=== design 1 ===
design_1/clock_wires.png
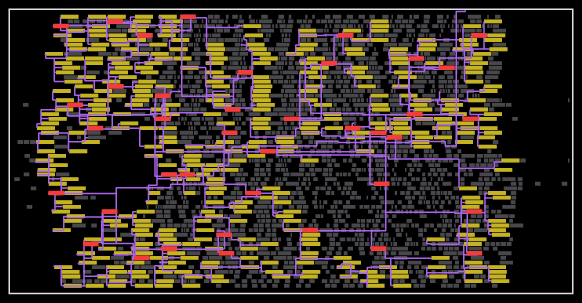

### src/rtl/store_buffer.sv
// FIFO store buffer between EX/MEM and data memory, with a per-lane load-forwarding probe.
// Optional: define STORE_BUFFER_COALESCE_EN to merge same-word stores into the youngest entry.
module store_buffer #(
    parameter int DEPTH = 4,
    parameter int AW    = 2
) (
    input  logic          clk,
    input  logic          reset,
    input  logic          st_valid,
    output logic          st_ready,
    input  logic [31:0]   st_addr,
    input  logic [3:0]    st_be,
    input  logic [31:0]   st_data,
    input  logic [31:0]   st_pc,
    output logic          dm_we,
    input  logic          dm_ready,
    output logic [31:0]   dm_addr,
    output logic [3:0]    dm_be,
    output logic [31:0]   dm_wdata,
    output logic [31:0]   dm_pc,
    input  logic [31:0]   ld_addr,
    output logic [3:0]    ld_hit_be,
    output logic [31:0]   ld_hit_data,
    output logic          ld_full_hit,
    output logic          empty,
    output logic [AW:0]   count
);

    logic [29:0]   mem_waddr [DEPTH];
    logic [3:0]    mem_be    [DEPTH];
    logic [31:0]   mem_data  [DEPTH];
    logic [31:0]   mem_pc    [DEPTH];

    logic [AW-1:0] head;
    logic [AW-1:0] tail;
    logic [AW-1:0] last;
    logic [AW-1:0] idx;
    logic          full;
    logic          pop;
    logic          coal_hit;
    logic          merge;
    logic          alloc;
    logic          unused_addr_bits;

    assign unused_addr_bits = ^{st_addr[1:0], ld_addr[1:0]};

    assign full  = (count == (AW+1)'(DEPTH));
    assign empty = (count == '0);
    assign last  = tail - AW'(1);

    assign dm_we    = !empty;
    assign dm_addr  = {mem_waddr[head], 2'b00};
    assign dm_be    = mem_be[head];
    assign dm_wdata = mem_data[head];
    assign dm_pc    = mem_pc[head];
    assign pop      = dm_we && dm_ready;

`ifdef STORE_BUFFER_COALESCE_EN
    // The youngest entry is only mergeable if it is not leaving this cycle.
    assign coal_hit = !empty && (mem_waddr[last] == st_addr[31:2]) &&
                      !(pop && (last == head));
`else
    assign coal_hit = 1'b0;
`endif

    assign st_ready = !full || coal_hit;
    assign merge    = st_valid && coal_hit;
    assign alloc    = st_valid && !full && !coal_hit;

    always_ff @(posedge clk) begin
        if (reset) begin
            head  <= '0;
            tail  <= '0;
            count <= '0;
        end else begin
            if (alloc) tail <= tail + AW'(1);
            if (pop)   head <= head + AW'(1);
            case ({alloc, pop})
                2'b10:   count <= count + (AW+1)'(1);
                2'b01:   count <= count - (AW+1)'(1);
                default: count <= count;
            endcase
        end
    end

    // Entry contents carry no reset; occupancy is tracked by count alone.
    always_ff @(posedge clk) begin
        if (alloc) begin
            mem_waddr[tail] <= st_addr[31:2];
            mem_be[tail]    <= st_be;
            mem_data[tail]  <= st_data;
            mem_pc[tail]    <= st_pc;
        end else if (merge) begin
            mem_be[last] <= mem_be[last] | st_be;
            mem_pc[last] <= st_pc;
            for (int i = 0; i < 4; i++) begin
                if (st_be[i]) mem_data[last][8*i +: 8] <= st_data[8*i +: 8];
            end
        end
    end

    // Walk oldest to youngest so younger matching lanes overwrite older ones.
    always_comb begin
        ld_hit_be   = '0;
        ld_hit_data = '0;
        idx         = head;
        for (int k = 0; k < DEPTH; k++) begin
            idx = head + AW'(k);
            if (((AW+1)'(k) < count) && (mem_waddr[idx] == ld_addr[31:2])) begin
                for (int i = 0; i < 4; i++) begin
                    if (mem_be[idx][i]) begin
                        ld_hit_be[i]            = 1'b1;
                        ld_hit_data[8*i +: 8]   = mem_data[idx][8*i +: 8];
                    end
                end
            end
        end
    end

    assign ld_full_hit = (ld_hit_be == 4'b1111);

endmodule

### config.mk
export PLATFORM = sky130hd
export DESIGN_NAME = store_buffer
export DESIGN_NICKNAME = d
export VERILOG_FILES = /design/src/rtl/store_buffer.sv
export SDC_FILE = /design/constraint.sdc
export NUM_CORES = 1
export LEC_CHECK = 0
export CAP_MARGIN = 20
export CORE_ASPECT_RATIO = 0.5
export CORE_UTILIZATION = 41
export DETAILED_ROUTE_END_ITERATION = 8
export PLACE_DENSITY = 0.7
export SYNTH_ARGS = -nofsm -noshare
export SYNTH_HDL_FRONTEND = slang
export SYNTH_SLANG_ARGS = --single-unit
### constraint.sdc
create_clock -name clk -period 4.45 [get_ports clk]
set_clock_uncertainty 0.2 [all_clocks]
set_input_delay 0.6675 -clock clk [delete_from_list [all_inputs] [get_ports clk]]
set_output_delay 0.6675 -clock clk [all_outputs]
set_load 0.01 [all_outputs]
=== design 2 ===
`config.mk`:
```
export PLATFORM = sky130hd
export DESIGN_NAME = alu_issue_unit
export DESIGN_NICKNAME = d
export VERILOG_FILES = /design/src/rtl/alu_issue_unit.sv
export SDC_FILE = /design/constraint.sdc
export NUM_CORES = 1
export LEC_CHECK = 0
export CORE_ASPECT_RATIO = 0.7
export CORE_UTILIZATION = 45
export CTS_CLUSTER_SIZE = 10
export DETAILED_ROUTE_END_ITERATION = 7
export PLACE_DENSITY_LB_ADDON = 0.1
export REMOVE_ABC_BUFFERS = 1
export SETUP_SLACK_MARGIN = 0.15
export SLEW_MARGIN = 5
export SYNTH_ARGS = -nofsm -noshare
export SYNTH_HDL_FRONTEND = slang
export SYNTH_SLANG_ARGS = --single-unit
```
`constraint.sdc`:
```
create_clock -name Clock -period 4.1 [get_ports Clock]
set_input_delay 0.41 -clock Clock [delete_from_list [all_inputs] [get_ports Clock]]
set_output_delay 0.41 -clock Clock [all_outputs]
set_load 0.01 [all_outputs]
```
`src/rtl/alu_issue_unit.sv`:
```
// rtl/alu_issue_unit.sv - three-phase issue/capture sequencer for an external combinational ALU
//
// Purpose:
//   Accepts one command at a time, decodes it into ALU controls, gives the
//   external ALU one full cycle to settle, then captures the result and flags
//   into a small response FIFO. Illegal opcodes bypass the ALU and produce a
//   zero result tagged RspIllegal.
//   Optional feature macro: ALU_ISSUE_OVF_TRAP_EN (sticky OvfTrap on ADD/SUB
//   overflow; blocks further commands until reset).
//
// Ports:
//   Clock, Reset                 rising-edge clock, synchronous active-low reset
//   CmdValid/CmdReady            command handshake
//   CmdOp[2:0], CmdA, CmdB       opcode (0 AND,1 OR,2 ADD,3 SUB,4 NOR) and operands
//   AluA, AluB, AluAInvert, AluOp registered controls to the external ALU
//   AluResult, AluZero, AluOverflow, AluCarryOut  external ALU outputs
//   RspValid/RspReady            response handshake
//   RspResult, RspZero, RspOverflow, RspCarryOut, RspIllegal  head-of-FIFO payload
//   Busy                         FSM not idle or responses pending
//   OvfTrap                      sticky overflow trap (only with ALU_ISSUE_OVF_TRAP_EN)

module alu_issue_unit #(
  parameter int RESP_DEPTH = 2
) (
  input  logic        Clock,
  input  logic        Reset,
  input  logic        CmdValid,
  output logic        CmdReady,
  input  logic [2:0]  CmdOp,
  input  logic [15:0] CmdA,
  input  logic [15:0] CmdB,
  output logic [15:0] AluA,
  output logic [15:0] AluB,
  output logic        AluAInvert,
  output logic [3:0]  AluOp,
  input  logic [15:0] AluResult,
  input  logic        AluZero,
  input  logic        AluOverflow,
  input  logic        AluCarryOut,
  output logic        RspValid,
  input  logic        RspReady,
  output logic [15:0] RspResult,
  output logic        RspZero,
  output logic        RspOverflow,
  output logic        RspCarryOut,
  output logic        RspIllegal,
`ifdef ALU_ISSUE_OVF_TRAP_EN
  output logic        OvfTrap,
`endif
  output logic        Busy
);

  localparam int PTR_W = (RESP_DEPTH > 1) ? $clog2(RESP_DEPTH) : 1;
  localparam int CNT_W = $clog2(RESP_DEPTH + 1);
  localparam logic [PTR_W-1:0] LAST_PTR = PTR_W'(RESP_DEPTH - 1);
  localparam logic [CNT_W-1:0] FULL_CNT = CNT_W'(RESP_DEPTH);

  typedef enum logic [1:0] {
    IDLE    = 2'd0,
    ISSUE   = 2'd1,
    CAPTURE = 2'd2
  } state_t;

  state_t state_q, state_d;

  // Entry layout: {result[15:0], zero, overflow, carry, illegal}
  logic [19:0]      mem [RESP_DEPTH];
  logic [PTR_W-1:0] wr_ptr, rd_ptr;
  logic [CNT_W-1:0] count;
  logic             illegal_q;

  logic             accept, capture, pop, full, trap_active;
  logic [3:0]       dec_op;
  logic             dec_inv, dec_legal;
  logic [19:0]      push_data;

  always_comb begin
    dec_op    = 4'b0000;
    dec_inv   = 1'b0;
    dec_legal = 1'b1;
    case (CmdOp)
      3'd0:    dec_op = 4'b0000;
      3'd1:    dec_op = 4'b0001;
      3'd2:    dec_op = 4'b0100;
      3'd3:    dec_op = 4'b1100;
      3'd4: begin
        dec_op  = 4'b1000;
        dec_inv = 1'b1;
      end
      default: dec_legal = 1'b0;
    endcase
  end

`ifdef ALU_ISSUE_OVF_TRAP_EN
  logic trap_q;
  logic arith_q;
  assign trap_active = trap_q;
  assign OvfTrap     = trap_q;
`else
  assign trap_active = 1'b0;
`endif

  function automatic logic [PTR_W-1:0] next_ptr(input logic [PTR_W-1:0] p);
    return (p == LAST_PTR) ? '0 : p + 1'b1;
  endfunction

  assign full     = (count == FULL_CNT);
  assign RspValid = (count != '0);
  assign pop      = RspValid && RspReady;
  assign Busy     = (state_q != IDLE) || RspValid;

  // Illegal commands never touched the ALU, so their entry is synthesised here.
  assign push_data = illegal_q ? 20'h00001
                               : {AluResult, AluZero, AluOverflow, AluCarryOut, 1'b0};

  always_comb begin
    state_d  = state_q;
    CmdReady = 1'b0;
    accept   = 1'b0;
    capture  = 1'b0;
    case (state_q)
      IDLE: begin
        CmdReady = !full && !trap_active;
        if (CmdValid && CmdReady) begin
          accept  = 1'b1;
          state_d = ISSUE;
        end
      end
      ISSUE:   state_d = CAPTURE;
      CAPTURE: begin
        capture = 1'b1;
        state_d = IDLE;
      end
      default: state_d = IDLE;
    endcase
  end

  always_ff @(posedge Clock) begin
    if (!Reset) begin
      state_q    <= IDLE;
      illegal_q  <= 1'b0;
      AluA       <= '0;
      AluB       <= '0;
      AluOp      <= 4'b0000;
      AluAInvert <= 1'b0;
    end else begin
      state_q <= state_d;
      if (accept) begin
        illegal_q <= !dec_legal;
        // Alu* keep the last legal issue so the ALU inputs never follow CmdA/CmdB.
        if (dec_legal) begin
          AluA       <= CmdA;
          AluB       <= CmdB;
          AluOp      <= dec_op;
          AluAInvert <= dec_inv;
        end
      end
    end
  end

`ifdef ALU_ISSUE_OVF_TRAP_EN
  always_ff @(posedge Clock) begin
    if (!Reset) begin
      trap_q  <= 1'b0;
      arith_q <= 1'b0;
    end else begin
      if (accept) arith_q <= (CmdOp == 3'd2) || (CmdOp == 3'd3);
      if (capture && arith_q && !illegal_q && AluOverflow) trap_q <= 1'b1;
    end
  end
`endif

  always_ff @(posedge Clock) begin
    if (!Reset) begin
      wr_ptr <= '0;
      rd_ptr <= '0;
      count  <= '0;
    end else begin
      if (capture) begin
        mem[wr_ptr] <= push_data;
        wr_ptr      <= next_ptr(wr_ptr);
      end
      if (pop) rd_ptr <= next_ptr(rd_ptr);
      case ({capture, pop})
        2'b10:   count <= count + 1'b1;
        2'b01:   count <= count - 1'b1;
        default: count <= count;
      endcase
    end
  end

  // Payload reads as zero whenever nothing is presented, including after reset.
  always_comb begin
    RspResult   = '0;
    RspZero     = 1'b0;
    RspOverflow = 1'b0;
    RspCarryOut = 1'b0;
    RspIllegal  = 1'b0;
    if (RspValid) begin
      {RspResult, RspZero, RspOverflow, RspCarryOut, RspIllegal} = mem[rd_ptr];
    end
  end

endmodule

```
=== design 3 ===
--- src/rtl/exec_pkg.sv ---
// exec_pkg: definitions shared by the swt16 execute stage.
//   - ALU operation codes carried on in_alu_op (3 bits)
//   - Execute-stage FSM state encoding for the iterative multiply
package exec_pkg;

  localparam logic [2:0] ALU_ADD = 3'd0;
  localparam logic [2:0] ALU_SUB = 3'd1;
  localparam logic [2:0] ALU_AND = 3'd2;
  localparam logic [2:0] ALU_OR  = 3'd3;
  localparam logic [2:0] ALU_XOR = 3'd4;
  localparam logic [2:0] ALU_SLL = 3'd5;
  localparam logic [2:0] ALU_SRL = 3'd6;
  localparam logic [2:0] ALU_MUL = 3'd7;

  typedef enum logic {
    EXEC_IDLE = 1'b0,
    EXEC_BUSY = 1'b1
  } exec_state_e;

endpackage

--- src/rtl/exec_stage_if.sv ---
// exec_stage_if: bundle between decode, the execute stage and the memory stage.
//   in_*      : instruction fields and control flags from decode
//   out_*     : registered fields sampled by the memory stage
//   out_stall : combinational hold request back to decode
// Modports: slave = execute stage view, master = driver/observer view.
interface exec_stage_if #(
  parameter int DMEM_ADDR_WIDTH = 12,
  parameter int DMEM_WORD_WIDTH = 16,
  parameter int IALU_WORD_WIDTH = 16,
  parameter int PMEM_WORD_WIDTH = 16,
  parameter int REG_IDX_WIDTH   = 4
);
  logic [2:0]                 in_alu_op;
  logic [IALU_WORD_WIDTH-1:0] in_op_a;
  logic [IALU_WORD_WIDTH-1:0] in_op_b;
  logic [DMEM_WORD_WIDTH-1:0] in_store_word;
  logic [PMEM_WORD_WIDTH-1:0] in_instr;
  logic [REG_IDX_WIDTH-1:0]   in_res_reg_idx;
  logic                       in_act_load_dmem;
  logic                       in_act_store_dmem;
  logic                       in_act_write_res_to_reg;

  logic [PMEM_WORD_WIDTH-1:0] out_instr;
  logic [IALU_WORD_WIDTH-1:0] out_res;
  logic [REG_IDX_WIDTH-1:0]   out_res_reg_idx;
  logic [DMEM_ADDR_WIDTH-1:0] out_mem_rd_addr;
  logic [DMEM_ADDR_WIDTH-1:0] out_mem_wr_addr;
  logic [DMEM_WORD_WIDTH-1:0] out_mem_wr_word;
  logic                       out_act_load_dmem;
  logic                       out_act_store_dmem;
  logic                       out_act_write_res_to_reg;
  logic                       out_stall;

  modport slave (
    input  in_alu_op, in_op_a, in_op_b, in_store_word, in_instr, in_res_reg_idx,
           in_act_load_dmem, in_act_store_dmem, in_act_write_res_to_reg,
    output out_instr, out_res, out_res_reg_idx, out_mem_rd_addr, out_mem_wr_addr,
           out_mem_wr_word, out_act_load_dmem, out_act_store_dmem,
           out_act_write_res_to_reg, out_stall
  );

  modport master (
    output in_alu_op, in_op_a, in_op_b, in_store_word, in_instr, in_res_reg_idx,
           in_act_load_dmem, in_act_store_dmem, in_act_write_res_to_reg,
    input  out_instr, out_res, out_res_reg_idx, out_mem_rd_addr, out_mem_wr_addr,
           out_mem_wr_word, out_act_load_dmem, out_act_store_dmem,
           out_act_write_res_to_reg, out_stall
  );
endinterface

--- src/rtl/exec_stage_iter_mul.sv ---
// iter_mul: iterative shift-add multiplier, one partial product per clock.
//   clock, reset : clock and asynchronous active-high reset
//   start        : load a/b, clear accumulator, begin WIDTH iterations
//   a, b         : multiplicand and multiplier
//   busy         : iterations in progress
//   last         : the upcoming edge performs the final iteration
//   product      : accumulator value after the current iteration (valid with last)
module iter_mul #(
  parameter int WIDTH = 16
) (
  input  logic             clock,
  input  logic             reset,
  input  logic             start,
  input  logic [WIDTH-1:0] a,
  input  logic [WIDTH-1:0] b,
  output logic             busy,
  output logic             last,
  output logic [WIDTH-1:0] product
);
  localparam int CNT_W = $clog2(WIDTH);

  logic [WIDTH-1:0] mcand_d, mcand_q, mplier_d, mplier_q, acc_d, acc_q, acc_step;
  logic [CNT_W-1:0] count_d, count_q;
  logic             busy_d, busy_q;

  always_comb begin
    // Only the low WIDTH product bits are kept, so the left-shifted
    // multiplicand may drop its upper bits without affecting the result.
    acc_step = acc_q + (mplier_q[0] ? mcand_q : '0);
    mcand_d  = mcand_q;
    mplier_d = mplier_q;
    acc_d    = acc_q;
    count_d  = count_q;
    busy_d   = busy_q;
    if (start) begin
      mcand_d  = a;
      mplier_d = b;
      acc_d    = '0;
      count_d  = CNT_W'(WIDTH - 1);
      busy_d   = 1'b1;
    end else if (busy_q) begin
      acc_d    = acc_step;
      mcand_d  = mcand_q << 1;
      mplier_d = mplier_q >> 1;
      if (count_q == '0) busy_d  = 1'b0;
      else               count_d = count_q - CNT_W'(1);
    end
  end

  always_ff @(posedge clock or posedge reset) begin
    if (reset) begin
      mcand_q  <= '0;
      mplier_q <= '0;
      acc_q    <= '0;
      count_q  <= '0;
      busy_q   <= 1'b0;
    end else begin
      mcand_q  <= mcand_d;
      mplier_q <= mplier_d;
      acc_q    <= acc_d;
      count_q  <= count_d;
      busy_q   <= busy_d;
    end
  end

  assign busy    = busy_q;
  assign last    = busy_q && (count_q == '0);
  assign product = acc_step;
endmodule

--- src/rtl/exec_stage.sv ---
// exec_stage: execute stage of the swt16 pipeline, feeding the memory stage.
//   clock, reset : clock and asynchronous active-high reset
//   bus (slave)  : decode-side in_* fields, registered out_* fields, out_stall
// Single-cycle ALU ops, DMEM address (a+b) and store data are registered each
// edge. With macro EXEC_MUL_EN defined, op MUL with the write flag set runs an
// iterative multiply: decode is stalled and bubbles are emitted until the
// product is written. Without EXEC_MUL_EN, MUL yields 0 in one cycle.
module exec_stage
  import exec_pkg::*;
#(
  parameter int DMEM_ADDR_WIDTH = 12,
  parameter int DMEM_WORD_WIDTH = 16,
  parameter int IALU_WORD_WIDTH = 16,
  parameter int PMEM_WORD_WIDTH = 16,
  parameter int REG_IDX_WIDTH   = 4
) (
  input logic         clock,
  input logic         reset,
  exec_stage_if.slave bus
);
  logic [PMEM_WORD_WIDTH-1:0] instr_d, instr_q;
  logic [IALU_WORD_WIDTH-1:0] res_d, res_q;
  logic [REG_IDX_WIDTH-1:0]   idx_d, idx_q;
  logic [DMEM_ADDR_WIDTH-1:0] addr_d, addr_q;
  logic [DMEM_WORD_WIDTH-1:0] wword_d, wword_q;
  logic                       ld_d, ld_q, st_d, st_q, wr_d, wr_q;
  logic                       stall;

  function automatic logic [IALU_WORD_WIDTH-1:0] alu_calc(
    input logic [2:0]                 op,
    input logic [IALU_WORD_WIDTH-1:0] a,
    input logic [IALU_WORD_WIDTH-1:0] b
  );
    logic [IALU_WORD_WIDTH-1:0] r;
    case (op)
      ALU_ADD: r = a + b;
      ALU_SUB: r = a - b;
      ALU_AND: r = a & b;
      ALU_OR:  r = a | b;
      ALU_XOR: r = a ^ b;
      ALU_SLL: r = a << b[3:0];
      ALU_SRL: r = a >> b[3:0];
      default: r = '0;
    endcase
    return r;
  endfunction

`ifdef EXEC_MUL_EN
  exec_state_e                state_d, state_q;
  logic [PMEM_WORD_WIDTH-1:0] pend_instr_d, pend_instr_q;
  logic [REG_IDX_WIDTH-1:0]   pend_idx_d, pend_idx_q;
  logic                       issue, mul_busy, mul_last;
  logic [IALU_WORD_WIDTH-1:0] mul_product;

  iter_mul #(.WIDTH(IALU_WORD_WIDTH)) u_iter_mul (
    .clock   (clock),
    .reset   (reset),
    .start   (issue),
    .a       (bus.in_op_a),
    .b       (bus.in_op_b),
    .busy    (mul_busy),
    .last    (mul_last),
    .product (mul_product)
  );
`endif

  always_comb begin
    instr_d = bus.in_instr;
    res_d   = alu_calc(bus.in_alu_op, bus.in_op_a, bus.in_op_b);
    idx_d   = bus.in_res_reg_idx;
    addr_d  = bus.in_op_a[DMEM_ADDR_WIDTH-1:0] + bus.in_op_b[DMEM_ADDR_WIDTH-1:0];
    wword_d = bus.in_store_word;
    ld_d    = bus.in_act_load_dmem;
    st_d    = bus.in_act_store_dmem;
    wr_d    = bus.in_act_write_res_to_reg;
    stall   = 1'b0;
`ifdef EXEC_MUL_EN
    // Gating with reset keeps stall low while a held MUL sits on the inputs.
    issue        = !reset && (state_q == EXEC_IDLE) && (bus.in_alu_op == ALU_MUL) &&
                   bus.in_act_write_res_to_reg;
    state_d      = state_q;
    pend_instr_d = pend_instr_q;
    pend_idx_d   = pend_idx_q;
    // The final iteration cycle releases decode so it advances on the
    // completing edge and the multiply is not issued twice.
    stall        = issue || (mul_busy && !mul_last);
    if (issue || state_q == EXEC_BUSY) begin
      instr_d = '0;
      res_d   = '0;
      idx_d   = '0;
      addr_d  = '0;
      wword_d = '0;
      ld_d    = 1'b0;
      st_d    = 1'b0;
      wr_d    = 1'b0;
    end
    if (issue) begin
      state_d      = EXEC_BUSY;
      pend_instr_d = bus.in_instr;
      pend_idx_d   = bus.in_res_reg_idx;
    end
    if (state_q == EXEC_BUSY && mul_last) begin
      res_d   = mul_product;
      wr_d    = 1'b1;
      idx_d   = pend_idx_q;
      instr_d = pend_instr_q;
      state_d = EXEC_IDLE;
    end
`endif
  end

  always_ff @(posedge clock or posedge reset) begin
    if (reset) begin
      instr_q      <= '0;
      res_q        <= '0;
      idx_q        <= '0;
      addr_q       <= '0;
      wword_q      <= '0;
      ld_q         <= 1'b0;
      st_q         <= 1'b0;
      wr_q         <= 1'b0;
`ifdef EXEC_MUL_EN
      state_q      <= EXEC_IDLE;
      pend_instr_q <= '0;
      pend_idx_q   <= '0;
`endif
    end else begin
      instr_q      <= instr_d;
      res_q        <= res_d;
      idx_q        <= idx_d;
      addr_q       <= addr_d;
      wword_q      <= wword_d;
      ld_q         <= ld_d;
      st_q         <= st_d;
      wr_q         <= wr_d;
`ifdef EXEC_MUL_EN
      state_q      <= state_d;
      pend_instr_q <= pend_instr_d;
      pend_idx_q   <= pend_idx_d;
`endif
    end
  end

  assign bus.out_instr                = instr_q;
  assign bus.out_res                  = res_q;
  assign bus.out_res_reg_idx          = idx_q;
  assign bus.out_mem_rd_addr          = addr_q;
  assign bus.out_mem_wr_addr          = addr_q;
  assign bus.out_mem_wr_word          = wword_q;
  assign bus.out_act_load_dmem        = ld_q;
  assign bus.out_act_store_dmem       = st_q;
  assign bus.out_act_write_res_to_reg = wr_q;
  assign bus.out_stall                = stall;
endmodule

--- src/flat_wrapper.sv ---
// flat-port wrapper written by rule: the top's interface ports become plain ports
module exec_stage_flat import exec_pkg::*;
#(
  parameter int DMEM_ADDR_WIDTH = 12,
  parameter int DMEM_WORD_WIDTH = 16,
  parameter int IALU_WORD_WIDTH = 16,
  parameter int PMEM_WORD_WIDTH = 16,
  parameter int REG_IDX_WIDTH   = 4
)
  (clock, reset, bus_in_alu_op, bus_in_op_a, bus_in_op_b, bus_in_store_word, bus_in_instr, bus_in_res_reg_idx, bus_in_act_load_dmem, bus_in_act_store_dmem, bus_in_act_write_res_to_reg, bus_out_instr, bus_out_res, bus_out_res_reg_idx, bus_out_mem_rd_addr, bus_out_mem_wr_addr, bus_out_mem_wr_word, bus_out_act_load_dmem, bus_out_act_store_dmem, bus_out_act_write_res_to_reg, bus_out_stall);
  exec_stage_if #(.DMEM_ADDR_WIDTH(DMEM_ADDR_WIDTH), .DMEM_WORD_WIDTH(DMEM_WORD_WIDTH), .IALU_WORD_WIDTH(IALU_WORD_WIDTH), .PMEM_WORD_WIDTH(PMEM_WORD_WIDTH), .REG_IDX_WIDTH(REG_IDX_WIDTH)) bus_i ();
  input logic clock;
  input logic reset;
  input wire logic [$bits(bus_i.in_alu_op)-1:0] bus_in_alu_op;
  input wire logic [$bits(bus_i.in_op_a)-1:0] bus_in_op_a;
  input wire logic [$bits(bus_i.in_op_b)-1:0] bus_in_op_b;
  input wire logic [$bits(bus_i.in_store_word)-1:0] bus_in_store_word;
  input wire logic [$bits(bus_i.in_instr)-1:0] bus_in_instr;
  input wire logic [$bits(bus_i.in_res_reg_idx)-1:0] bus_in_res_reg_idx;
  input wire logic [$bits(bus_i.in_act_load_dmem)-1:0] bus_in_act_load_dmem;
  input wire logic [$bits(bus_i.in_act_store_dmem)-1:0] bus_in_act_store_dmem;
  input wire logic [$bits(bus_i.in_act_write_res_to_reg)-1:0] bus_in_act_write_res_to_reg;
  output wire logic [$bits(bus_i.out_instr)-1:0] bus_out_instr;
  output wire logic [$bits(bus_i.out_res)-1:0] bus_out_res;
  output wire logic [$bits(bus_i.out_res_reg_idx)-1:0] bus_out_res_reg_idx;
  output wire logic [$bits(bus_i.out_mem_rd_addr)-1:0] bus_out_mem_rd_addr;
  output wire logic [$bits(bus_i.out_mem_wr_addr)-1:0] bus_out_mem_wr_addr;
  output wire logic [$bits(bus_i.out_mem_wr_word)-1:0] bus_out_mem_wr_word;
  output wire logic [$bits(bus_i.out_act_load_dmem)-1:0] bus_out_act_load_dmem;
  output wire logic [$bits(bus_i.out_act_store_dmem)-1:0] bus_out_act_store_dmem;
  output wire logic [$bits(bus_i.out_act_write_res_to_reg)-1:0] bus_out_act_write_res_to_reg;
  output wire logic [$bits(bus_i.out_stall)-1:0] bus_out_stall;
  assign bus_i.in_alu_op = bus_in_alu_op;
  assign bus_i.in_op_a = bus_in_op_a;
  assign bus_i.in_op_b = bus_in_op_b;
  assign bus_i.in_store_word = bus_in_store_word;
  assign bus_i.in_instr = bus_in_instr;
  assign bus_i.in_res_reg_idx = bus_in_res_reg_idx;
  assign bus_i.in_act_load_dmem = bus_in_act_load_dmem;
  assign bus_i.in_act_store_dmem = bus_in_act_store_dmem;
  assign bus_i.in_act_write_res_to_reg = bus_in_act_write_res_to_reg;
  assign bus_out_instr = bus_i.out_instr;
  assign bus_out_res = bus_i.out_res;
  assign bus_out_res_reg_idx = bus_i.out_res_reg_idx;
  assign bus_out_mem_rd_addr = bus_i.out_mem_rd_addr;
  assign bus_out_mem_wr_addr = bus_i.out_mem_wr_addr;
  assign bus_out_mem_wr_word = bus_i.out_mem_wr_word;
  assign bus_out_act_load_dmem = bus_i.out_act_load_dmem;
  assign bus_out_act_store_dmem = bus_i.out_act_store_dmem;
  assign bus_out_act_write_res_to_reg = bus_i.out_act_write_res_to_reg;
  assign bus_out_stall = bus_i.out_stall;
  exec_stage #(.DMEM_ADDR_WIDTH(DMEM_ADDR_WIDTH), .DMEM_WORD_WIDTH(DMEM_WORD_WIDTH), .IALU_WORD_WIDTH(IALU_WORD_WIDTH), .PMEM_WORD_WIDTH(PMEM_WORD_WIDTH), .REG_IDX_WIDTH(REG_IDX_WIDTH)) u_core (.clock(clock), .reset(reset), .bus(bus_i));
endmodule
--- config.mk ---
export PLATFORM = sky130hd
export DESIGN_NAME = exec_stage_flat
export DESIGN_NICKNAME = d
export VERILOG_FILES = /design/src/rtl/exec_pkg.sv /design/src/rtl/exec_stage_if.sv /design/src/rtl/exec_stage_iter_mul.sv /design/src/rtl/exec_stage.sv /design/src/flat_wrapper.sv
export SDC_FILE = /design/constraint.sdc
export NUM_CORES = 1
export LEC_CHECK = 0
export CORE_MARGIN = 4
export CORE_UTILIZATION = 40
export CTS_BUF_LIST = sky130_fd_sc_hd__clkbuf_8
export DETAILED_ROUTE_END_ITERATION = 8
export HOLD_SLACK_MARGIN = 0.08
export PLACE_DENSITY = 0.69
export SLEW_MARGIN = 20
export SYNTH_ARGS = -nofsm -noshare
export SYNTH_HDL_FRONTEND = slang
export SYNTH_SLANG_ARGS = --single-unit
--- constraint.sdc ---
create_clock -name clock -period 2.98 [get_ports clock]
set_input_delay 0.596 -clock clock [delete_from_list [all_inputs] [get_ports clock]]
set_output_delay 0.596 -clock clock [all_outputs]
set_load 0.02 [all_outputs]
design_3/layers.png
Scale bar: 20 um.
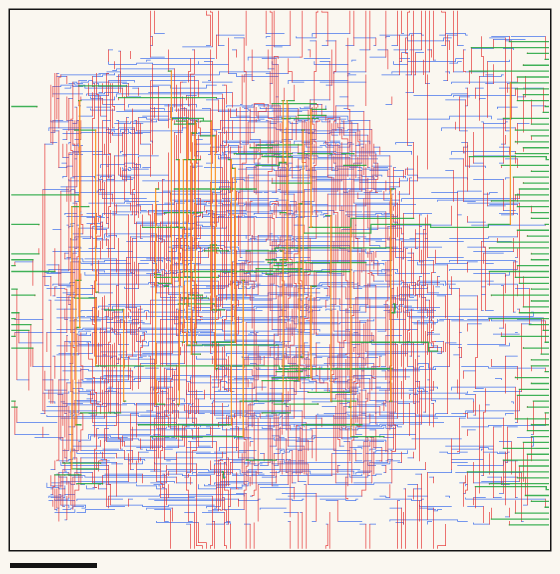
- orange: M4 (wire length 1210 um)
- green: M3 (wire length 1430 um)
- red: M2 (wire length 9590 um)
- blue: M1 (wire length 8690 um)
Vias: 5670
Wirelength per Cell: 20.2 um
gr usage total: 26.9%
Total Routed Length: 20900 um

==> impl_metrics.py, design 3 <==
# Metrics from the implementation run
metrics = {
    "status": {
        "status": "finished, final reports clean",
    },
    "worst_setup_path": {
        "crit_buf_inv": 1,
        "cp.arrival_ps": 3150,
    },
    "floorplan": {
        "chipWidth_um": 125,
        "fp_util_pct": 40.9,
        "io_pins": 156,
        "core_area_um2": 13300,
    },
    "grt": {
        "globalRouteMet3Util_pct": 6.39,
        "grt_max_degree": 41,
        "grt_pass1_vias": 5837,
        "grt_pass1_wl_um": 33100,
        "use_met2_pct": 42.8,
        "grt.overflow.total": 0,
    },
    "clocking": {
        "clk_pin_slew_ps": 100,
        "cts_tree": "yes",
        "holdBufCountCts": 0,
    },
    "power": {
        "irDropWorstVdd_v": 0.000242,
        "clkPwrFrac_pct": 25.3,
        "power.group.top": "combinational cells",
        "seqPwrFrac_pct": 29.9,
    },
    "logic_synthesis": {
        "enable_flop_cells": 0,
        "top_area_cell": "dfrtp_1",
        "ys_warn_count": 0,
        "yosysMostFrequentCell": "dfrtp_1",
        "ys_chip_area_um2": 5440,
        "ys_sh_simple_pct": 15.3,
        "ys_cells": 609,
        "synth_seq_share_pct": 30.8,
        "synthTopLogicFamily": "AND-OR/OR-AND gates",
        "synthTopCellsByCount": "dfrtp_1 (67), nor2_1 (51), ha_1 (49), nand2_1 (43), inv_1 (42)",
    },
    "final_layout": {
        "drive_gt1_share_pct": 23.5,
        "flops": 67,
        "largest_class": "combinational gates",
        "clkbuf_count": 9,
        "buf_share_pct": 29.8,
        "seq_area_um2": 1680,
        "syn2layout_area_growth_pct": 52.1,
        "final-clk-cell-share_pct": 2.69,
    },
    "placed_design": {
        "gp_congestion": 0.981,
        "place_area_um2": 7860,
    },
    "sta": {
        "relSlewSlack_pct": 59.6,
        "worst_pin_slew_ps": 605,
        "fin_crit_ps": 2910,
        "period_used_pct": 97.8,
        "setup_ws_ps": 66.3,
    },
}
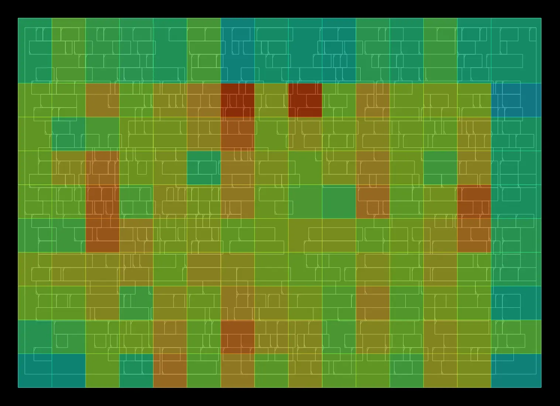
design_2/congestion_map.png
Most Crowded Layer GR: met2
met2 Use GR: 29.1%
gr usage total: 17.9%
grt met1 use: 23.3%
met3 GRT Util: 5.99%

==> impl_metrics.py, design 2 <==
# Metrics from the implementation run
metrics = {
    "worst_setup_path": {
        "r2r_slack_ps": 2270,
        "crit_required_ps": 3690,
        "crit_family": "flip-flops",
        "cp.arrival_ps": 2360,
    },
    "final_layout": {
        "comb_area_um2": 1260,
        "n_all_buffers": 120,
        "buf_share_pct": 24.3,
    },
    "min_path": {
        "whs_path_depth": 3,
    },
    "floorplan": {
        "chipWidth_um": 107,
    },
    "clocking": {
        "numCtsBuffers": 9,
        "holdBufCountCts": 0,
    },
    "power": {
        "pg_clk_mw": 0.604,
    },
    "sta": {
        "slew_violations": 0,
        "final.setup_skew_ps": 10.0,
    },
    "grt": {
        "grt_pass1_wl_um": 11000,
    },
    "placed_design": {
        "place_ws_ps": 1670,
        "numPortBuffers": 116,
    },
    "drt": {
        "drtIter0Drc": 96,
    },
    "job": {
        "log.warning_count": 25,
    },
    "logic_synthesis": {
        "async_flop_share_pct": 0,
    },
    "status": {
        "status": "finished, final reports clean",
    },
}
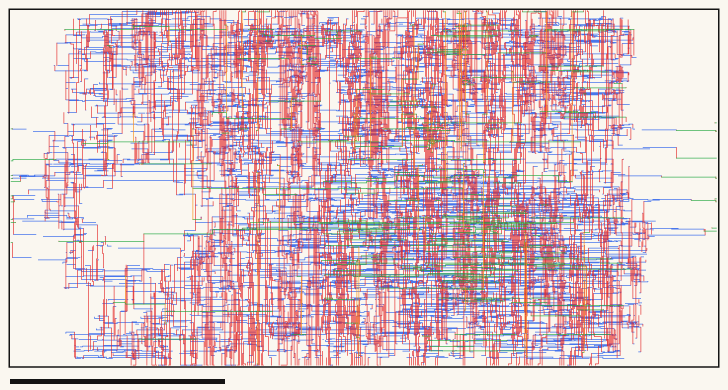
design_1/layers.png
Scale bar: 100 um.
- orange: M4 (wire length 1540 um)
- red: M2 (wire length 32.7 mm)
- blue: M1 (wire length 27.8 mm)
- green: M3 (wire length 4350 um)
gr usage total: 24.2%
Vias: 15800
Wirelength per Cell: 24.4 um

About design_1/clock_wires.png:
- purple: clock wires (length 5030 um)
- yellow: flip-flops (count 401)
- red: clock-net drivers (count 39)
- routed clock nets: 40
- flops lie: all over the die
clock network power share: 23.2%
Clock net power: 3.38 mW
Clk Latency, worst-skew pair: 550 ps

==> impl_metrics.py, design 1 <==
# Metrics from the implementation run
metrics = {
    "status": {
        "status": "finished with violations",
        "violations": "setup timing",
    },
    "power": {
        "swShare_pct": 33.4,
        "p_seq_mw": 4.68,
    },
    "grt": {
        "antenna_found_initial": 7,
        "met1_usage_pct": 33.5,
    },
    "final_layout": {
        "sh_comb_area_pct": 33.3,
    },
    "logic_synthesis": {
        "ys_chip_area_um2": 22000,
        "top_area_cell": "edfxtp_1",
        "async_flop_share_pct": 0,
    },
    "sta": {
        "setup_ws_ps": -444,
        "setup_viol": 35,
    },
    "placed_design": {
        "post-place-cells": 2589,
    },
    "job": {
        "log.warning_count": 38,
    },
    "floorplan": {
        "dieArea_um2": 54700,
    },
    "worst_setup_path": {
        "r2r_start": "count[0]",
    },
}

=== design 4 ===
design_4/clock_wires.png
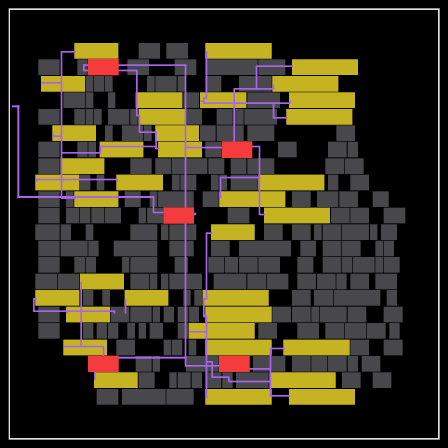

==> config.mk <==
export PLATFORM = sky130hd
export DESIGN_NAME = spare_col_allocator_flat
export DESIGN_NICKNAME = d
export VERILOG_FILES = /design/src/rtl/spare_col_allocator_if.sv /design/src/rtl/spare_col_allocator.sv /design/src/flat_wrapper.sv
export SDC_FILE = /design/constraint.sdc
export NUM_CORES = 1
export LEC_CHECK = 0
export CAP_MARGIN = 25
export CORE_MARGIN = 4
export CORE_UTILIZATION = 54
export CTS_CLUSTER_DIAMETER = 40
export DETAILED_ROUTE_END_ITERATION = 6
export PLACE_DENSITY = 0.79
export SETUP_SLACK_MARGIN = 0.15
export SLEW_MARGIN = 40
export SYNTH_ARGS = -nofsm -noshare
export SYNTH_HDL_FRONTEND = slang
export SYNTH_SLANG_ARGS = --single-unit
==> constraint.sdc <==
create_clock -name clk -period 2.4 [get_ports clk]
set_input_delay 0.48 -clock clk [delete_from_list [all_inputs] [get_ports clk]]
set_output_delay 0.48 -clock clk [all_outputs]
set_load 0.02 [all_outputs]
==> src/rtl/spare_col_allocator_if.sv <==
// Handshake bundle between the BIST fault reporter / repair datapath and the
// spare column allocator.
//   fault_valid/fault_col/fault_ready : faulty-column report channel
//   alloc_valid/alloc_spare/alloc_col/alloc_dup/alloc_fail/alloc_ready :
//                                       assignment result channel
// master: the environment (reporter + consumer); slave: the allocator.
interface spare_col_allocator_if #(
  parameter int unsigned NUM_SPARES = 4,
  parameter int unsigned NUM_COLS   = 16
);
  localparam int unsigned SPARE_W = (NUM_SPARES > 1) ? $clog2(NUM_SPARES) : 1;
  localparam int unsigned COL_W   = $clog2(NUM_COLS);

  logic               fault_valid;
  logic [COL_W-1:0]   fault_col;
  logic               fault_ready;
  logic               alloc_valid;
  logic [SPARE_W-1:0] alloc_spare;
  logic [COL_W-1:0]   alloc_col;
  logic               alloc_dup;
  logic               alloc_fail;
  logic               alloc_ready;

  modport master (
    output fault_valid, fault_col, alloc_ready,
    input  fault_ready, alloc_valid, alloc_spare, alloc_col, alloc_dup, alloc_fail
  );

  modport slave (
    input  fault_valid, fault_col, alloc_ready,
    output fault_ready, alloc_valid, alloc_spare, alloc_col, alloc_dup, alloc_fail
  );
endinterface

==> src/rtl/spare_col_allocator.sv <==
// Spare column allocator for the weight-proxy BISR repair flow.
// Accepts one faulty-column report at a time, assigns the lowest free spare
// (or reports a duplicate / no-spare failure), records the column-to-spare
// mapping and returns the result over a valid/ready handshake.
// Ports:
//   clk, rst     : clock, synchronous active-low reset
//   bus (slave)  : fault report channel in, allocation result channel out
//   query_col    : remap lookup column
//   query_hit    : query_col is mapped (combinational)
//   query_spare  : spare mapped to query_col, 0 when no hit
//   spares_used  : number of occupied spares
//   all_used     : every spare occupied
module spare_col_allocator #(
  parameter  int unsigned NUM_SPARES = 4,
  parameter  int unsigned NUM_COLS   = 16,
  localparam int unsigned SPARE_W    = (NUM_SPARES > 1) ? $clog2(NUM_SPARES) : 1,
  localparam int unsigned COL_W      = $clog2(NUM_COLS)
) (
  input  logic                 clk,
  input  logic                 rst,
  spare_col_allocator_if.slave bus,
  input  logic [COL_W-1:0]     query_col,
  output logic                 query_hit,
  output logic [SPARE_W-1:0]   query_spare,
  output logic [SPARE_W:0]     spares_used,
  output logic                 all_used
);

  typedef enum logic [1:0] {
    S_IDLE  = 2'd0,
    S_CHECK = 2'd1,
    S_RESP  = 2'd2
  } state_t;

  state_t             state;
  logic [NUM_SPARES-1:0] used;
  logic [COL_W-1:0]   map_col [NUM_SPARES];
  logic [COL_W-1:0]   cur_col;

  logic               fault_ready_q;
  logic               alloc_valid_q;
  logic [SPARE_W-1:0] alloc_spare_q;
  logic [COL_W-1:0]   alloc_col_q;
  logic               alloc_dup_q;
  logic               alloc_fail_q;

  // Search results for the CHECK cycle
  logic               dup_hit;
  logic [SPARE_W-1:0] dup_idx;
  logic               free_hit;
  logic [SPARE_W-1:0] free_idx;

  // Lowest matching spare for the in-flight column; the found flag blocks
  // later (higher) indices so the first match wins.
  always_comb begin
    dup_hit = 1'b0;
    dup_idx = '0;
    for (int unsigned i = 0; i < NUM_SPARES; i++) begin
      if (!dup_hit && used[i] && (map_col[i] == cur_col)) begin
        dup_hit = 1'b1;
        dup_idx = SPARE_W'(i);
      end
    end
  end

  // First-zero priority search over the occupancy bitmap
  always_comb begin
    free_hit = 1'b0;
    free_idx = '0;
    for (int unsigned i = 0; i < NUM_SPARES; i++) begin
      if (!free_hit && !used[i]) begin
        free_hit = 1'b1;
        free_idx = SPARE_W'(i);
      end
    end
  end

  // Remap lookup, lowest spare index wins on multiple matches
  always_comb begin
    query_hit   = 1'b0;
    query_spare = '0;
    for (int unsigned i = 0; i < NUM_SPARES; i++) begin
      if (!query_hit && used[i] && (map_col[i] == query_col)) begin
        query_hit   = 1'b1;
        query_spare = SPARE_W'(i);
      end
    end
  end

  always_comb begin
    spares_used = '0;
    for (int unsigned i = 0; i < NUM_SPARES; i++) begin
      spares_used = spares_used + (SPARE_W + 1)'(used[i]);
    end
  end

  assign all_used = &used;

  always_ff @(posedge clk) begin
    if (!rst) begin
      state         <= S_IDLE;
      used          <= '0;
      for (int unsigned i = 0; i < NUM_SPARES; i++) begin
        map_col[i] <= '0;
      end
      cur_col       <= '0;
      fault_ready_q <= 1'b1;
      alloc_valid_q <= 1'b0;
      alloc_spare_q <= '0;
      alloc_col_q   <= '0;
      alloc_dup_q   <= 1'b0;
      alloc_fail_q  <= 1'b0;
    end else begin
      case (state)
        S_IDLE: begin
          // fault_ready_q is 1 throughout IDLE, so fault_valid alone completes
          // the handshake here.
          if (bus.fault_valid) begin
            cur_col       <= bus.fault_col;
            fault_ready_q <= 1'b0;
            state         <= S_CHECK;
          end
        end
        S_CHECK: begin
          alloc_col_q   <= cur_col;
          alloc_valid_q <= 1'b1;
          alloc_dup_q   <= 1'b0;
          alloc_fail_q  <= 1'b0;
          if (dup_hit) begin
            alloc_dup_q   <= 1'b1;
            alloc_spare_q <= dup_idx;
          end else if (!free_hit) begin
            alloc_fail_q  <= 1'b1;
            alloc_spare_q <= '0;
          end else begin
            used[free_idx]    <= 1'b1;
            map_col[free_idx] <= cur_col;
            alloc_spare_q     <= free_idx;
          end
          state <= S_RESP;
        end
        S_RESP: begin
          if (bus.alloc_ready) begin
            alloc_valid_q <= 1'b0;
            fault_ready_q <= 1'b1;
            state         <= S_IDLE;
          end
        end
        default: begin
          alloc_valid_q <= 1'b0;
          fault_ready_q <= 1'b1;
          state         <= S_IDLE;
        end
      endcase
    end
  end

  assign bus.fault_ready = fault_ready_q;
  assign bus.alloc_valid = alloc_valid_q;
  assign bus.alloc_spare = alloc_spare_q;
  assign bus.alloc_col   = alloc_col_q;
  assign bus.alloc_dup   = alloc_dup_q;
  assign bus.alloc_fail  = alloc_fail_q;

endmodule

==> src/flat_wrapper.sv <==
// flat-port wrapper written by rule: the top's interface ports become plain ports
module spare_col_allocator_flat 
#(
  parameter  int unsigned NUM_SPARES = 4,
  parameter  int unsigned NUM_COLS   = 16,
  localparam int unsigned SPARE_W    = (NUM_SPARES > 1) ? $clog2(NUM_SPARES) : 1,
  localparam int unsigned COL_W      = $clog2(NUM_COLS)
)
  (clk, rst, query_col, query_hit, query_spare, spares_used, all_used, bus_fault_valid, bus_fault_col, bus_alloc_ready, bus_fault_ready, bus_alloc_valid, bus_alloc_spare, bus_alloc_col, bus_alloc_dup, bus_alloc_fail);
  spare_col_allocator_if #(.NUM_SPARES(NUM_SPARES), .NUM_COLS(NUM_COLS)) bus_i ();
  input  logic clk;
  input  logic rst;
  input  logic [COL_W-1:0] query_col;
  output logic query_hit;
  output logic [SPARE_W-1:0] query_spare;
  output logic [SPARE_W:0] spares_used;
  output logic all_used;
  input wire logic [$bits(bus_i.fault_valid)-1:0] bus_fault_valid;
  input wire logic [$bits(bus_i.fault_col)-1:0] bus_fault_col;
  input wire logic [$bits(bus_i.alloc_ready)-1:0] bus_alloc_ready;
  output wire logic [$bits(bus_i.fault_ready)-1:0] bus_fault_ready;
  output wire logic [$bits(bus_i.alloc_valid)-1:0] bus_alloc_valid;
  output wire logic [$bits(bus_i.alloc_spare)-1:0] bus_alloc_spare;
  output wire logic [$bits(bus_i.alloc_col)-1:0] bus_alloc_col;
  output wire logic [$bits(bus_i.alloc_dup)-1:0] bus_alloc_dup;
  output wire logic [$bits(bus_i.alloc_fail)-1:0] bus_alloc_fail;
  assign bus_i.fault_valid = bus_fault_valid;
  assign bus_i.fault_col = bus_fault_col;
  assign bus_i.alloc_ready = bus_alloc_ready;
  assign bus_fault_ready = bus_i.fault_ready;
  assign bus_alloc_valid = bus_i.alloc_valid;
  assign bus_alloc_spare = bus_i.alloc_spare;
  assign bus_alloc_col = bus_i.alloc_col;
  assign bus_alloc_dup = bus_i.alloc_dup;
  assign bus_alloc_fail = bus_i.alloc_fail;
  spare_col_allocator #(.NUM_SPARES(NUM_SPARES), .NUM_COLS(NUM_COLS)) u_core (.clk(clk), .rst(rst), .bus(bus_i), .query_col(query_col), .query_hit(query_hit), .query_spare(query_spare), .spares_used(spares_used), .all_used(all_used));
endmodule
=== design 5 ===
`src/rtl/seq_ctrl_switch.sv`:
```
// seq_ctrl_switch
//   Registered switch that routes one of NUM_SRC pulse-sequence controller
//   buses to the bridge/dump driver stage. A change of source never happens
//   mid-sequence. The switch first waits for the active source to go idle,
//   bounded by DRAIN_MAX cycles. It then drives SAFE_VAL for GUARD_CYC cycles,
//   and only after that hands over to the newly selected source.
//
// Ports
//   clk_sys      in   system clock, rising edge
//   rst_n        in   asynchronous active-low reset
//   sel          in   requested source index (values >= NUM_SRC are ignored)
//   src_ctrl     in   packed source buses, source i at [i*CTRL_W +: CTRL_W]
//   src_busy     in   source i is mid-sequence when bit i is 1
//   ctrl_out     out  registered control bus to the driver stage
//   active_sel   out  index currently routed
//   switching    out  high while draining or guarding
//   sw_done      out  one-cycle pulse in the handover cycle
//   timeout_err  out  one-cycle pulse when the drain wait expired
//
// Build option
//   SEQ_SW_SYNC_SEL_EN : when defined, sel and src_busy each pass through a
//   2-flop synchroniser before use. This supports sources in another clock
//   domain and adds 2 cycles to every sel/busy reaction.

module seq_ctrl_switch #(
  parameter int                NUM_SRC   = 2,
  parameter int                SEL_W     = 1,
  parameter int                CTRL_W    = 8,
  parameter logic [CTRL_W-1:0] SAFE_VAL  = {CTRL_W{1'b0}},
  parameter int                GUARD_CYC = 4,
  parameter int                DRAIN_MAX = 1023
) (
  input  logic                      clk_sys,
  input  logic                      rst_n,
  input  logic [SEL_W-1:0]          sel,
  input  logic [NUM_SRC*CTRL_W-1:0] src_ctrl,
  input  logic [NUM_SRC-1:0]        src_busy,
  output logic [CTRL_W-1:0]         ctrl_out,
  output logic [SEL_W-1:0]          active_sel,
  output logic                      switching,
  output logic                      sw_done,
  output logic                      timeout_err
);

  localparam int               LP_NSLOT      = 1 << SEL_W;
  localparam logic [SEL_W:0]   LP_NUM        = (SEL_W+1)'(NUM_SRC);
  localparam logic [15:0]      LP_DRAIN_LAST = 16'(DRAIN_MAX - 1);
  localparam logic [7:0]       LP_GUARD_LAST = 8'(GUARD_CYC - 1);

  typedef enum logic [1:0] {S_RUN, S_DRAIN, S_GUARD, S_SWITCH} state_t;

  logic [SEL_W-1:0]   w_sel;
  logic [NUM_SRC-1:0] w_busy;

`ifdef SEQ_SW_SYNC_SEL_EN
  logic [SEL_W-1:0]   r_sel_s1, r_sel_s2;
  logic [NUM_SRC-1:0] r_busy_s1, r_busy_s2;

  always_ff @(posedge clk_sys or negedge rst_n) begin
    if (!rst_n) begin
      r_sel_s1  <= '0;
      r_sel_s2  <= '0;
      r_busy_s1 <= '0;
      r_busy_s2 <= '0;
    end else begin
      r_sel_s1  <= sel;
      r_sel_s2  <= r_sel_s1;
      r_busy_s1 <= src_busy;
      r_busy_s2 <= r_busy_s1;
    end
  end

  assign w_sel  = r_sel_s2;
  assign w_busy = r_busy_s2;
`else
  assign w_sel  = sel;
  assign w_busy = src_busy;
`endif

  // Pad the source table to a full power of two so any SEL_W-bit index is
  // in range. Unused slots are never selected; they read as safe/idle.
  logic [CTRL_W-1:0]   w_src [LP_NSLOT];
  logic [LP_NSLOT-1:0] w_busy_slot;

  for (genvar gi = 0; gi < LP_NSLOT; gi++) begin : g_slot
    if (gi < NUM_SRC) begin : g_used
      assign w_src[gi]       = src_ctrl[gi*CTRL_W +: CTRL_W];
      assign w_busy_slot[gi] = w_busy[gi];
    end else begin : g_unused
      assign w_src[gi]       = SAFE_VAL;
      assign w_busy_slot[gi] = 1'b0;
    end
  end

  state_t            r_state, w_nxt_state;
  logic [SEL_W-1:0]  r_active, w_nxt_active;
  logic [SEL_W-1:0]  r_pending, w_nxt_pending;
  logic [15:0]       r_drain_cnt, w_nxt_drain_cnt;
  logic [7:0]        r_guard_cnt, w_nxt_guard_cnt;
  logic [CTRL_W-1:0] r_ctrl_out;
  logic              r_switching, r_sw_done, r_timeout_err;
  logic              w_sel_valid, w_req, w_timeout;
  logic [SEL_W-1:0]  w_sel_eff;

  // An out-of-range select behaves like "stay where you are".
  assign w_sel_valid = ({1'b0, w_sel} < LP_NUM);
  assign w_sel_eff   = w_sel_valid ? w_sel : r_active;
  assign w_req       = (w_sel_eff != r_active);

  always_comb begin
    w_nxt_state     = r_state;
    w_nxt_active    = r_active;
    w_nxt_pending   = r_pending;
    w_nxt_drain_cnt = r_drain_cnt;
    w_nxt_guard_cnt = r_guard_cnt;
    w_timeout       = 1'b0;
    unique case (r_state)
      S_RUN: begin
        if (w_req) begin
          w_nxt_pending   = w_sel_eff;
          w_nxt_drain_cnt = '0;
          w_nxt_state     = S_DRAIN;
        end
      end
      S_DRAIN: begin
        if (!w_req) begin
          w_nxt_state = S_RUN;
        end else begin
          // Retarget keeps the drain count running.
          w_nxt_pending = w_sel_eff;
          // A busy-fall wins over a coincident timeout.
          if (!w_busy_slot[r_active]) begin
            w_nxt_guard_cnt = '0;
            w_nxt_state     = S_GUARD;
          end else if (r_drain_cnt == LP_DRAIN_LAST) begin
            w_timeout       = 1'b1;
            w_nxt_guard_cnt = '0;
            w_nxt_state     = S_GUARD;
          end else begin
            w_nxt_drain_cnt = r_drain_cnt + 16'd1;
          end
        end
      end
      S_GUARD: begin
        if (w_sel_valid) w_nxt_pending = w_sel;
        if (r_guard_cnt == LP_GUARD_LAST) begin
          w_nxt_active = w_nxt_pending;
          w_nxt_state  = S_SWITCH;
        end else begin
          w_nxt_guard_cnt = r_guard_cnt + 8'd1;
        end
      end
      S_SWITCH: begin
        w_nxt_state = S_RUN;
      end
      default: w_nxt_state = S_RUN;
    endcase
  end

  // Outputs are loaded from the next state, so each one lines up with the
  // state it describes. The new source appears together with sw_done.
  always_ff @(posedge clk_sys or negedge rst_n) begin
    if (!rst_n) begin
      r_state       <= S_RUN;
      r_active      <= '0;
      r_pending     <= '0;
      r_drain_cnt   <= '0;
      r_guard_cnt   <= '0;
      r_ctrl_out    <= SAFE_VAL;
      r_switching   <= 1'b0;
      r_sw_done     <= 1'b0;
      r_timeout_err <= 1'b0;
    end else begin
      r_state       <= w_nxt_state;
      r_active      <= w_nxt_active;
      r_pending     <= w_nxt_pending;
      r_drain_cnt   <= w_nxt_drain_cnt;
      r_guard_cnt   <= w_nxt_guard_cnt;
      r_ctrl_out    <= (w_nxt_state == S_GUARD) ? SAFE_VAL : w_src[w_nxt_active];
      r_switching   <= (w_nxt_state == S_DRAIN) || (w_nxt_state == S_GUARD);
      r_sw_done     <= (w_nxt_state == S_SWITCH);
      r_timeout_err <= w_timeout;
    end
  end

  assign ctrl_out    = r_ctrl_out;
  assign active_sel  = r_active;
  assign switching   = r_switching;
  assign sw_done     = r_sw_done;
  assign timeout_err = r_timeout_err;

endmodule

```
`config.mk`:
```
export PLATFORM = sky130hd
export DESIGN_NAME = seq_ctrl_switch
export DESIGN_NICKNAME = d
export VERILOG_FILES = /design/src/rtl/seq_ctrl_switch.sv
export SDC_FILE = /design/constraint.sdc
export NUM_CORES = 1
export LEC_CHECK = 0
export CORE_UTILIZATION = 54
export DETAILED_ROUTE_END_ITERATION = 10
export PLACE_DENSITY = 0.8
export SETUP_SLACK_MARGIN = 0.3
export SYNTH_ARGS = -nofsm -noshare
export SYNTH_HDL_FRONTEND = slang
export SYNTH_SLANG_ARGS = --single-unit
export TNS_END_PERCENT = 1
```
`constraint.sdc`:
```
create_clock -name clk_sys -period 3.45 [get_ports clk_sys]
set_clock_uncertainty 0.15 [all_clocks]
set_input_delay 0.69 -clock clk_sys [delete_from_list [all_inputs] [get_ports clk_sys]]
set_output_delay 0.69 -clock clk_sys [all_outputs]
set_load 0.005 [all_outputs]
```
=== design 6 ===
## src/rtl/program_loader_pkg.sv

```systemverilog
// Shared types and constants for the boot-time program loader.
package loader_pkg;

  typedef enum logic [2:0] {
    ST_IDLE  = 3'd0,
    ST_HI    = 3'd1,
    ST_LO    = 3'd2,
    ST_WRITE = 3'd3,
    ST_DONE  = 3'd4,
    ST_ERR   = 3'd5
  } loader_state_t;

  // Bits of the high byte that must be zero for a well-formed instruction.
  localparam logic [7:0] LOADER_HI_MASK = 8'hF0;

  localparam int unsigned DEFAULT_PROG_LEN = 18;

endpackage

```

## src/rtl/program_loader_if.sv

```systemverilog
// Byte-stream input and program-memory load port of the loader.
interface program_loader_if #(
  parameter int unsigned ADDR_W = 8,
  parameter int unsigned INST_W = 12
);
  logic [7:0]        byte_in;
  logic              byte_valid;
  logic              byte_ready;
  logic              load_e;
  logic [ADDR_W-1:0] load_addr;
  logic [INST_W-1:0] load_inst;

  // Host side: drives the byte stream and observes the load port.
  modport master (
    output byte_in, byte_valid,
    input  byte_ready, load_e, load_addr, load_inst
  );

  // Loader side: consumes the byte stream and drives the load port.
  modport slave (
    input  byte_in, byte_valid,
    output byte_ready, load_e, load_addr, load_inst
  );
endinterface

```

## src/rtl/program_loader.sv

```systemverilog
// Assembles byte pairs into instructions and writes them to program memory
// at consecutive addresses from 0; raises load_done after the last write.
module program_loader
  import loader_pkg::*;
#(
  parameter int unsigned ADDR_W   = 8,
  parameter int unsigned INST_W   = 12,
  parameter int unsigned PROG_LEN = DEFAULT_PROG_LEN
) (
  input  logic                 clk,
  input  logic                 rst,
  input  logic                 start,
  program_loader_if.slave      bus,
  output logic                 load_done,
  output logic                 busy,
  output logic                 err,
  output logic [7:0]           checksum
);

  localparam int unsigned HI_W = INST_W - 8;
  localparam logic [ADDR_W-1:0] LAST_ADDR = ADDR_W'(PROG_LEN - 1);

  loader_state_t     state;
  logic [ADDR_W-1:0] addr_q;
  logic [INST_W-1:0] inst_q;
  logic [HI_W-1:0]   hi_q;
  logic [7:0]        sum_q;
  logic              hi_bad;

  // A high byte with any masked bit set is a format error.
  assign hi_bad = |(bus.byte_in & LOADER_HI_MASK);

  // State machine plus address, instruction and checksum registers.
  always_ff @(posedge clk or posedge rst) begin
    if (rst) begin
      state  <= ST_IDLE;
      addr_q <= '0;
      inst_q <= '0;
      hi_q   <= '0;
      sum_q  <= '0;
    end else begin
      case (state)
        ST_IDLE, ST_DONE, ST_ERR: begin
          if (start) begin
            addr_q <= '0;
            sum_q  <= '0;
            state  <= ST_HI;
          end
        end
        ST_HI: begin
          if (bus.byte_valid) begin
            sum_q <= sum_q + bus.byte_in;
            if (hi_bad) begin
              state <= ST_ERR;
            end else begin
              hi_q  <= bus.byte_in[HI_W-1:0];
              state <= ST_LO;
            end
          end
        end
        ST_LO: begin
          if (bus.byte_valid) begin
            inst_q <= {hi_q, bus.byte_in};
            sum_q  <= sum_q + bus.byte_in;
            state  <= ST_WRITE;
          end
        end
        ST_WRITE: begin
          if (addr_q == LAST_ADDR) begin
            state <= ST_DONE;
          end else begin
            addr_q <= addr_q + ADDR_W'(1);
            state  <= ST_HI;
          end
        end
        default: state <= ST_IDLE;
      endcase
    end
  end

  // Handshake and status flags decode the state register only, so reset
  // clears them without waiting for a clock edge.
  assign bus.byte_ready = (state == ST_HI) || (state == ST_LO);
  assign bus.load_e     = (state == ST_WRITE);
  assign busy           = (state == ST_HI) || (state == ST_LO) || (state == ST_WRITE);
  assign load_done      = (state == ST_DONE);
  assign err            = (state == ST_ERR);

  assign bus.load_addr  = addr_q;
  assign bus.load_inst  = inst_q;
  assign checksum       = sum_q;

endmodule

```

## src/flat_wrapper.sv

```systemverilog
// flat-port wrapper written by rule: the top's interface ports become plain ports
module program_loader_flat import loader_pkg::*;
#(
  parameter int unsigned ADDR_W   = 8,
  parameter int unsigned INST_W   = 12,
  parameter int unsigned PROG_LEN = DEFAULT_PROG_LEN
)
  (clk, rst, start, load_done, busy, err, checksum, bus_byte_in, bus_byte_valid, bus_byte_ready, bus_load_e, bus_load_addr, bus_load_inst);
  program_loader_if #(.ADDR_W(ADDR_W), .INST_W(INST_W)) bus_i ();
  input  logic clk;
  input  logic rst;
  input  logic start;
  output logic load_done;
  output logic busy;
  output logic err;
  output logic [7:0] checksum;
  input wire logic [$bits(bus_i.byte_in)-1:0] bus_byte_in;
  input wire logic [$bits(bus_i.byte_valid)-1:0] bus_byte_valid;
  output wire logic [$bits(bus_i.byte_ready)-1:0] bus_byte_ready;
  output wire logic [$bits(bus_i.load_e)-1:0] bus_load_e;
  output wire logic [$bits(bus_i.load_addr)-1:0] bus_load_addr;
  output wire logic [$bits(bus_i.load_inst)-1:0] bus_load_inst;
  assign bus_i.byte_in = bus_byte_in;
  assign bus_i.byte_valid = bus_byte_valid;
  assign bus_byte_ready = bus_i.byte_ready;
  assign bus_load_e = bus_i.load_e;
  assign bus_load_addr = bus_i.load_addr;
  assign bus_load_inst = bus_i.load_inst;
  program_loader #(.ADDR_W(ADDR_W), .INST_W(INST_W), .PROG_LEN(PROG_LEN)) u_core (.clk(clk), .rst(rst), .start(start), .bus(bus_i), .load_done(load_done), .busy(busy), .err(err), .checksum(checksum));
endmodule
```

## config.mk

```make
export PLATFORM = sky130hd
export DESIGN_NAME = program_loader_flat
export DESIGN_NICKNAME = d
export VERILOG_FILES = /design/src/rtl/program_loader_pkg.sv /design/src/rtl/program_loader_if.sv /design/src/rtl/program_loader.sv /design/src/flat_wrapper.sv
export SDC_FILE = /design/constraint.sdc
export NUM_CORES = 1
export LEC_CHECK = 0
export CORE_UTILIZATION = 53
export CTS_CLUSTER_DIAMETER = 30
export DETAILED_ROUTE_END_ITERATION = 10
export GPL_TIMING_DRIVEN = 0
export PLACE_DENSITY = 0.8
export SYNTH_ARGS = -nofsm -noshare
export SYNTH_HDL_FRONTEND = slang
export SYNTH_SLANG_ARGS = --single-unit
```

## constraint.sdc

```tcl
create_clock -name clk -period 4.19 [get_ports clk]
set_input_delay 0.6285 -clock clk [delete_from_list [all_inputs] [get_ports clk]]
set_output_delay 0.6285 -clock clk [all_outputs]
set_load 0.01 [all_outputs]
```

design_4/gates.png
Scale bar: 20 um.
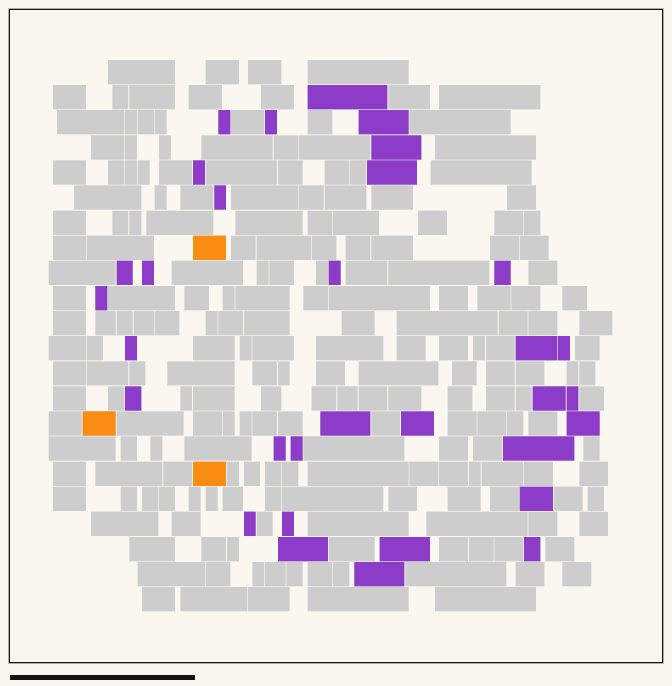
- orange: non-inverting ao/oa cells (cells 3; most used o211a_1)
- purple: nor cells (cells 32; most used nor2_1; where all over the die)
combinational share of cell area: 44.0%
non-filler cells, final: 292

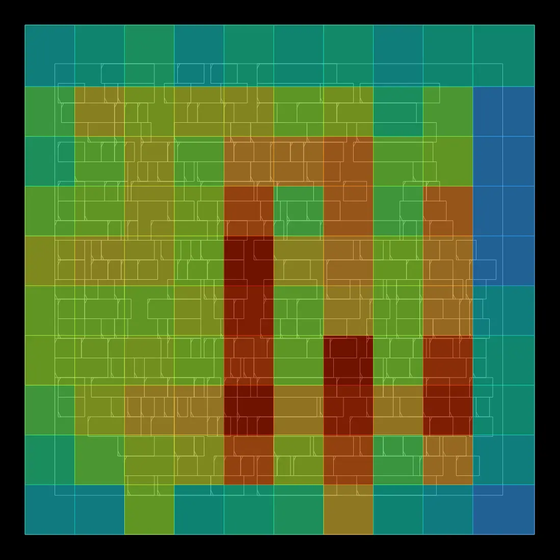
design_4/congestion_map.png
grt met1 use: 23.9%
final core utilization: 71.1%
Most Crowded Layer GR: met2

About design_4/clock_wires.png:
- purple: clock wires (length 420 um)
- yellow: flip-flops (count 36)
- red: clock-net drivers (count 5)
- routed clock nets: 6
clock network power share: 30.9%
Clock net power: 0.421 mW
Clock Skew: 8.71 ps
Clk Latency, worst-skew pair: 290 ps

==> impl_metrics.py, design 4 <==
# Metrics from the implementation run
metrics = {
    "status": {
        "status": "finished, final reports clean",
    },
    "placed_design": {
        "dp_hpwl_um": 3270,
    },
    "power": {
        "p_seq_mw": 0.706,
        "comb_power_mw": 0.234,
        "p_sw_mw": 0.377,
        "power.group.top": "registers",
    },
    "clocking": {
        "post_cts_resized": 30,
        "clk_pin_slew_ps": 70,
        "clock-sinks": 36,
        "htreeDepth": 2,
        "holdBufCountCts": 0,
    },
    "worst_setup_path": {
        "cp.arrival_ps": 1780,
        "slowest_delay_ps": 360,
        "r2r_start": "u_core.cur_col[1]",
        "critPathSlowestCell": "fa_1",
        "crit_type": "reg -> out",
        "cp_max_fo": 2,
        "crit_family": "adder cells",
    },
    "sta": {
        "slew_violations": 0,
        "relSlewSlack_pct": 69.9,
    },
    "floorplan": {
        "tapCellCount": 48,
        "io_pins": 29,
        "dieArea_um2": 4990,
        "core_area_um2": 3720,
    },
    "final_layout": {
        "flops": 36,
        "diodes": 0,
        "largest_reg_flops": 16,
        "sh_seq_area_pct": 33.5,
        "finish.instance_area_um2": 2640,
    },
    "drt": {
        "ant_nets": 0,
        "wl_met3_um": 266,
        "drt-wirelength-per-cell_um": 15.3,
        "vias": 1575,
        "viasPerCell": 5.39,
    },
    "grt": {
        "track_usage_pct": 18.7,
        "antenna_found_initial": 0,
        "grt.overflow.total": 0,
        "use_met2_pct": 29.3,
    },
    "logic_synthesis": {
        "ys_sh_aoi_pct": 9.80,
        "ys.flops": 36,
        "synthTopCellsByCount": "nand2_1 (22), dfxtp_1 (20), xor2_1 (20), edfxtp_1 (16), nor2_1 (14)",
        "synth.avg_cell_area_um2": 10.5,
    },
}
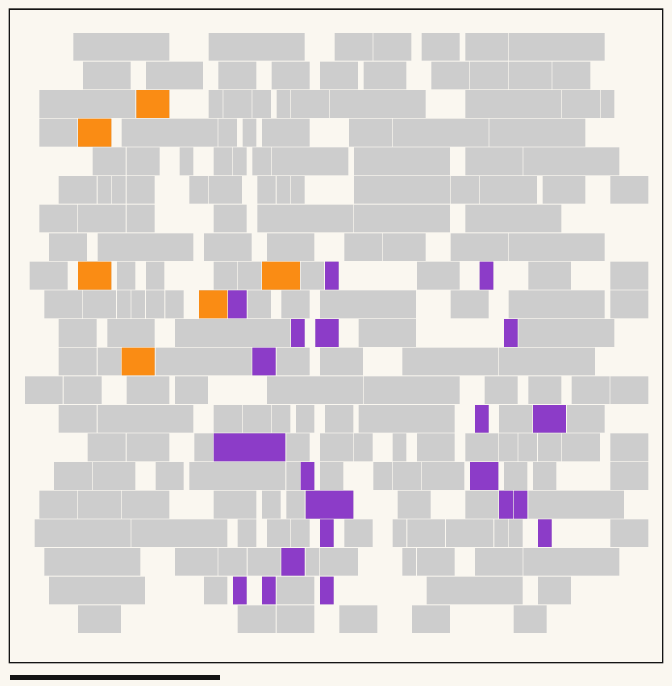
design_6/gates.png
Scale bar: 20 um.
- orange: non-inverting ao/oa cells (cells 6; most used a22o_1)
- purple: nor cells (cells 21; most used nor2_1)
most instantiated logic cell after routing: clkdlybuf4s50_1
combinational share of cell area: 39.5%

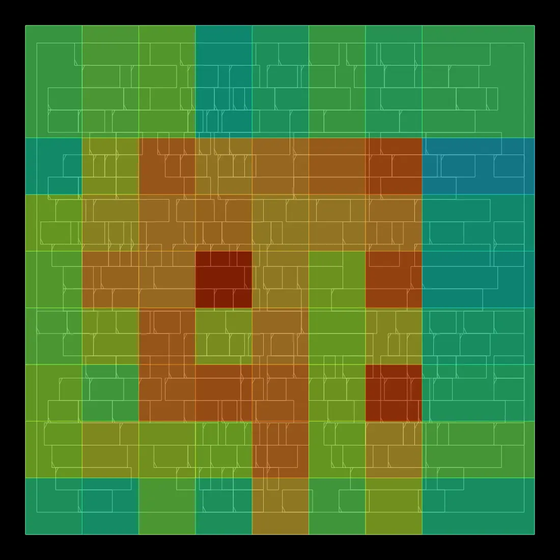
design_6/congestion_map.png
final core utilization: 73.3%
Wirelength per Cell: 14.8 um
met2 Use GR: 38.0%

==> impl_metrics.py, design 6 <==
# Metrics from the implementation run
metrics = {
    "status": {
        "status": "finished, final reports clean",
    },
    "logic_synthesis": {
        "adder_share_pct": 6.96,
        "synth.avg_cell_area_um2": 11.2,
        "synth_seq_share_pct": 45.9,
        "ys_sh_mux_pct": 12.5,
        "synth_top_area_share_pct": 45.9,
        "ys_chip_area_um2": 1910,
        "ys_warn_count": 0,
        "yosysMostFrequentCell": "dfrtp_1",
    },
    "grt": {
        "grt_pass1_wl_um": 6360,
        "grt_max_degree": 36,
        "busiest_layer": "met2",
    },
    "final_layout": {
        "nets": 243,
        "final-clk-cell-share_pct": 3.27,
        "buf_share_pct": 18.8,
        "fin_cells": 268,
    },
    "clocking": {
        "root_buffer": "clkbuf_4",
        "cts_tree": "yes",
        "numCtsBuffers": 5,
    },
    "floorplan": {
        "io_pins": 45,
        "fp_util_pct": 56.3,
        "rows": 21,
        "dieArea_um2": 3840,
    },
    "drt": {
        "routed_wl_um": 3970,
        "viasPerCell": 5.30,
        "ant_nets": 0,
        "wl_met2_um": 2000,
        "dr.pass1.iters": 4,
    },
    "placed_design": {
        "place_area_um2": 2400,
    },
    "worst_setup_path": {
        "worst_setup_path_end_kind": "output pin",
        "crit_path_start_kind": "flip-flop",
        "crit_type": "reg -> out",
        "r2r_slack_ps": 2130,
    },
    "power": {
        "pg_clk_mw": 0.246,
        "comb_power_mw": 0.504,
        "power.group.top": "combinational cells",
        "irDropWorstVdd_v": 0.000356,
    },
    "min_path": {
        "whs_path_depth": 1,
    },
    "sta": {
        "rsz0062_at_grt": "false",
    },
}
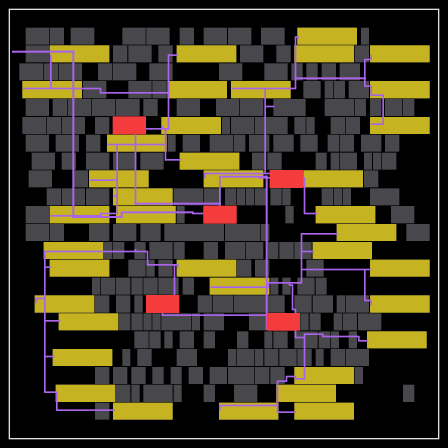
design_5/clock_wires.png
- red: clock-net drivers (count 5)
- purple: clock wires (length 483 um)
- yellow: flip-flops (count 38)
- routed clock nets: 6
clock network power share: 17.2%
Clock net power: 0.313 mW
Clk Latency, worst-skew pair: 290 ps

==> impl_metrics.py, design 5 <==
# Metrics from the implementation run
metrics = {
    "status": {
        "status": "finished, final reports clean",
    },
    "placed_design": {
        "numPortBuffers": 32,
        "post-place-cells": 297,
    },
    "job": {
        "log.warning_count": 28,
    },
    "logic_synthesis": {
        "top_area_cell": "dfrtp_1",
        "synthesis.area_um2": 2150,
        "ys_sh_simple_pct": 25.8,
        "ys_sh_mux_pct": 7.14,
        "synth_seq_share_pct": 44.1,
    },
    "grt": {
        "met1_usage_pct": 31.8,
        "antenna_found_initial": 0,
        "use_met2_pct": 37.5,
    },
    "worst_setup_path": {
        "r2r_slack_ps": 520,
        "r2r_start": "r_drain_cnt[0]",
    },
    "sta": {
        "period_used_pct": 85.1,
    },
    "floorplan": {
        "core_area_um2": 3740,
        "chipWidth_um": 65.2,
    },
    "power": {
        "p_leak_nw": 1.17,
        "seqPwrFrac_pct": 37.6,
        "power_mw": 1.82,
        "comb_power_mw": 0.826,
    },
    "final_layout": {
        "seq_area_um2": 951,
        "final-clk-cell-share_pct": 3.50,
        "buf_share_pct": 12.6,
        "most-common-layout-cells": "dfrtp_1 (38), clkdlybuf4s50_1 (31), nand2_1 (24)",
        "nets": 282,
        "comb_area_um2": 1140,
        "final_core_util_pct": 69.8,
    },
    "drt": {
        "dr.pass1.iters": 4,
        "maxUsedRoutingLayer": "met4",
        "vias": 1771,
    },
    "clocking": {
        "htreeDepth": 2,
        "numCtsBuffers": 5,
    },
}

=== design 7 ===
design_7/congestion_map.png
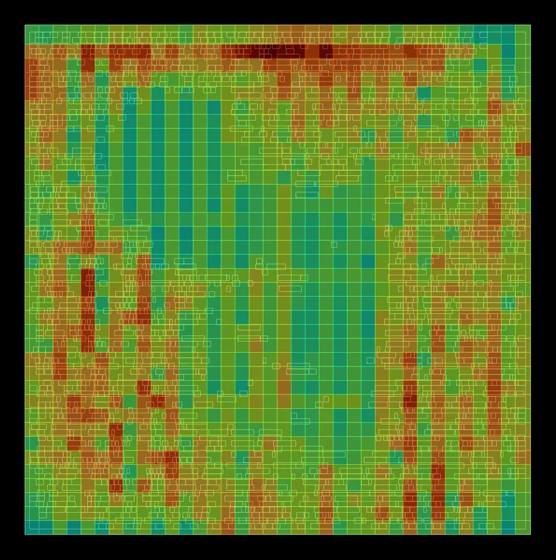

===== src/rtl/mem_tile_sequencer_pkg.sv =====
// Shared types and constants for the memory tile sequencer and its read FIFO.
package mem_tile_sequencer_pkg;

    typedef enum logic [1:0] {
        ST_IDLE,
        ST_RUN,
        ST_DRAIN,
        ST_DONE
    } seq_state_e;

    localparam int         FIFO_DEPTH = 2;
    localparam logic [4:0] MAX_BYTES  = 5'd16;

    // Rows wider than the memory port are clipped to the port width.
    function automatic logic [4:0] eff_bytes(input logic [4:0] b);
        return (b > MAX_BYTES) ? MAX_BYTES : b;
    endfunction

endpackage


===== src/rtl/seq_fifo2.sv =====
// Two-entry row FIFO between memory read returns and the read stream.
module seq_fifo2
    import mem_tile_sequencer_pkg::*;
#(
    parameter int W = 128
) (
    input  logic         clk,
    input  logic         rst,
    input  logic         push_i,
    input  logic [W-1:0] din_i,
    input  logic         pop_i,
    output logic [W-1:0] dout_o,
    output logic         valid_o,
    output logic [1:0]   count_o
);

    logic [W-1:0] mem_q [FIFO_DEPTH];
    logic         wr_ptr_q;
    logic         rd_ptr_q;
    logic [1:0]   count_q;
    logic         do_push;
    logic         do_pop;

    assign do_pop  = pop_i && (count_q != 2'd0);
    assign do_push = push_i && ((count_q != 2'(FIFO_DEPTH)) || do_pop);

    always_ff @(posedge clk or posedge rst) begin
        if (rst) begin
            wr_ptr_q <= 1'b0;
            rd_ptr_q <= 1'b0;
            count_q  <= 2'd0;
        end else begin
            if (do_push) wr_ptr_q <= ~wr_ptr_q;
            if (do_pop)  rd_ptr_q <= ~rd_ptr_q;
            count_q <= count_q + {1'b0, do_push} - {1'b0, do_pop};
        end
    end

    // Storage is not reset; the head is gated so an empty FIFO presents zeros.
    always_ff @(posedge clk) begin
        if (do_push) mem_q[wr_ptr_q] <= din_i;
    end

    assign valid_o = (count_q != 2'd0);
    assign dout_o  = valid_o ? mem_q[rd_ptr_q] : '0;
    assign count_o = count_q;

endmodule


===== src/rtl/mem_tile_sequencer.sv =====
// Walks a strided tile of rows, streaming writes into memory or reads out of it.
module mem_tile_sequencer
    import mem_tile_sequencer_pkg::*;
#(
    parameter int NUM_RAMS = 16,
    parameter int D_WID    = 8
) (
    input  logic                      clk,
    input  logic                      rst,
    input  logic                      cfg_start,
    input  logic                      cfg_rdwr,
    input  logic [31:0]               cfg_base,
    input  logic [31:0]               cfg_stride,
    input  logic [7:0]                cfg_rows,
    input  logic [4:0]                cfg_bytes,
    output logic                      busy,
    output logic                      done,
    output logic                      interface_en,
    output logic                      interface_rdwr,
    output logic [4:0]                interface_control,
    output logic [31:0]               interface_addr,
    output logic [NUM_RAMS*D_WID-1:0] interface_wr_data,
    input  logic [NUM_RAMS*D_WID-1:0] interface_rd_data,
    input  logic                      wr_valid,
    output logic                      wr_ready,
    input  logic [NUM_RAMS*D_WID-1:0] wr_data,
    output logic                      rd_valid,
    input  logic                      rd_ready,
    output logic [NUM_RAMS*D_WID-1:0] rd_data
);

    localparam int DW = NUM_RAMS * D_WID;

    seq_state_e   state_q;
    logic         rdwr_q;
    logic [31:0]  addr_q;
    logic [31:0]  addr_d;
    logic [31:0]  stride_q;
    logic [7:0]   rows_left_q;
    logic [4:0]   bytes_q;
    logic         inflight_q;

    logic         in_run;
    logic         last_row;
    logic         wr_accept;
    logic         rd_issue;
    logic [1:0]   fifo_count;
    logic [DW-1:0] rd_masked;

    function automatic logic [DW-1:0] mask_row(input logic [DW-1:0] d, input logic [4:0] n);
        logic [DW-1:0] m;
        m = d;
        for (int i = 0; i < NUM_RAMS; i++) begin
            if (i >= int'(n)) m[i*D_WID +: D_WID] = '0;
        end
        return m;
    endfunction

    assign in_run    = (state_q == ST_RUN);
    assign last_row  = (rows_left_q == 8'd1);
    assign wr_ready  = in_run && rdwr_q && (rows_left_q != 8'd0);
    assign wr_accept = wr_ready && wr_valid;
    // Throttle so a returning read always has a FIFO slot waiting for it.
    assign rd_issue  = in_run && !rdwr_q && (rows_left_q != 8'd0) &&
                       (({1'b0, fifo_count} + {2'b0, inflight_q}) < 3'(FIFO_DEPTH));
    assign addr_d    = addr_q + stride_q;

    always_ff @(posedge clk or posedge rst) begin
        if (rst) begin
            state_q     <= ST_IDLE;
            rdwr_q      <= 1'b0;
            addr_q      <= '0;
            stride_q    <= '0;
            rows_left_q <= '0;
            bytes_q     <= '0;
            inflight_q  <= 1'b0;
        end else begin
            inflight_q <= rd_issue;
            case (state_q)
                ST_IDLE: begin
                    if (cfg_start) begin
                        rdwr_q      <= cfg_rdwr;
                        addr_q      <= cfg_base;
                        stride_q    <= cfg_stride;
                        rows_left_q <= cfg_rows;
                        bytes_q     <= eff_bytes(cfg_bytes);
                        state_q     <= (cfg_rows == 8'd0) ? ST_DONE : ST_RUN;
                    end
                end
                ST_RUN: begin
                    if (wr_accept || rd_issue) begin
                        addr_q      <= addr_d;
                        rows_left_q <= rows_left_q - 8'd1;
                        if (last_row) state_q <= rdwr_q ? ST_DONE : ST_DRAIN;
                    end
                end
                ST_DRAIN: begin
                    if (!inflight_q && (fifo_count == 2'd0)) state_q <= ST_DONE;
                end
                ST_DONE: state_q <= ST_IDLE;
                default: state_q <= ST_IDLE;
            endcase
        end
    end

    assign busy              = in_run || (state_q == ST_DRAIN);
    assign done              = (state_q == ST_DONE);
    assign interface_en      = wr_accept || rd_issue;
    assign interface_rdwr    = wr_accept;
    assign interface_control = in_run ? bytes_q : 5'd0;
    assign interface_addr    = in_run ? addr_q : 32'd0;
    assign interface_wr_data = wr_accept ? wr_data : '0;

    assign rd_masked = mask_row(interface_rd_data, bytes_q);

    seq_fifo2 #(
        .W (DW)
    ) u_fifo (
        .clk     (clk),
        .rst     (rst),
        .push_i  (inflight_q),
        .din_i   (rd_masked),
        .pop_i   (rd_ready),
        .dout_o  (rd_data),
        .valid_o (rd_valid),
        .count_o (fifo_count)
    );

endmodule


===== config.mk =====
export PLATFORM = sky130hd
export DESIGN_NAME = mem_tile_sequencer
export DESIGN_NICKNAME = d
export VERILOG_FILES = /design/src/rtl/mem_tile_sequencer_pkg.sv /design/src/rtl/seq_fifo2.sv /design/src/rtl/mem_tile_sequencer.sv
export SDC_FILE = /design/constraint.sdc
export NUM_CORES = 1
export LEC_CHECK = 0
export CORE_AREA = 2 2 247 249
export DETAILED_ROUTE_END_ITERATION = 16
export DIE_AREA = 0 0 249 251
export SLEW_MARGIN = 20
export SYNTH_ARGS = -nofsm -noshare
export SYNTH_HDL_FRONTEND = slang
export SYNTH_HIERARCHICAL = 1
export SYNTH_SLANG_ARGS = --single-unit

===== constraint.sdc =====
create_clock -name clk -period 19.6 [get_ports clk]
set_input_delay 2.94 -clock clk [delete_from_list [all_inputs] [get_ports clk]]
set_output_delay 2.94 -clock clk [all_outputs]
set_load 0.05 [all_outputs]

=== design 8 ===
===== src/rtl/counter_share_pkg.sv =====
// Shared definitions for the counter sharing controller: FSM state
// encoding, requester indices and the counter full-value derivation.
package counter_share_pkg;

  typedef enum logic [1:0] {
    ST_IDLE = 2'd0,
    ST_LOAD = 2'd1,
    ST_RUN  = 2'd2,
    ST_DONE = 2'd3
  } ctrl_state_e;

  localparam logic REQ_ID0 = 1'b0;
  localparam logic REQ_ID1 = 1'b1;

  // All-ones value of a WIDTH-bit counter (WIDTH up to 31).
  function automatic int unsigned cnt_max_f(input int unsigned width);
    return (32'd1 << width) - 32'd1;
  endfunction

endpackage


===== src/rtl/share_up_counter.sv =====
// Loadable up-counter with full detect. Load has priority over UP; the
// counter saturates at the all-ones value instead of wrapping.
module share_up_counter
  import counter_share_pkg::*;
#(
  parameter int unsigned WIDTH = 4
) (
  input  logic             clk_i,
  input  logic             rst_ni,
  input  logic             load_i,
  input  logic             up_i,
  input  logic [WIDTH-1:0] invalue_i,
  output logic [WIDTH-1:0] count_o,
  output logic             full_o
);

  localparam logic [WIDTH-1:0] CNT_MAX = WIDTH'(cnt_max_f(WIDTH));
  localparam logic [WIDTH-1:0] ONE     = {{(WIDTH-1){1'b0}}, 1'b1};

  logic [WIDTH-1:0] count_q, count_d;

  // Next count: load, increment below full, otherwise hold.
  always_comb begin
    count_d = count_q;
    if (load_i) begin
      count_d = invalue_i;
    end else if (up_i && (count_q != CNT_MAX)) begin
      count_d = count_q + ONE;
    end
  end

  // Counter register.
  always_ff @(posedge clk_i or negedge rst_ni) begin
    if (!rst_ni) begin
      count_q <= '0;
    end else begin
      count_q <= count_d;
    end
  end

  assign count_o = count_q;
  assign full_o  = (count_q == CNT_MAX);

endmodule


===== src/rtl/counter_share_ctrl.sv =====
// Round-robin sequencer for one shared loadable up-counter. Each granted
// requester gets its start value loaded and counted up to all-ones, then a
// one-cycle done pulse. All outputs are registered from next-state values.
// Optional macro CTRL_ABORT_EN adds an ABORT input that cancels a run in
// LOAD or RUN without a done pulse.
module counter_share_ctrl
  import counter_share_pkg::*;
#(
  parameter int unsigned WIDTH = 4
) (
  input  logic             CLK,
  input  logic             RESET,
  input  logic             REQ0,
  input  logic             REQ1,
`ifdef CTRL_ABORT_EN
  input  logic             ABORT,
`endif
  input  logic [WIDTH-1:0] START0,
  input  logic [WIDTH-1:0] START1,
  output logic             GNT0,
  output logic             GNT1,
  output logic             DONE0,
  output logic             DONE1,
  output logic             BUSY,
  output logic [WIDTH-1:0] Count
);

  ctrl_state_e state_q, state_d;
  logic        owner_q, owner_d;
  logic        ptr_q,   ptr_d;
  logic        gnt0_q,  gnt0_d;
  logic        gnt1_q,  gnt1_d;
  logic        done0_q, done0_d;
  logic        done1_q, done1_d;
  logic        busy_q,  busy_d;

  logic             cnt_load;
  logic             cnt_up;
  logic             cnt_full;
  logic [WIDTH-1:0] cnt_invalue;

  // Arbitration, sequencing and next values of the registered outputs.
  always_comb begin
    state_d  = state_q;
    owner_d  = owner_q;
    ptr_d    = ptr_q;
    cnt_load = 1'b0;
    cnt_up   = 1'b0;

    unique case (state_q)
      ST_IDLE: begin
        if (REQ0 || REQ1) begin
          owner_d = (REQ0 && (!REQ1 || (ptr_q == REQ_ID0))) ? REQ_ID0 : REQ_ID1;
          state_d = ST_LOAD;
        end
      end
      ST_LOAD: begin
        cnt_load = 1'b1;
        state_d  = ST_RUN;
      end
      ST_RUN: begin
        if (cnt_full) begin
          state_d = ST_DONE;
        end else begin
          cnt_up = 1'b1;
        end
      end
      ST_DONE: begin
        ptr_d   = ~owner_q;
        state_d = ST_IDLE;
      end
      default: state_d = ST_IDLE;
    endcase

`ifdef CTRL_ABORT_EN
    // Abort overrides the counter controls so Count holds its value.
    if (ABORT && ((state_q == ST_LOAD) || (state_q == ST_RUN))) begin
      state_d  = ST_IDLE;
      cnt_load = 1'b0;
      cnt_up   = 1'b0;
      ptr_d    = ~owner_q;
    end
`endif

    // Outputs are precomputed from the next state so they appear aligned
    // with the state they describe while still coming straight from flops.
    busy_d  = (state_d != ST_IDLE);
    gnt0_d  = busy_d && (owner_d == REQ_ID0);
    gnt1_d  = busy_d && (owner_d == REQ_ID1);
    done0_d = (state_d == ST_DONE) && (owner_d == REQ_ID0);
    done1_d = (state_d == ST_DONE) && (owner_d == REQ_ID1);
  end

  // State, arbitration and output registers.
  always_ff @(posedge CLK or negedge RESET) begin
    if (!RESET) begin
      state_q <= ST_IDLE;
      owner_q <= REQ_ID0;
      ptr_q   <= REQ_ID0;
      gnt0_q  <= 1'b0;
      gnt1_q  <= 1'b0;
      done0_q <= 1'b0;
      done1_q <= 1'b0;
      busy_q  <= 1'b0;
    end else begin
      state_q <= state_d;
      owner_q <= owner_d;
      ptr_q   <= ptr_d;
      gnt0_q  <= gnt0_d;
      gnt1_q  <= gnt1_d;
      done0_q <= done0_d;
      done1_q <= done1_d;
      busy_q  <= busy_d;
    end
  end

  assign cnt_invalue = (owner_q == REQ_ID0) ? START0 : START1;

  share_up_counter #(
    .WIDTH(WIDTH)
  ) u_counter (
    .clk_i    (CLK),
    .rst_ni   (RESET),
    .load_i   (cnt_load),
    .up_i     (cnt_up),
    .invalue_i(cnt_invalue),
    .count_o  (Count),
    .full_o   (cnt_full)
  );

  assign GNT0  = gnt0_q;
  assign GNT1  = gnt1_q;
  assign DONE0 = done0_q;
  assign DONE1 = done1_q;
  assign BUSY  = busy_q;

endmodule


===== config.mk =====
export PLATFORM = sky130hd
export DESIGN_NAME = counter_share_ctrl
export DESIGN_NICKNAME = d
export VERILOG_FILES = /design/src/rtl/counter_share_pkg.sv /design/src/rtl/share_up_counter.sv /design/src/rtl/counter_share_ctrl.sv
export SDC_FILE = /design/constraint.sdc
export NUM_CORES = 1
export LEC_CHECK = 0
export CORE_ASPECT_RATIO = 1.25
export CORE_MARGIN = 3
export CORE_UTILIZATION = 40
export DETAILED_ROUTE_END_ITERATION = 6
export GPL_ROUTABILITY_DRIVEN = 0
export GPL_TIMING_DRIVEN = 0
export PLACE_DENSITY = 0.84
export SLEW_MARGIN = 30
export SYNTH_ARGS = -nofsm -noshare
export SYNTH_HDL_FRONTEND = slang
export SYNTH_SLANG_ARGS = --single-unit

===== constraint.sdc =====
create_clock -name CLK -period 1.6 [get_ports CLK]
set_clock_uncertainty 0.15 [all_clocks]
set_input_delay 0.16 -clock CLK [delete_from_list [all_inputs] [get_ports CLK]]
set_output_delay 0.16 -clock CLK [all_outputs]
set_load 0.005 [all_outputs]

design_7/util_map.png
25 x 25 tiles, from dark blue (low) to red (high), 0 to 100% covered.
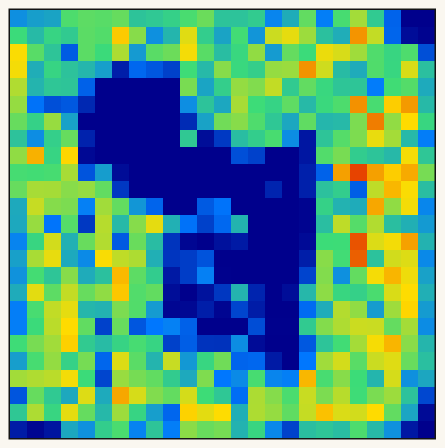
- fullest tile: 92%
- mean over tiles: 39%
- nearly empty tiles: 16%
- emptiest ninth of the die: middle
- tiles over 75% full: 5.1%
Pre-Place Util: 29.0%
final core utilization: 42.9%
Placeable Area: 59800 um^2

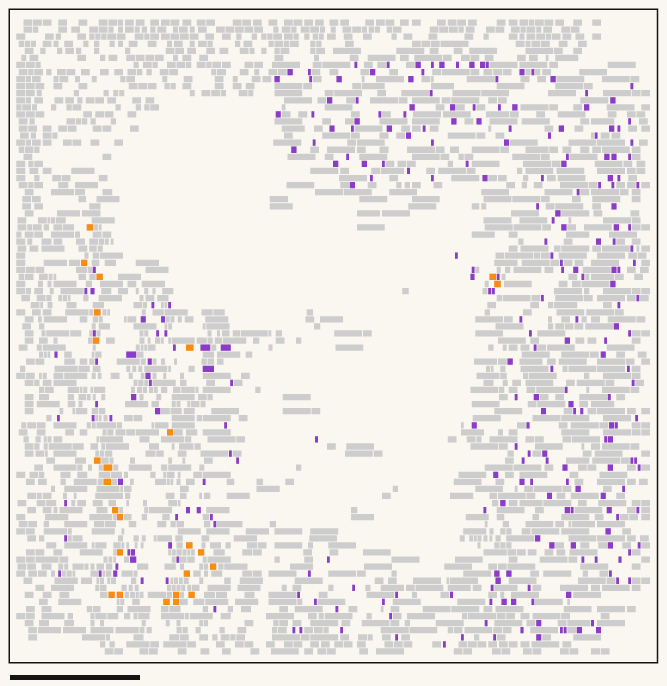
design_7/gates.png
Scale bar: 50 um.
- orange: non-inverting ao/oa cells (cells 25; most used a21o_1)
- purple: nor cells (cells 262; most used nor2_1; where all over the die)
non-filler cells, final: 2915
combinational share of cell area: 27.1%
most instantiated logic cell after routing: clkdlybuf4s50_1

## Picture notes: design_7/congestion_map.png
met2 Use GR: 31.2%
Most Crowded Layer GR: met2
met3 GRT Util: 7.66%
gr usage total: 19.4%

==> impl_metrics.py, design 7 <==
# Metrics from the implementation run
metrics = {
    "status": {
        "status": "finished, final reports clean",
    },
    "logic_synthesis": {
        "top_area_cell": "edfxtp_1",
        "synthesis.area_um2": 17300,
        "ys_chip_area_um2": 17300,
        "yosysMostFrequentCell": "edfxtp_1",
        "ys_sh_simple_pct": 17.9,
        "ys_sh_mux_pct": 10.2,
    },
    "final_layout": {
        "syn2layout_area_growth_pct": 48.0,
        "fill_cells": 5656,
    },
    "placed_design": {
        "numPortBuffers": 637,
        "place_ws_ps": 11080,
    },
    "clocking": {
        "clock-sinks": 341,
        "htreeDepth": 2,
        "holdBufCountCts": 0,
        "postCtsSetupRepairBufs": 0,
    },
    "sta": {
        "worst_pin_slew_ps": 1070,
        "whs_ps": 514,
        "rsz0062_at_grt": "false",
        "final.setup_skew_ps": 22.4,
    },
    "grt": {
        "grt.overflow.total": 0,
        "met1_usage_pct": 24.6,
    },
    "worst_setup_path": {
        "critPathSlowestCell": "clkdlybuf4s50_1",
        "crit_chain": "clkdlybuf4s50_1, nand2_1, nor2_4, buf_4, and2_1, clkdlybuf4s50_1",
        "cp.arrival_ps": 5610,
    },
    "floorplan": {
        "dieArea_um2": 62500,
        "tapCellCount": 782,
    },
    "job": {
        "log.warning_count": 34,
    },
    "drt": {
        "viasPerCell": 4.73,
        "wl_met3_um": 6470,
    },
    "power": {
        "clkPwrFrac_pct": 16.2,
    },
}
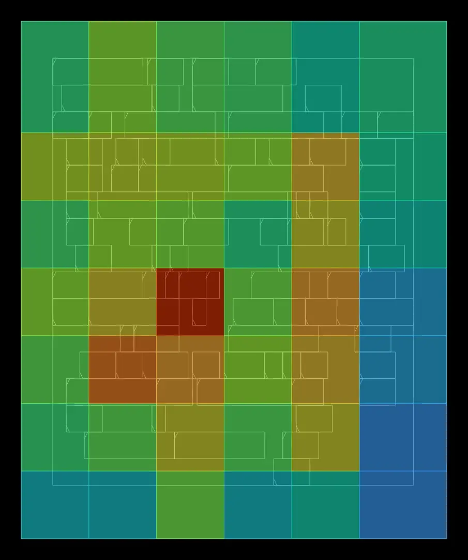
design_8/congestion_map.png
final core utilization: 65.5%
gr usage total: 12.4%
met3 GRT Util: 2.75%

==> impl_metrics.py, design 8 <==
# Metrics from the implementation run
metrics = {
    "final_layout": {
        "buf_share_pct": 24.1,
        "n_all_buffers": 26,
        "sh_seq_area_pct": 31.3,
        "comb_area_um2": 408,
        "nets": 104,
        "largest_class": "combinational gates",
        "fill_cells": 141,
        "finish.instance_area_um2": 1050,
    },
    "sta": {
        "rsz0062_at_grt": "true",
        "fin_crit_ps": 1580,
    },
    "grt": {
        "grt_pass1_vias": 508,
        "grt_max_degree": 14,
        "grt_pass1_wl_um": 2100,
    },
    "placed_design": {
        "place_area_um2": 922,
        "numPortBuffers": 20,
    },
    "logic_synthesis": {
        "synth_top_area_share_pct": 46.5,
        "ys.flops": 13,
        "synth.avg_cell_area_um2": 12.3,
        "fp_nets": 75,
        "ys_sh_simple_pct": 11.4,
    },
    "worst_setup_path": {
        "slowest_delay_ps": 400,
        "crit_family": "AND-OR/OR-AND gates",
        "crit_cells": 6,
        "cp_max_fo": 9,
    },
    "drt": {
        "maxUsedRoutingLayer": "met4",
        "drt-wirelength-per-cell_um": 14.0,
        "viasPerCell": 5.34,
        "met1_length_um": 559,
        "wl_met2_um": 760,
    },
    "floorplan": {
        "core_area_um2": 1600,
        "dieArea_um2": 2290,
    },
    "power": {
        "p_seq_mw": 0.627,
        "combPwrFrac_pct": 62.1,
        "power_mw": 2.17,
        "power_density_nw_per_um2": 2060,
    },
    "status": {
        "status": "finished, final reports clean",
    },
}

==> gallery <==
Clock wires, drivers and flops.
shot_01.png
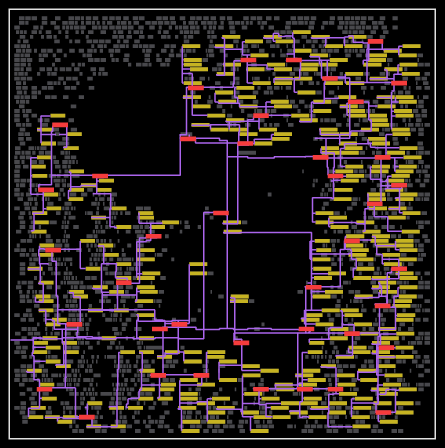
shot_02.png
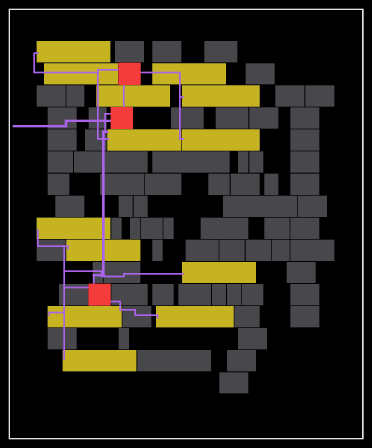
shot_01.png comes from design 7.
shot_02.png comes from design 8.
Of these, most sequential cells: shot_01.png

Key to shot_02.png:
- red: clock-net drivers (count 3)
- yellow: flip-flops (count 13)
- purple: clock wires (length 134 um)
- routed clock nets: 4


=== design 9 ===
<file path="src/rtl/prog_loader_pkg.sv">
// prog_loader_pkg: shared definitions for the FRANK6000 program loader.
//   state_t   - loader state encodings (IDLE, HI, LO, WRITE, CSUM, DONE, ERR)
//   csum_add  - modulo-256 running checksum step
package prog_loader_pkg;

   typedef enum logic [2:0] {
      ST_IDLE  = 3'd0,
      ST_HI    = 3'd1,
      ST_LO    = 3'd2,
      ST_WRITE = 3'd3,
      ST_CSUM  = 3'd4,
      ST_DONE  = 3'd5,
      ST_ERR   = 3'd6
   } state_t;

   localparam int BYTE_W = 8;

   // Running checksum: plain 8-bit add, wraps modulo 256.
   function automatic logic [BYTE_W-1:0] csum_add(input logic [BYTE_W-1:0] sum,
                                                  input logic [BYTE_W-1:0] data);
      return sum + data;
   endfunction

endpackage

</file>
<file path="src/rtl/prog_loader.sv">
// prog_loader: fills the instruction memory from a byte stream and holds the
// CPU in reset until the image has been loaded and its checksum verified.
// Ports:
//   i_clk, i_rst (async, active-low)
//   i_start, i_count   - begin a load of i_count+1 words (sampled in IDLE/DONE/ERR)
//   i_valid, i_byte    - stream byte, transferred when i_valid && o_ready
//   o_ready            - byte accepted this cycle (HI, LO, CSUM)
//   o_addr, o_instr,
//   o_we               - one-cycle instruction memory write
//   o_cpu_rst          - active-high CPU reset, low only after a good load
//   o_busy, o_done, o_err - load status
// All outputs are registers loaded from the next-state decode, so nothing
// depends combinationally on i_valid.
module prog_loader
   import prog_loader_pkg::*;
#(
   parameter int addr_width = 8,
   parameter int data_width = 16
) (
   input  logic                  i_clk,
   input  logic                  i_rst,
   input  logic                  i_start,
   input  logic [addr_width-1:0] i_count,
   input  logic                  i_valid,
   input  logic [7:0]            i_byte,
   output logic                  o_ready,
   output logic [addr_width-1:0] o_addr,
   output logic [data_width-1:0] o_instr,
   output logic                  o_we,
   output logic                  o_cpu_rst,
   output logic                  o_busy,
   output logic                  o_done,
   output logic                  o_err
);

   state_t                  state_r;
   state_t                  state_nxt_s;
   logic [addr_width-1:0]   count_r;
   logic [addr_width-1:0]   cnt_r;
   logic [7:0]              sum_r;
   logic [addr_width-1:0]   addr_r;
   logic [data_width-1:0]   instr_r;
   logic                    ready_r;
   logic                    we_r;
   logic                    cpu_rst_r;
   logic                    busy_r;
   logic                    done_r;
   logic                    err_r;

   logic                    xfer_s;
   logic                    last_s;
   logic                    start_s;

   // ready_r mirrors "current state is HI, LO or CSUM"
   assign xfer_s  = i_valid & ready_r;
   // Compare before increment, so count 0xFF ends at address 0xFF without wrap
   assign last_s  = (cnt_r == count_r);
   assign start_s = i_start & ((state_r == ST_IDLE) | (state_r == ST_DONE) | (state_r == ST_ERR));

   // Next-state logic
   always_comb begin
      state_nxt_s = state_r;
      case (state_r)
         ST_IDLE, ST_DONE, ST_ERR: begin
            if (i_start) state_nxt_s = ST_HI;
            else         state_nxt_s = state_r;
         end
         ST_HI: begin
            if (xfer_s) state_nxt_s = ST_LO;
            else        state_nxt_s = ST_HI;
         end
         ST_LO: begin
            if (xfer_s) state_nxt_s = ST_WRITE;
            else        state_nxt_s = ST_LO;
         end
         ST_WRITE: begin
            if (last_s) state_nxt_s = ST_CSUM;
            else        state_nxt_s = ST_HI;
         end
         ST_CSUM: begin
            if (xfer_s) state_nxt_s = (i_byte == sum_r) ? ST_DONE : ST_ERR;
            else        state_nxt_s = ST_CSUM;
         end
         default: state_nxt_s = ST_IDLE;
      endcase
   end

   // State register and registered status outputs decoded from the next state
   always_ff @(posedge i_clk or negedge i_rst) begin
      if (!i_rst) begin
         state_r   <= ST_IDLE;
         ready_r   <= 1'b0;
         we_r      <= 1'b0;
         busy_r    <= 1'b0;
         done_r    <= 1'b0;
         err_r     <= 1'b0;
         cpu_rst_r <= 1'b1;
      end else begin
         state_r   <= state_nxt_s;
         ready_r   <= (state_nxt_s == ST_HI) | (state_nxt_s == ST_LO) | (state_nxt_s == ST_CSUM);
         we_r      <= (state_nxt_s == ST_WRITE);
         busy_r    <= (state_nxt_s == ST_HI) | (state_nxt_s == ST_LO) |
                      (state_nxt_s == ST_WRITE) | (state_nxt_s == ST_CSUM);
         done_r    <= (state_nxt_s == ST_DONE);
         err_r     <= (state_nxt_s == ST_ERR);
         cpu_rst_r <= (state_nxt_s != ST_DONE);
      end
   end

   // Datapath: count latch, word counter, byte assembly, checksum, write address
   always_ff @(posedge i_clk or negedge i_rst) begin
      if (!i_rst) begin
         count_r <= {addr_width{1'b0}};
         cnt_r   <= {addr_width{1'b0}};
         sum_r   <= 8'h00;
         addr_r  <= {addr_width{1'b0}};
         instr_r <= {data_width{1'b0}};
      end else begin
         case (state_r)
            ST_IDLE, ST_DONE, ST_ERR: begin
               if (start_s) begin
                  count_r <= i_count;
                  cnt_r   <= {addr_width{1'b0}};
                  sum_r   <= 8'h00;
               end else begin
                  count_r <= count_r;
               end
            end
            ST_HI: begin
               if (xfer_s) begin
                  instr_r[15:8] <= i_byte;
                  sum_r         <= csum_add(sum_r, i_byte);
               end else begin
                  sum_r <= sum_r;
               end
            end
            ST_LO: begin
               if (xfer_s) begin
                  instr_r[7:0] <= i_byte;
                  sum_r        <= csum_add(sum_r, i_byte);
                  // Address is set up on entry to WRITE and then held
                  addr_r       <= cnt_r;
               end else begin
                  sum_r <= sum_r;
               end
            end
            ST_WRITE: begin
               if (!last_s) cnt_r <= cnt_r + addr_width'(1);
               else         cnt_r <= cnt_r;
            end
            default: begin
               cnt_r <= cnt_r;
            end
         endcase
      end
   end

   assign o_ready   = ready_r;
   assign o_addr    = addr_r;
   assign o_instr   = instr_r;
   assign o_we      = we_r;
   assign o_cpu_rst = cpu_rst_r;
   assign o_busy    = busy_r;
   assign o_done    = done_r;
   assign o_err     = err_r;

endmodule
</file>
<file path="config.mk">
export PLATFORM = sky130hd
export DESIGN_NAME = prog_loader
export DESIGN_NICKNAME = d
export VERILOG_FILES = /design/src/rtl/prog_loader_pkg.sv /design/src/rtl/prog_loader.sv
export SDC_FILE = /design/constraint.sdc
export NUM_CORES = 1
export LEC_CHECK = 0
export CAP_MARGIN = 10
export CORE_MARGIN = 8
export CORE_UTILIZATION = 35
export CTS_CLUSTER_DIAMETER = 60
export CTS_CLUSTER_SIZE = 20
export DETAILED_ROUTE_END_ITERATION = 6
export PLACE_DENSITY = 0.6
export RECOVER_POWER = 25
export SETUP_SLACK_MARGIN = 0.2
export SKIP_LAST_GASP = 1
export SYNTH_ARGS = -nofsm -noshare
export SYNTH_HDL_FRONTEND = slang
export SYNTH_SLANG_ARGS = --single-unit
</file>
<file path="constraint.sdc">
create_clock -name i_clk -period 5.9 [get_ports i_clk]
set_clock_uncertainty 0.1 [all_clocks]
set_input_delay 1.18 -clock i_clk [delete_from_list [all_inputs] [get_ports i_clk]]
set_output_delay 1.18 -clock i_clk [all_outputs]
set_load 0.02 [all_outputs]
</file>
=== design 10 ===
==> config.mk <==
export PLATFORM = sky130hd
export DESIGN_NAME = led_display_frame_writer_flat
export DESIGN_NICKNAME = d
export VERILOG_FILES = /design/src/rtl/led_display_frame_writer_if.sv /design/src/rtl/led_display_frame_writer.sv /design/src/flat_wrapper.sv
export SDC_FILE = /design/constraint.sdc
export NUM_CORES = 1
export LEC_CHECK = 0
export CAP_MARGIN = 10
export CORE_ASPECT_RATIO = 0.6
export CORE_MARGIN = 2
export CORE_UTILIZATION = 45
export DETAILED_ROUTE_END_ITERATION = 7
export PLACE_DENSITY = 0.69
export SYNTH_ARGS = -nofsm -noshare
export SYNTH_HDL_FRONTEND = slang
export SYNTH_SLANG_ARGS = --single-unit
==> constraint.sdc <==
create_clock -name clk_in -period 4.1 [get_ports clk_in]
set_input_delay 0.41 -clock clk_in [delete_from_list [all_inputs] [get_ports clk_in]]
set_output_delay 0.41 -clock clk_in [all_outputs]
set_load 0.05 [all_outputs]
==> src/rtl/led_display_frame_writer_if.sv <==
// Pixel-stream and frame-RAM port A bundle for the LED frame writer.
// slave: the writer (consumes pixels, drives RAM); master: pixel source / RAM side.
`timescale 1ns/1ps

interface led_display_frame_writer_if;
    logic [2:0]  pix_data_in;
    logic        pix_valid_in;
    logic        pix_ready_out;
    logic        pix_sof_in;
    logic        pix_eol_in;
    logic [3:0]  ram_wen_out;
    logic [31:0] ram_addr_out;
    logic [31:0] ram_wdata_out;

    modport slave (
        input  pix_data_in,
        input  pix_valid_in,
        output pix_ready_out,
        input  pix_sof_in,
        input  pix_eol_in,
        output ram_wen_out,
        output ram_addr_out,
        output ram_wdata_out
    );

    modport master (
        output pix_data_in,
        output pix_valid_in,
        input  pix_ready_out,
        output pix_sof_in,
        output pix_eol_in,
        input  ram_wen_out,
        input  ram_addr_out,
        input  ram_wdata_out
    );
endinterface

==> src/rtl/led_display_frame_writer.sv <==
// Packs a 3-bit RGB pixel stream into 32-bit words and writes whole frames into a double buffer.
// Optional saturating frame/error counters are built when LED_FRAME_WRITER_STATS_EN is defined.
`timescale 1ns/1ps

module led_display_frame_writer #(
    parameter int unsigned NUM_ROW_PIXELS = 32,
    parameter int unsigned NUM_COL_PIXELS = 64,
    parameter logic [31:0] BASE_ADDR      = 32'h0000_0000
) (
    input  logic                              clk_in,
    input  logic                              n_reset_in,
    led_display_frame_writer_if.slave         bus,
    output logic                              buffer_sel_out,
    output logic                              frame_done_out,
    output logic                              frame_error_out
`ifdef LED_FRAME_WRITER_STATS_EN
    ,
    output logic [15:0]                       frame_count_out,
    output logic [15:0]                       error_count_out
`endif
);

    localparam int unsigned WORDS_PER_ROW = NUM_COL_PIXELS / 8;
    localparam int unsigned FRAME_WORDS   = NUM_ROW_PIXELS * WORDS_PER_ROW;
    localparam logic [31:0] FRAME_BYTES   = 32'(FRAME_WORDS * 4);
    localparam int COL_W  = $clog2(NUM_COL_PIXELS);
    localparam int ROW_W  = (NUM_ROW_PIXELS > 1) ? $clog2(NUM_ROW_PIXELS) : 1;
    localparam int WIDX_W = (FRAME_WORDS > 1) ? $clog2(FRAME_WORDS) : 1;
    localparam logic [COL_W-1:0] LAST_COL = COL_W'(NUM_COL_PIXELS - 1);
    localparam logic [ROW_W-1:0] LAST_ROW = ROW_W'(NUM_ROW_PIXELS - 1);

    typedef enum logic [1:0] {
        ST_IDLE   = 2'd0,
        ST_ACTIVE = 2'd1,
        ST_SWAP   = 2'd2
    } state_t;

    state_t            state_r;
    logic [COL_W-1:0]  col_r;
    logic [ROW_W-1:0]  row_r;
    logic [WIDX_W-1:0] widx_r;
    logic [31:0]       pack_r;
    logic              ready_r;
    logic [3:0]        ram_wen_r;
    logic [31:0]       ram_addr_r;
    logic [31:0]       ram_wdata_r;
    logic              buffer_sel_r;
    logic              frame_done_r;
    logic              frame_error_r;

    logic              accept_s;
    logic              in_frame_s;
    logic [COL_W-1:0]  eff_col_s;
    logic [ROW_W-1:0]  eff_row_s;
    logic [WIDX_W-1:0] eff_widx_s;
    logic [31:0]       word_s;
    logic              last_col_s;
    logic              last_row_s;
    logic              eol_err_s;
    logic              sof_err_s;
    logic              word_full_s;
    logic [31:0]       addr_s;

    // Decode the offered pixel: a SOF pixel always lands at row 0 / col 0 of a fresh word.
    always_comb begin
        accept_s   = bus.pix_valid_in & ready_r;
        eff_col_s  = col_r;
        eff_row_s  = row_r;
        eff_widx_s = widx_r;
        word_s     = pack_r;
        if (bus.pix_sof_in) begin
            eff_col_s  = {COL_W{1'b0}};
            eff_row_s  = {ROW_W{1'b0}};
            eff_widx_s = {WIDX_W{1'b0}};
            word_s     = 32'h0000_0000;
        end else begin
            eff_col_s  = col_r;
            eff_row_s  = row_r;
            eff_widx_s = widx_r;
            word_s     = pack_r;
        end
        word_s[{eff_col_s[2:0], 2'b00} +: 4] = {1'b0, bus.pix_data_in};
        in_frame_s  = accept_s & (bus.pix_sof_in | (state_r == ST_ACTIVE));
        last_col_s  = (eff_col_s == LAST_COL);
        last_row_s  = (eff_row_s == LAST_ROW);
        eol_err_s   = in_frame_s & (bus.pix_eol_in != last_col_s);
        sof_err_s   = accept_s & bus.pix_sof_in & (state_r == ST_ACTIVE);
        word_full_s = (eff_col_s[2:0] == 3'd7);
        // The write buffer is always the one the reader is not showing.
        addr_s = BASE_ADDR + (buffer_sel_r ? 32'h0000_0000 : FRAME_BYTES)
               + 32'({eff_widx_s, 2'b00});
    end

    // Frame FSM with registered handshake, RAM port and status outputs.
    always_ff @(posedge clk_in or negedge n_reset_in) begin
        if (!n_reset_in) begin
            state_r       <= ST_IDLE;
            col_r         <= {COL_W{1'b0}};
            row_r         <= {ROW_W{1'b0}};
            widx_r        <= {WIDX_W{1'b0}};
            pack_r        <= 32'h0000_0000;
            ready_r       <= 1'b0;
            ram_wen_r     <= 4'h0;
            ram_addr_r    <= 32'h0000_0000;
            ram_wdata_r   <= 32'h0000_0000;
            buffer_sel_r  <= 1'b0;
            frame_done_r  <= 1'b0;
            frame_error_r <= 1'b0;
        end else begin
            ram_wen_r     <= 4'h0;
            frame_done_r  <= 1'b0;
            frame_error_r <= 1'b0;
            case (state_r)
                ST_IDLE, ST_ACTIVE: begin
                    ready_r <= 1'b1;
                    if (in_frame_s) begin
                        if (eol_err_s) begin
                            // Misplaced or missing EOL: drop the frame and any word in flight.
                            frame_error_r <= 1'b1;
                            state_r       <= ST_IDLE;
                        end else begin
                            frame_error_r <= sof_err_s;
                            if (word_full_s) begin
                                ram_wen_r   <= 4'hF;
                                ram_addr_r  <= addr_s;
                                ram_wdata_r <= word_s;
                                pack_r      <= 32'h0000_0000;
                                widx_r      <= eff_widx_s + 1'b1;
                            end else begin
                                pack_r      <= word_s;
                                widx_r      <= eff_widx_s;
                            end
                            if (last_col_s) begin
                                col_r <= {COL_W{1'b0}};
                                row_r <= eff_row_s + 1'b1;
                                if (last_row_s) begin
                                    state_r <= ST_SWAP;
                                    ready_r <= 1'b0;
                                end else begin
                                    state_r <= ST_ACTIVE;
                                end
                            end else begin
                                col_r   <= eff_col_s + 1'b1;
                                row_r   <= eff_row_s;
                                state_r <= ST_ACTIVE;
                            end
                        end
                    end else begin
                        state_r <= state_r;
                    end
                end
                ST_SWAP: begin
                    buffer_sel_r <= ~buffer_sel_r;
                    frame_done_r <= 1'b1;
                    ready_r      <= 1'b1;
                    state_r      <= ST_IDLE;
                end
                default: begin
                    ready_r <= 1'b0;
                    state_r <= ST_IDLE;
                end
            endcase
        end
    end

    assign bus.pix_ready_out = ready_r;
    assign bus.ram_wen_out   = ram_wen_r;
    assign bus.ram_addr_out  = ram_addr_r;
    assign bus.ram_wdata_out = ram_wdata_r;
    assign buffer_sel_out    = buffer_sel_r;
    assign frame_done_out    = frame_done_r;
    assign frame_error_out   = frame_error_r;

`ifdef LED_FRAME_WRITER_STATS_EN
    logic [15:0] frame_count_r;
    logic [15:0] error_count_r;

    // Saturating counters of completed frames and framing errors.
    always_ff @(posedge clk_in or negedge n_reset_in) begin
        if (!n_reset_in) begin
            frame_count_r <= 16'h0000;
            error_count_r <= 16'h0000;
        end else begin
            if (frame_done_r && (frame_count_r != 16'hFFFF)) begin
                frame_count_r <= frame_count_r + 16'd1;
            end else begin
                frame_count_r <= frame_count_r;
            end
            if (frame_error_r && (error_count_r != 16'hFFFF)) begin
                error_count_r <= error_count_r + 16'd1;
            end else begin
                error_count_r <= error_count_r;
            end
        end
    end

    assign frame_count_out = frame_count_r;
    assign error_count_out = error_count_r;
`else
    // Statistics counters are not built in this configuration.
`endif

endmodule

==> src/flat_wrapper.sv <==
// flat-port wrapper written by rule: the top's interface ports become plain ports
module led_display_frame_writer_flat 
#(
    parameter int unsigned NUM_ROW_PIXELS = 32,
    parameter int unsigned NUM_COL_PIXELS = 64,
    parameter logic [31:0] BASE_ADDR      = 32'h0000_0000
)
  (clk_in, n_reset_in, buffer_sel_out, frame_done_out, frame_error_out, bus_pix_data_in, bus_pix_valid_in, bus_pix_ready_out, bus_pix_sof_in, bus_pix_eol_in, bus_ram_wen_out, bus_ram_addr_out, bus_ram_wdata_out);
  led_display_frame_writer_if bus_i ();
  input  logic clk_in;
  input  logic n_reset_in;
  output logic buffer_sel_out;
  output logic frame_done_out;
  output logic frame_error_out;
  input wire logic [$bits(bus_i.pix_data_in)-1:0] bus_pix_data_in;
  input wire logic [$bits(bus_i.pix_valid_in)-1:0] bus_pix_valid_in;
  output wire logic [$bits(bus_i.pix_ready_out)-1:0] bus_pix_ready_out;
  input wire logic [$bits(bus_i.pix_sof_in)-1:0] bus_pix_sof_in;
  input wire logic [$bits(bus_i.pix_eol_in)-1:0] bus_pix_eol_in;
  output wire logic [$bits(bus_i.ram_wen_out)-1:0] bus_ram_wen_out;
  output wire logic [$bits(bus_i.ram_addr_out)-1:0] bus_ram_addr_out;
  output wire logic [$bits(bus_i.ram_wdata_out)-1:0] bus_ram_wdata_out;
  assign bus_i.pix_data_in = bus_pix_data_in;
  assign bus_i.pix_valid_in = bus_pix_valid_in;
  assign bus_pix_ready_out = bus_i.pix_ready_out;
  assign bus_i.pix_sof_in = bus_pix_sof_in;
  assign bus_i.pix_eol_in = bus_pix_eol_in;
  assign bus_ram_wen_out = bus_i.ram_wen_out;
  assign bus_ram_addr_out = bus_i.ram_addr_out;
  assign bus_ram_wdata_out = bus_i.ram_wdata_out;
  led_display_frame_writer #(.NUM_ROW_PIXELS(NUM_ROW_PIXELS), .NUM_COL_PIXELS(NUM_COL_PIXELS), .BASE_ADDR(BASE_ADDR)) u_core (.clk_in(clk_in), .n_reset_in(n_reset_in), .bus(bus_i), .buffer_sel_out(buffer_sel_out), .frame_done_out(frame_done_out), .frame_error_out(frame_error_out));
endmodule

==> gallery <==
Placement density heat map.
(a)
10 x 10 tiles, from dark blue (low) to red (high), 0 to 100% covered.
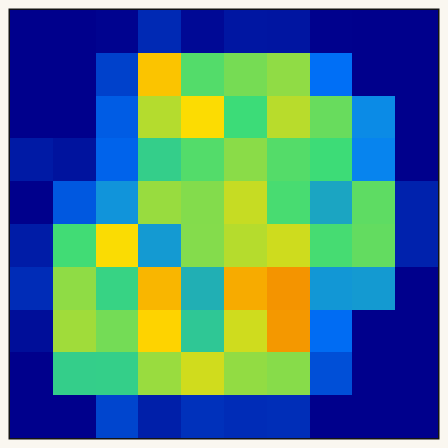
(b)
14 x 9 tiles, from dark blue (low) to red (high), 0 to 100% covered.
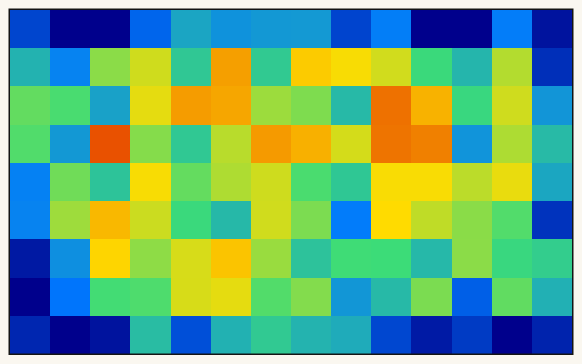
| picture | from |
|---|---|
| (a) | design 9 |
| (b) | design 10 |

design_9/gates.png
Scale bar: 20 um.
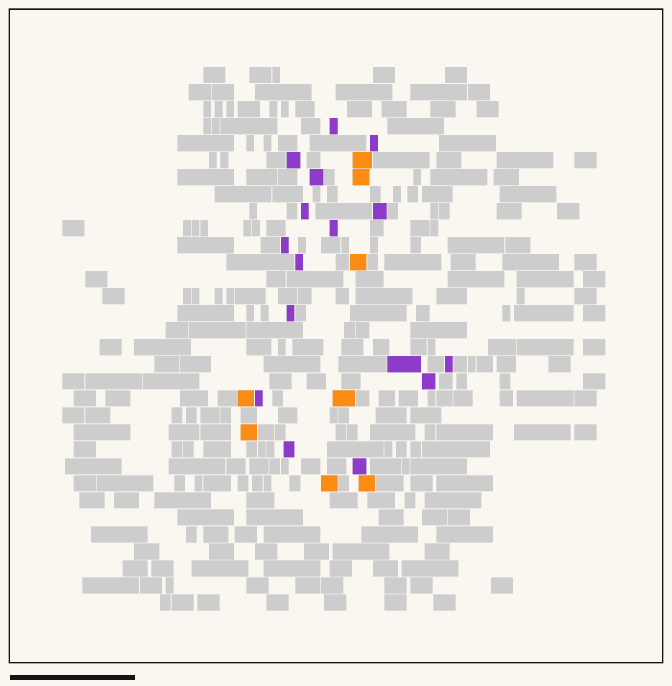
- purple: nor cells (cells 16; most used nor2_1)
- orange: non-inverting ao/oa cells (cells 8; most used a21o_1)
combinational share of cell area: 34.8%
non-filler cells, final: 407

==> impl_metrics.py, design 9 <==
# Metrics from the implementation run
metrics = {
    "status": {
        "status": "finished with violations",
        "violations": "capacitance limit, slew limit",
    },
    "power": {
        "internal_power_mw": 1.15,
        "combPwrFrac_pct": 40.6,
    },
    "sta": {
        "relSlewSlack_pct": -101,
        "slew_violations": 58,
        "whs_ps": 393,
        "timing.fmax_mhz": 266,
    },
    "clocking": {
        "clk_pin_slew_ps": 60,
        "holdBufCountCts": 0,
        "htreeDepth": 3,
        "clock.latency.late_pin_ps": 320,
        "numCtsBuffers": 9,
    },
    "grt": {
        "globalRouteMet3Util_pct": 4.96,
        "grt.overflow.total": 0,
        "met1_usage_pct": 14.8,
    },
    "drt": {
        "met1_length_um": 2840,
    },
    "placed_design": {
        "dp_hpwl_um": 4070,
        "post-place-cells": 391,
    },
    "job": {
        "maxCapViolCount": 1,
    },
    "logic_synthesis": {
        "ys_warn_count": 0,
        "top_area_cell": "dfrtp_1",
        "synthTopLogicFamily": "simple AND/OR/NAND/NOR gates",
    },
    "final_layout": {
        "comb_area_um2": 1230,
        "seq_area_um2": 1430,
        "final_core_util_pct": 46.3,
    },
    "worst_setup_path": {
        "critPathLaunch": "i_rst",
        "r2r_start": "cnt_r[6]",
        "slowest_delay_ps": 2110,
        "crit_required_ps": 5560,
        "cp.arrival_ps": 3420,
        "critPathSlowestCell": "clkbuf_1",
    },
}
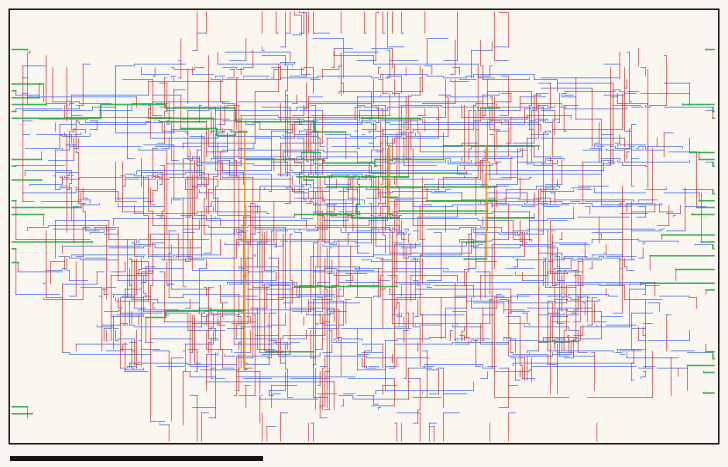
design_10/layers.png
Scale bar: 50 um.
- red: M2 (wire length 4780 um)
- blue: M1 (wire length 6010 um)
- orange: M4 (wire length 83.0 um)
- green: M3 (wire length 575 um)
Total Routed Length: 11400 um
Vias: 3783

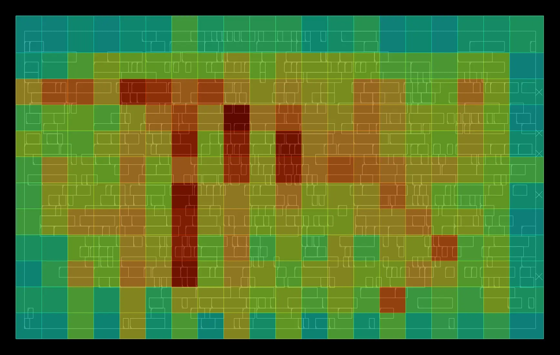
design_10/congestion_map.png
Wirelength per Cell: 16.7 um
final core utilization: 54.3%
met2 Use GR: 28.6%

==> impl_metrics.py, design 10 <==
# Metrics from the implementation run
metrics = {
    "status": {
        "status": "finished with violations",
        "violations": "DRC",
    },
    "sta": {
        "setup_ws_ps": 1260,
        "slew_violations": 0,
        "rsz0062_at_grt": "false",
    },
    "clocking": {
        "clock.latency.late_pin_ps": 350,
    },
    "power": {
        "power_density_nw_per_um2": 384,
        "clkPwrFrac_pct": 38.2,
        "swShare_pct": 28.0,
    },
    "worst_setup_path": {
        "crit_path_end": "u_core.bus.ram_wdata_out[28]",
        "worst_setup_path_end_kind": "flip-flop",
        "r2r_start": "u_core.col_r[0]",
        "crit_cells": 8,
    },
    "placed_design": {
        "numPortBuffers": 56,
        "place_ws_ps": 946,
        "dp_hpwl_um": 7890,
    },
    "final_layout": {
        "diodes": 0,
        "n_all_buffers": 61,
    },
    "grt": {
        "grt.overflow.total": 0,
    },
    "logic_synthesis": {
        "yosysMostFrequentCell": "dfrtp_1",
        "adder_share_pct": 1.50,
        "synth-xor-area-share_pct": 0.350,
        "synth_top_area_share_pct": 49.5,
    },
    "drt": {
        "ant_nets": 0,
        "wl_met3_um": 574,
        "drc": 5,
    },
}


==> notes/layouts.md <==
Pictures saved along the way, in no particular order.

Routing congestion.
image #1
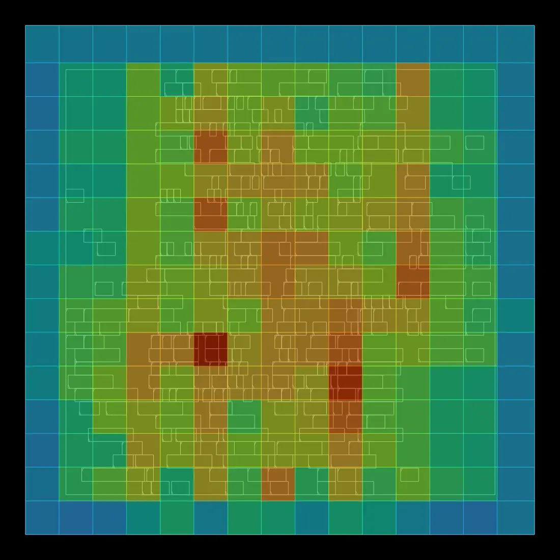
image #2
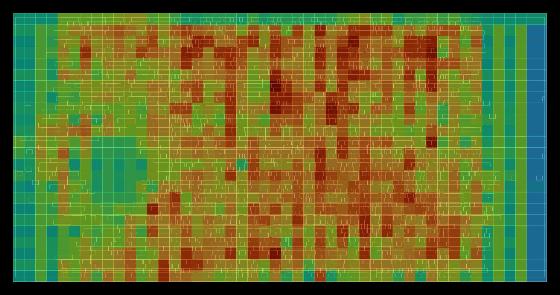
image #3
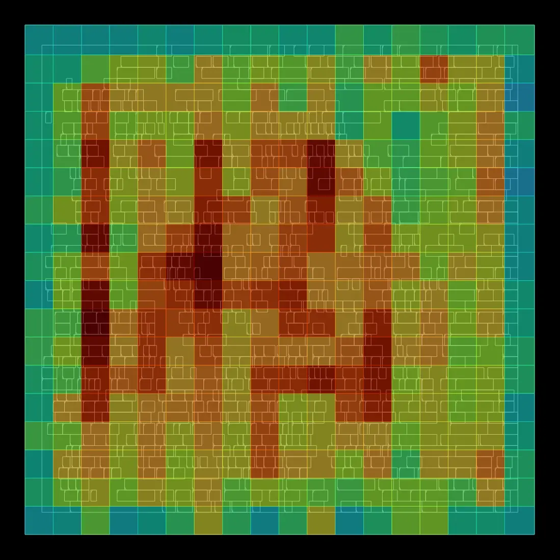
image #4
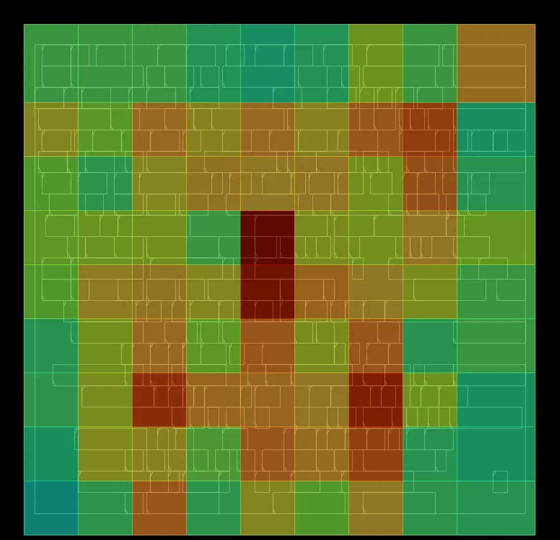
Design 3 is image #3.
Design 1 is image #2.
Design 5 is image #4.
Design 9 is image #1.
- lowest track usage: image #1
- most wire per cell: image #2


==> notes/layouts.md <==
Pictures saved along the way, in no particular order.

Logic cells by family.
panel A
Scale bar: 20 um.
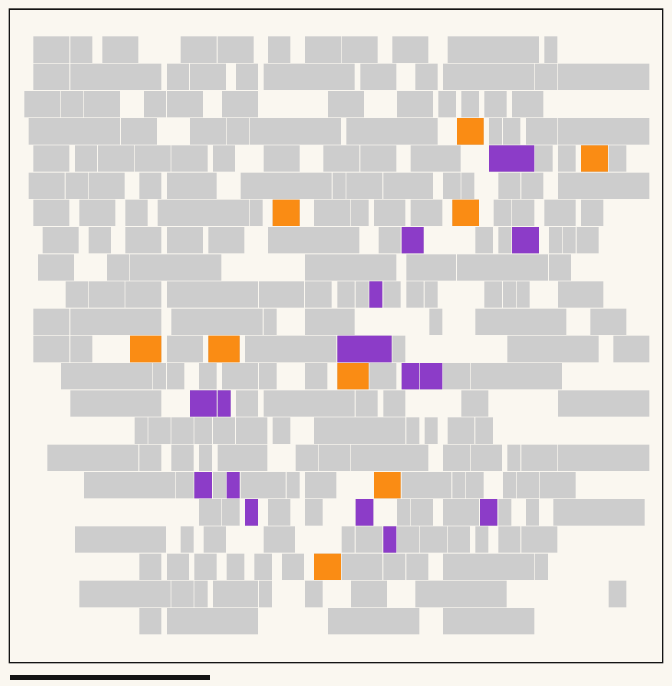
panel B
Scale bar: 50 um.
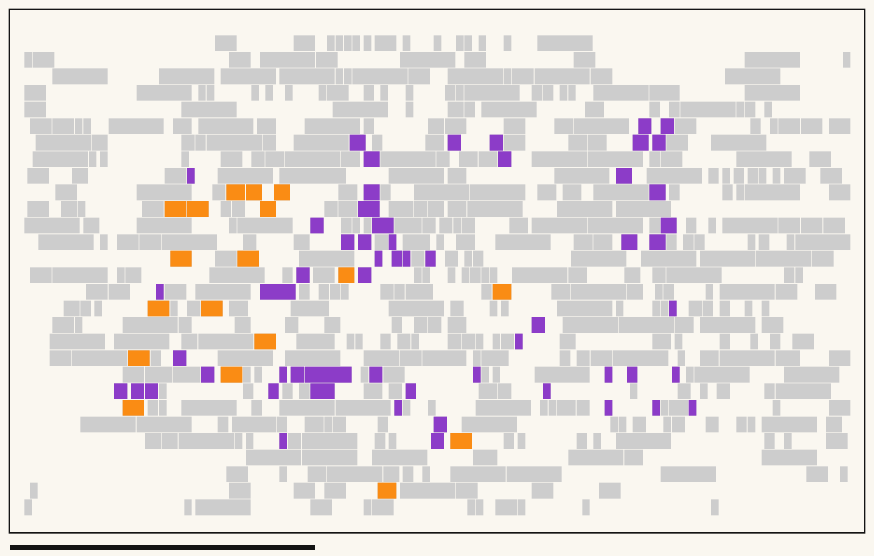
panel C
Scale bar: 20 um.
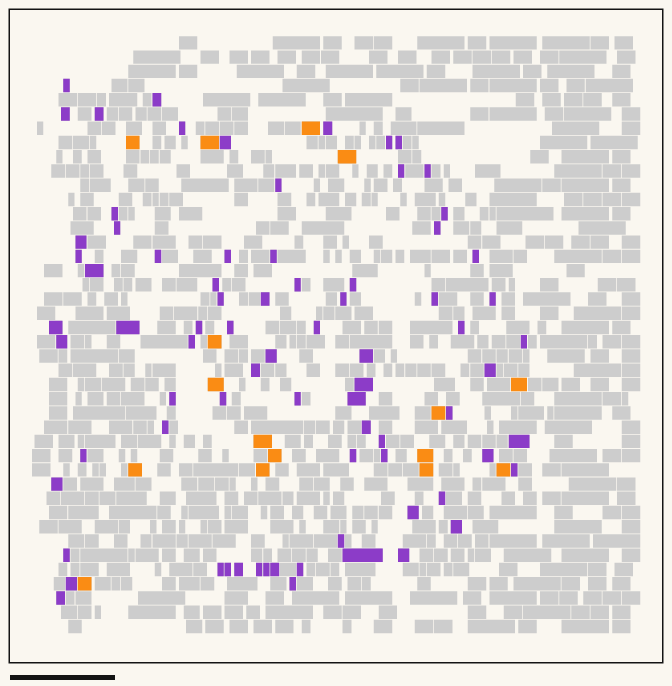
panel D
Scale bar: 100 um.
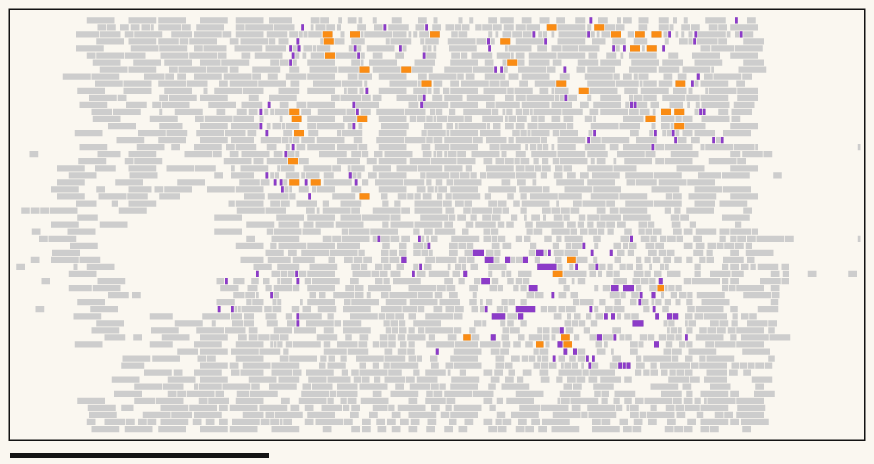
panel E
Scale bar: 20 um.
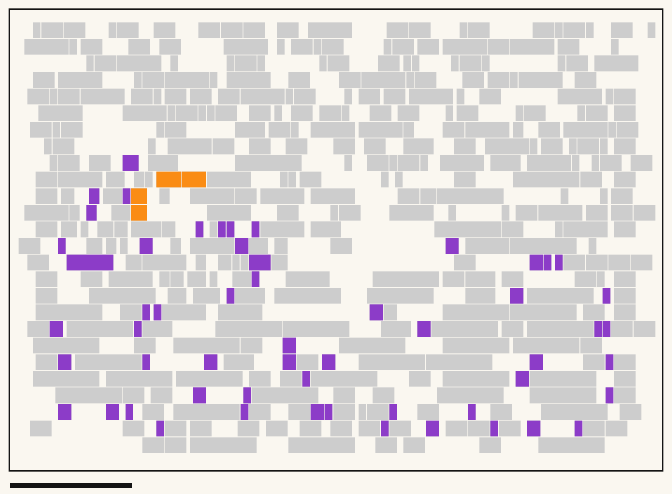
panel F
Scale bar: 10 um.
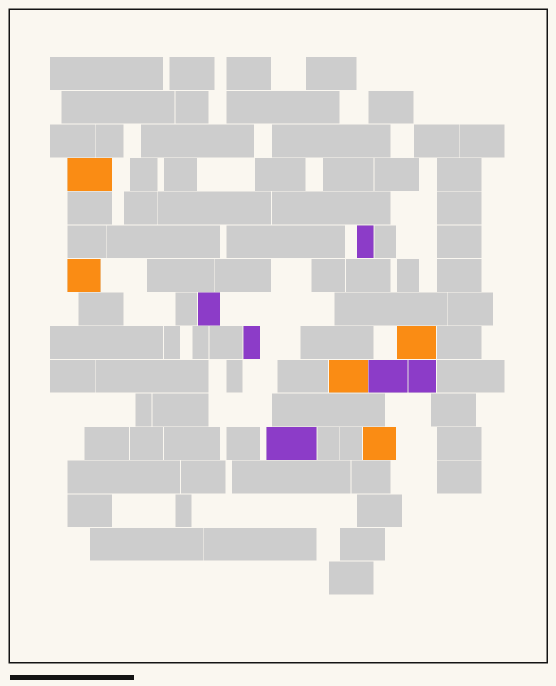
- design 1 = panel D
- design 2 = panel E
- design 5 = panel A
- design 3 = panel C
- design 10 = panel B
- design 8 = panel F

No activity file was given, so power comes from the tool's default toggle rates.
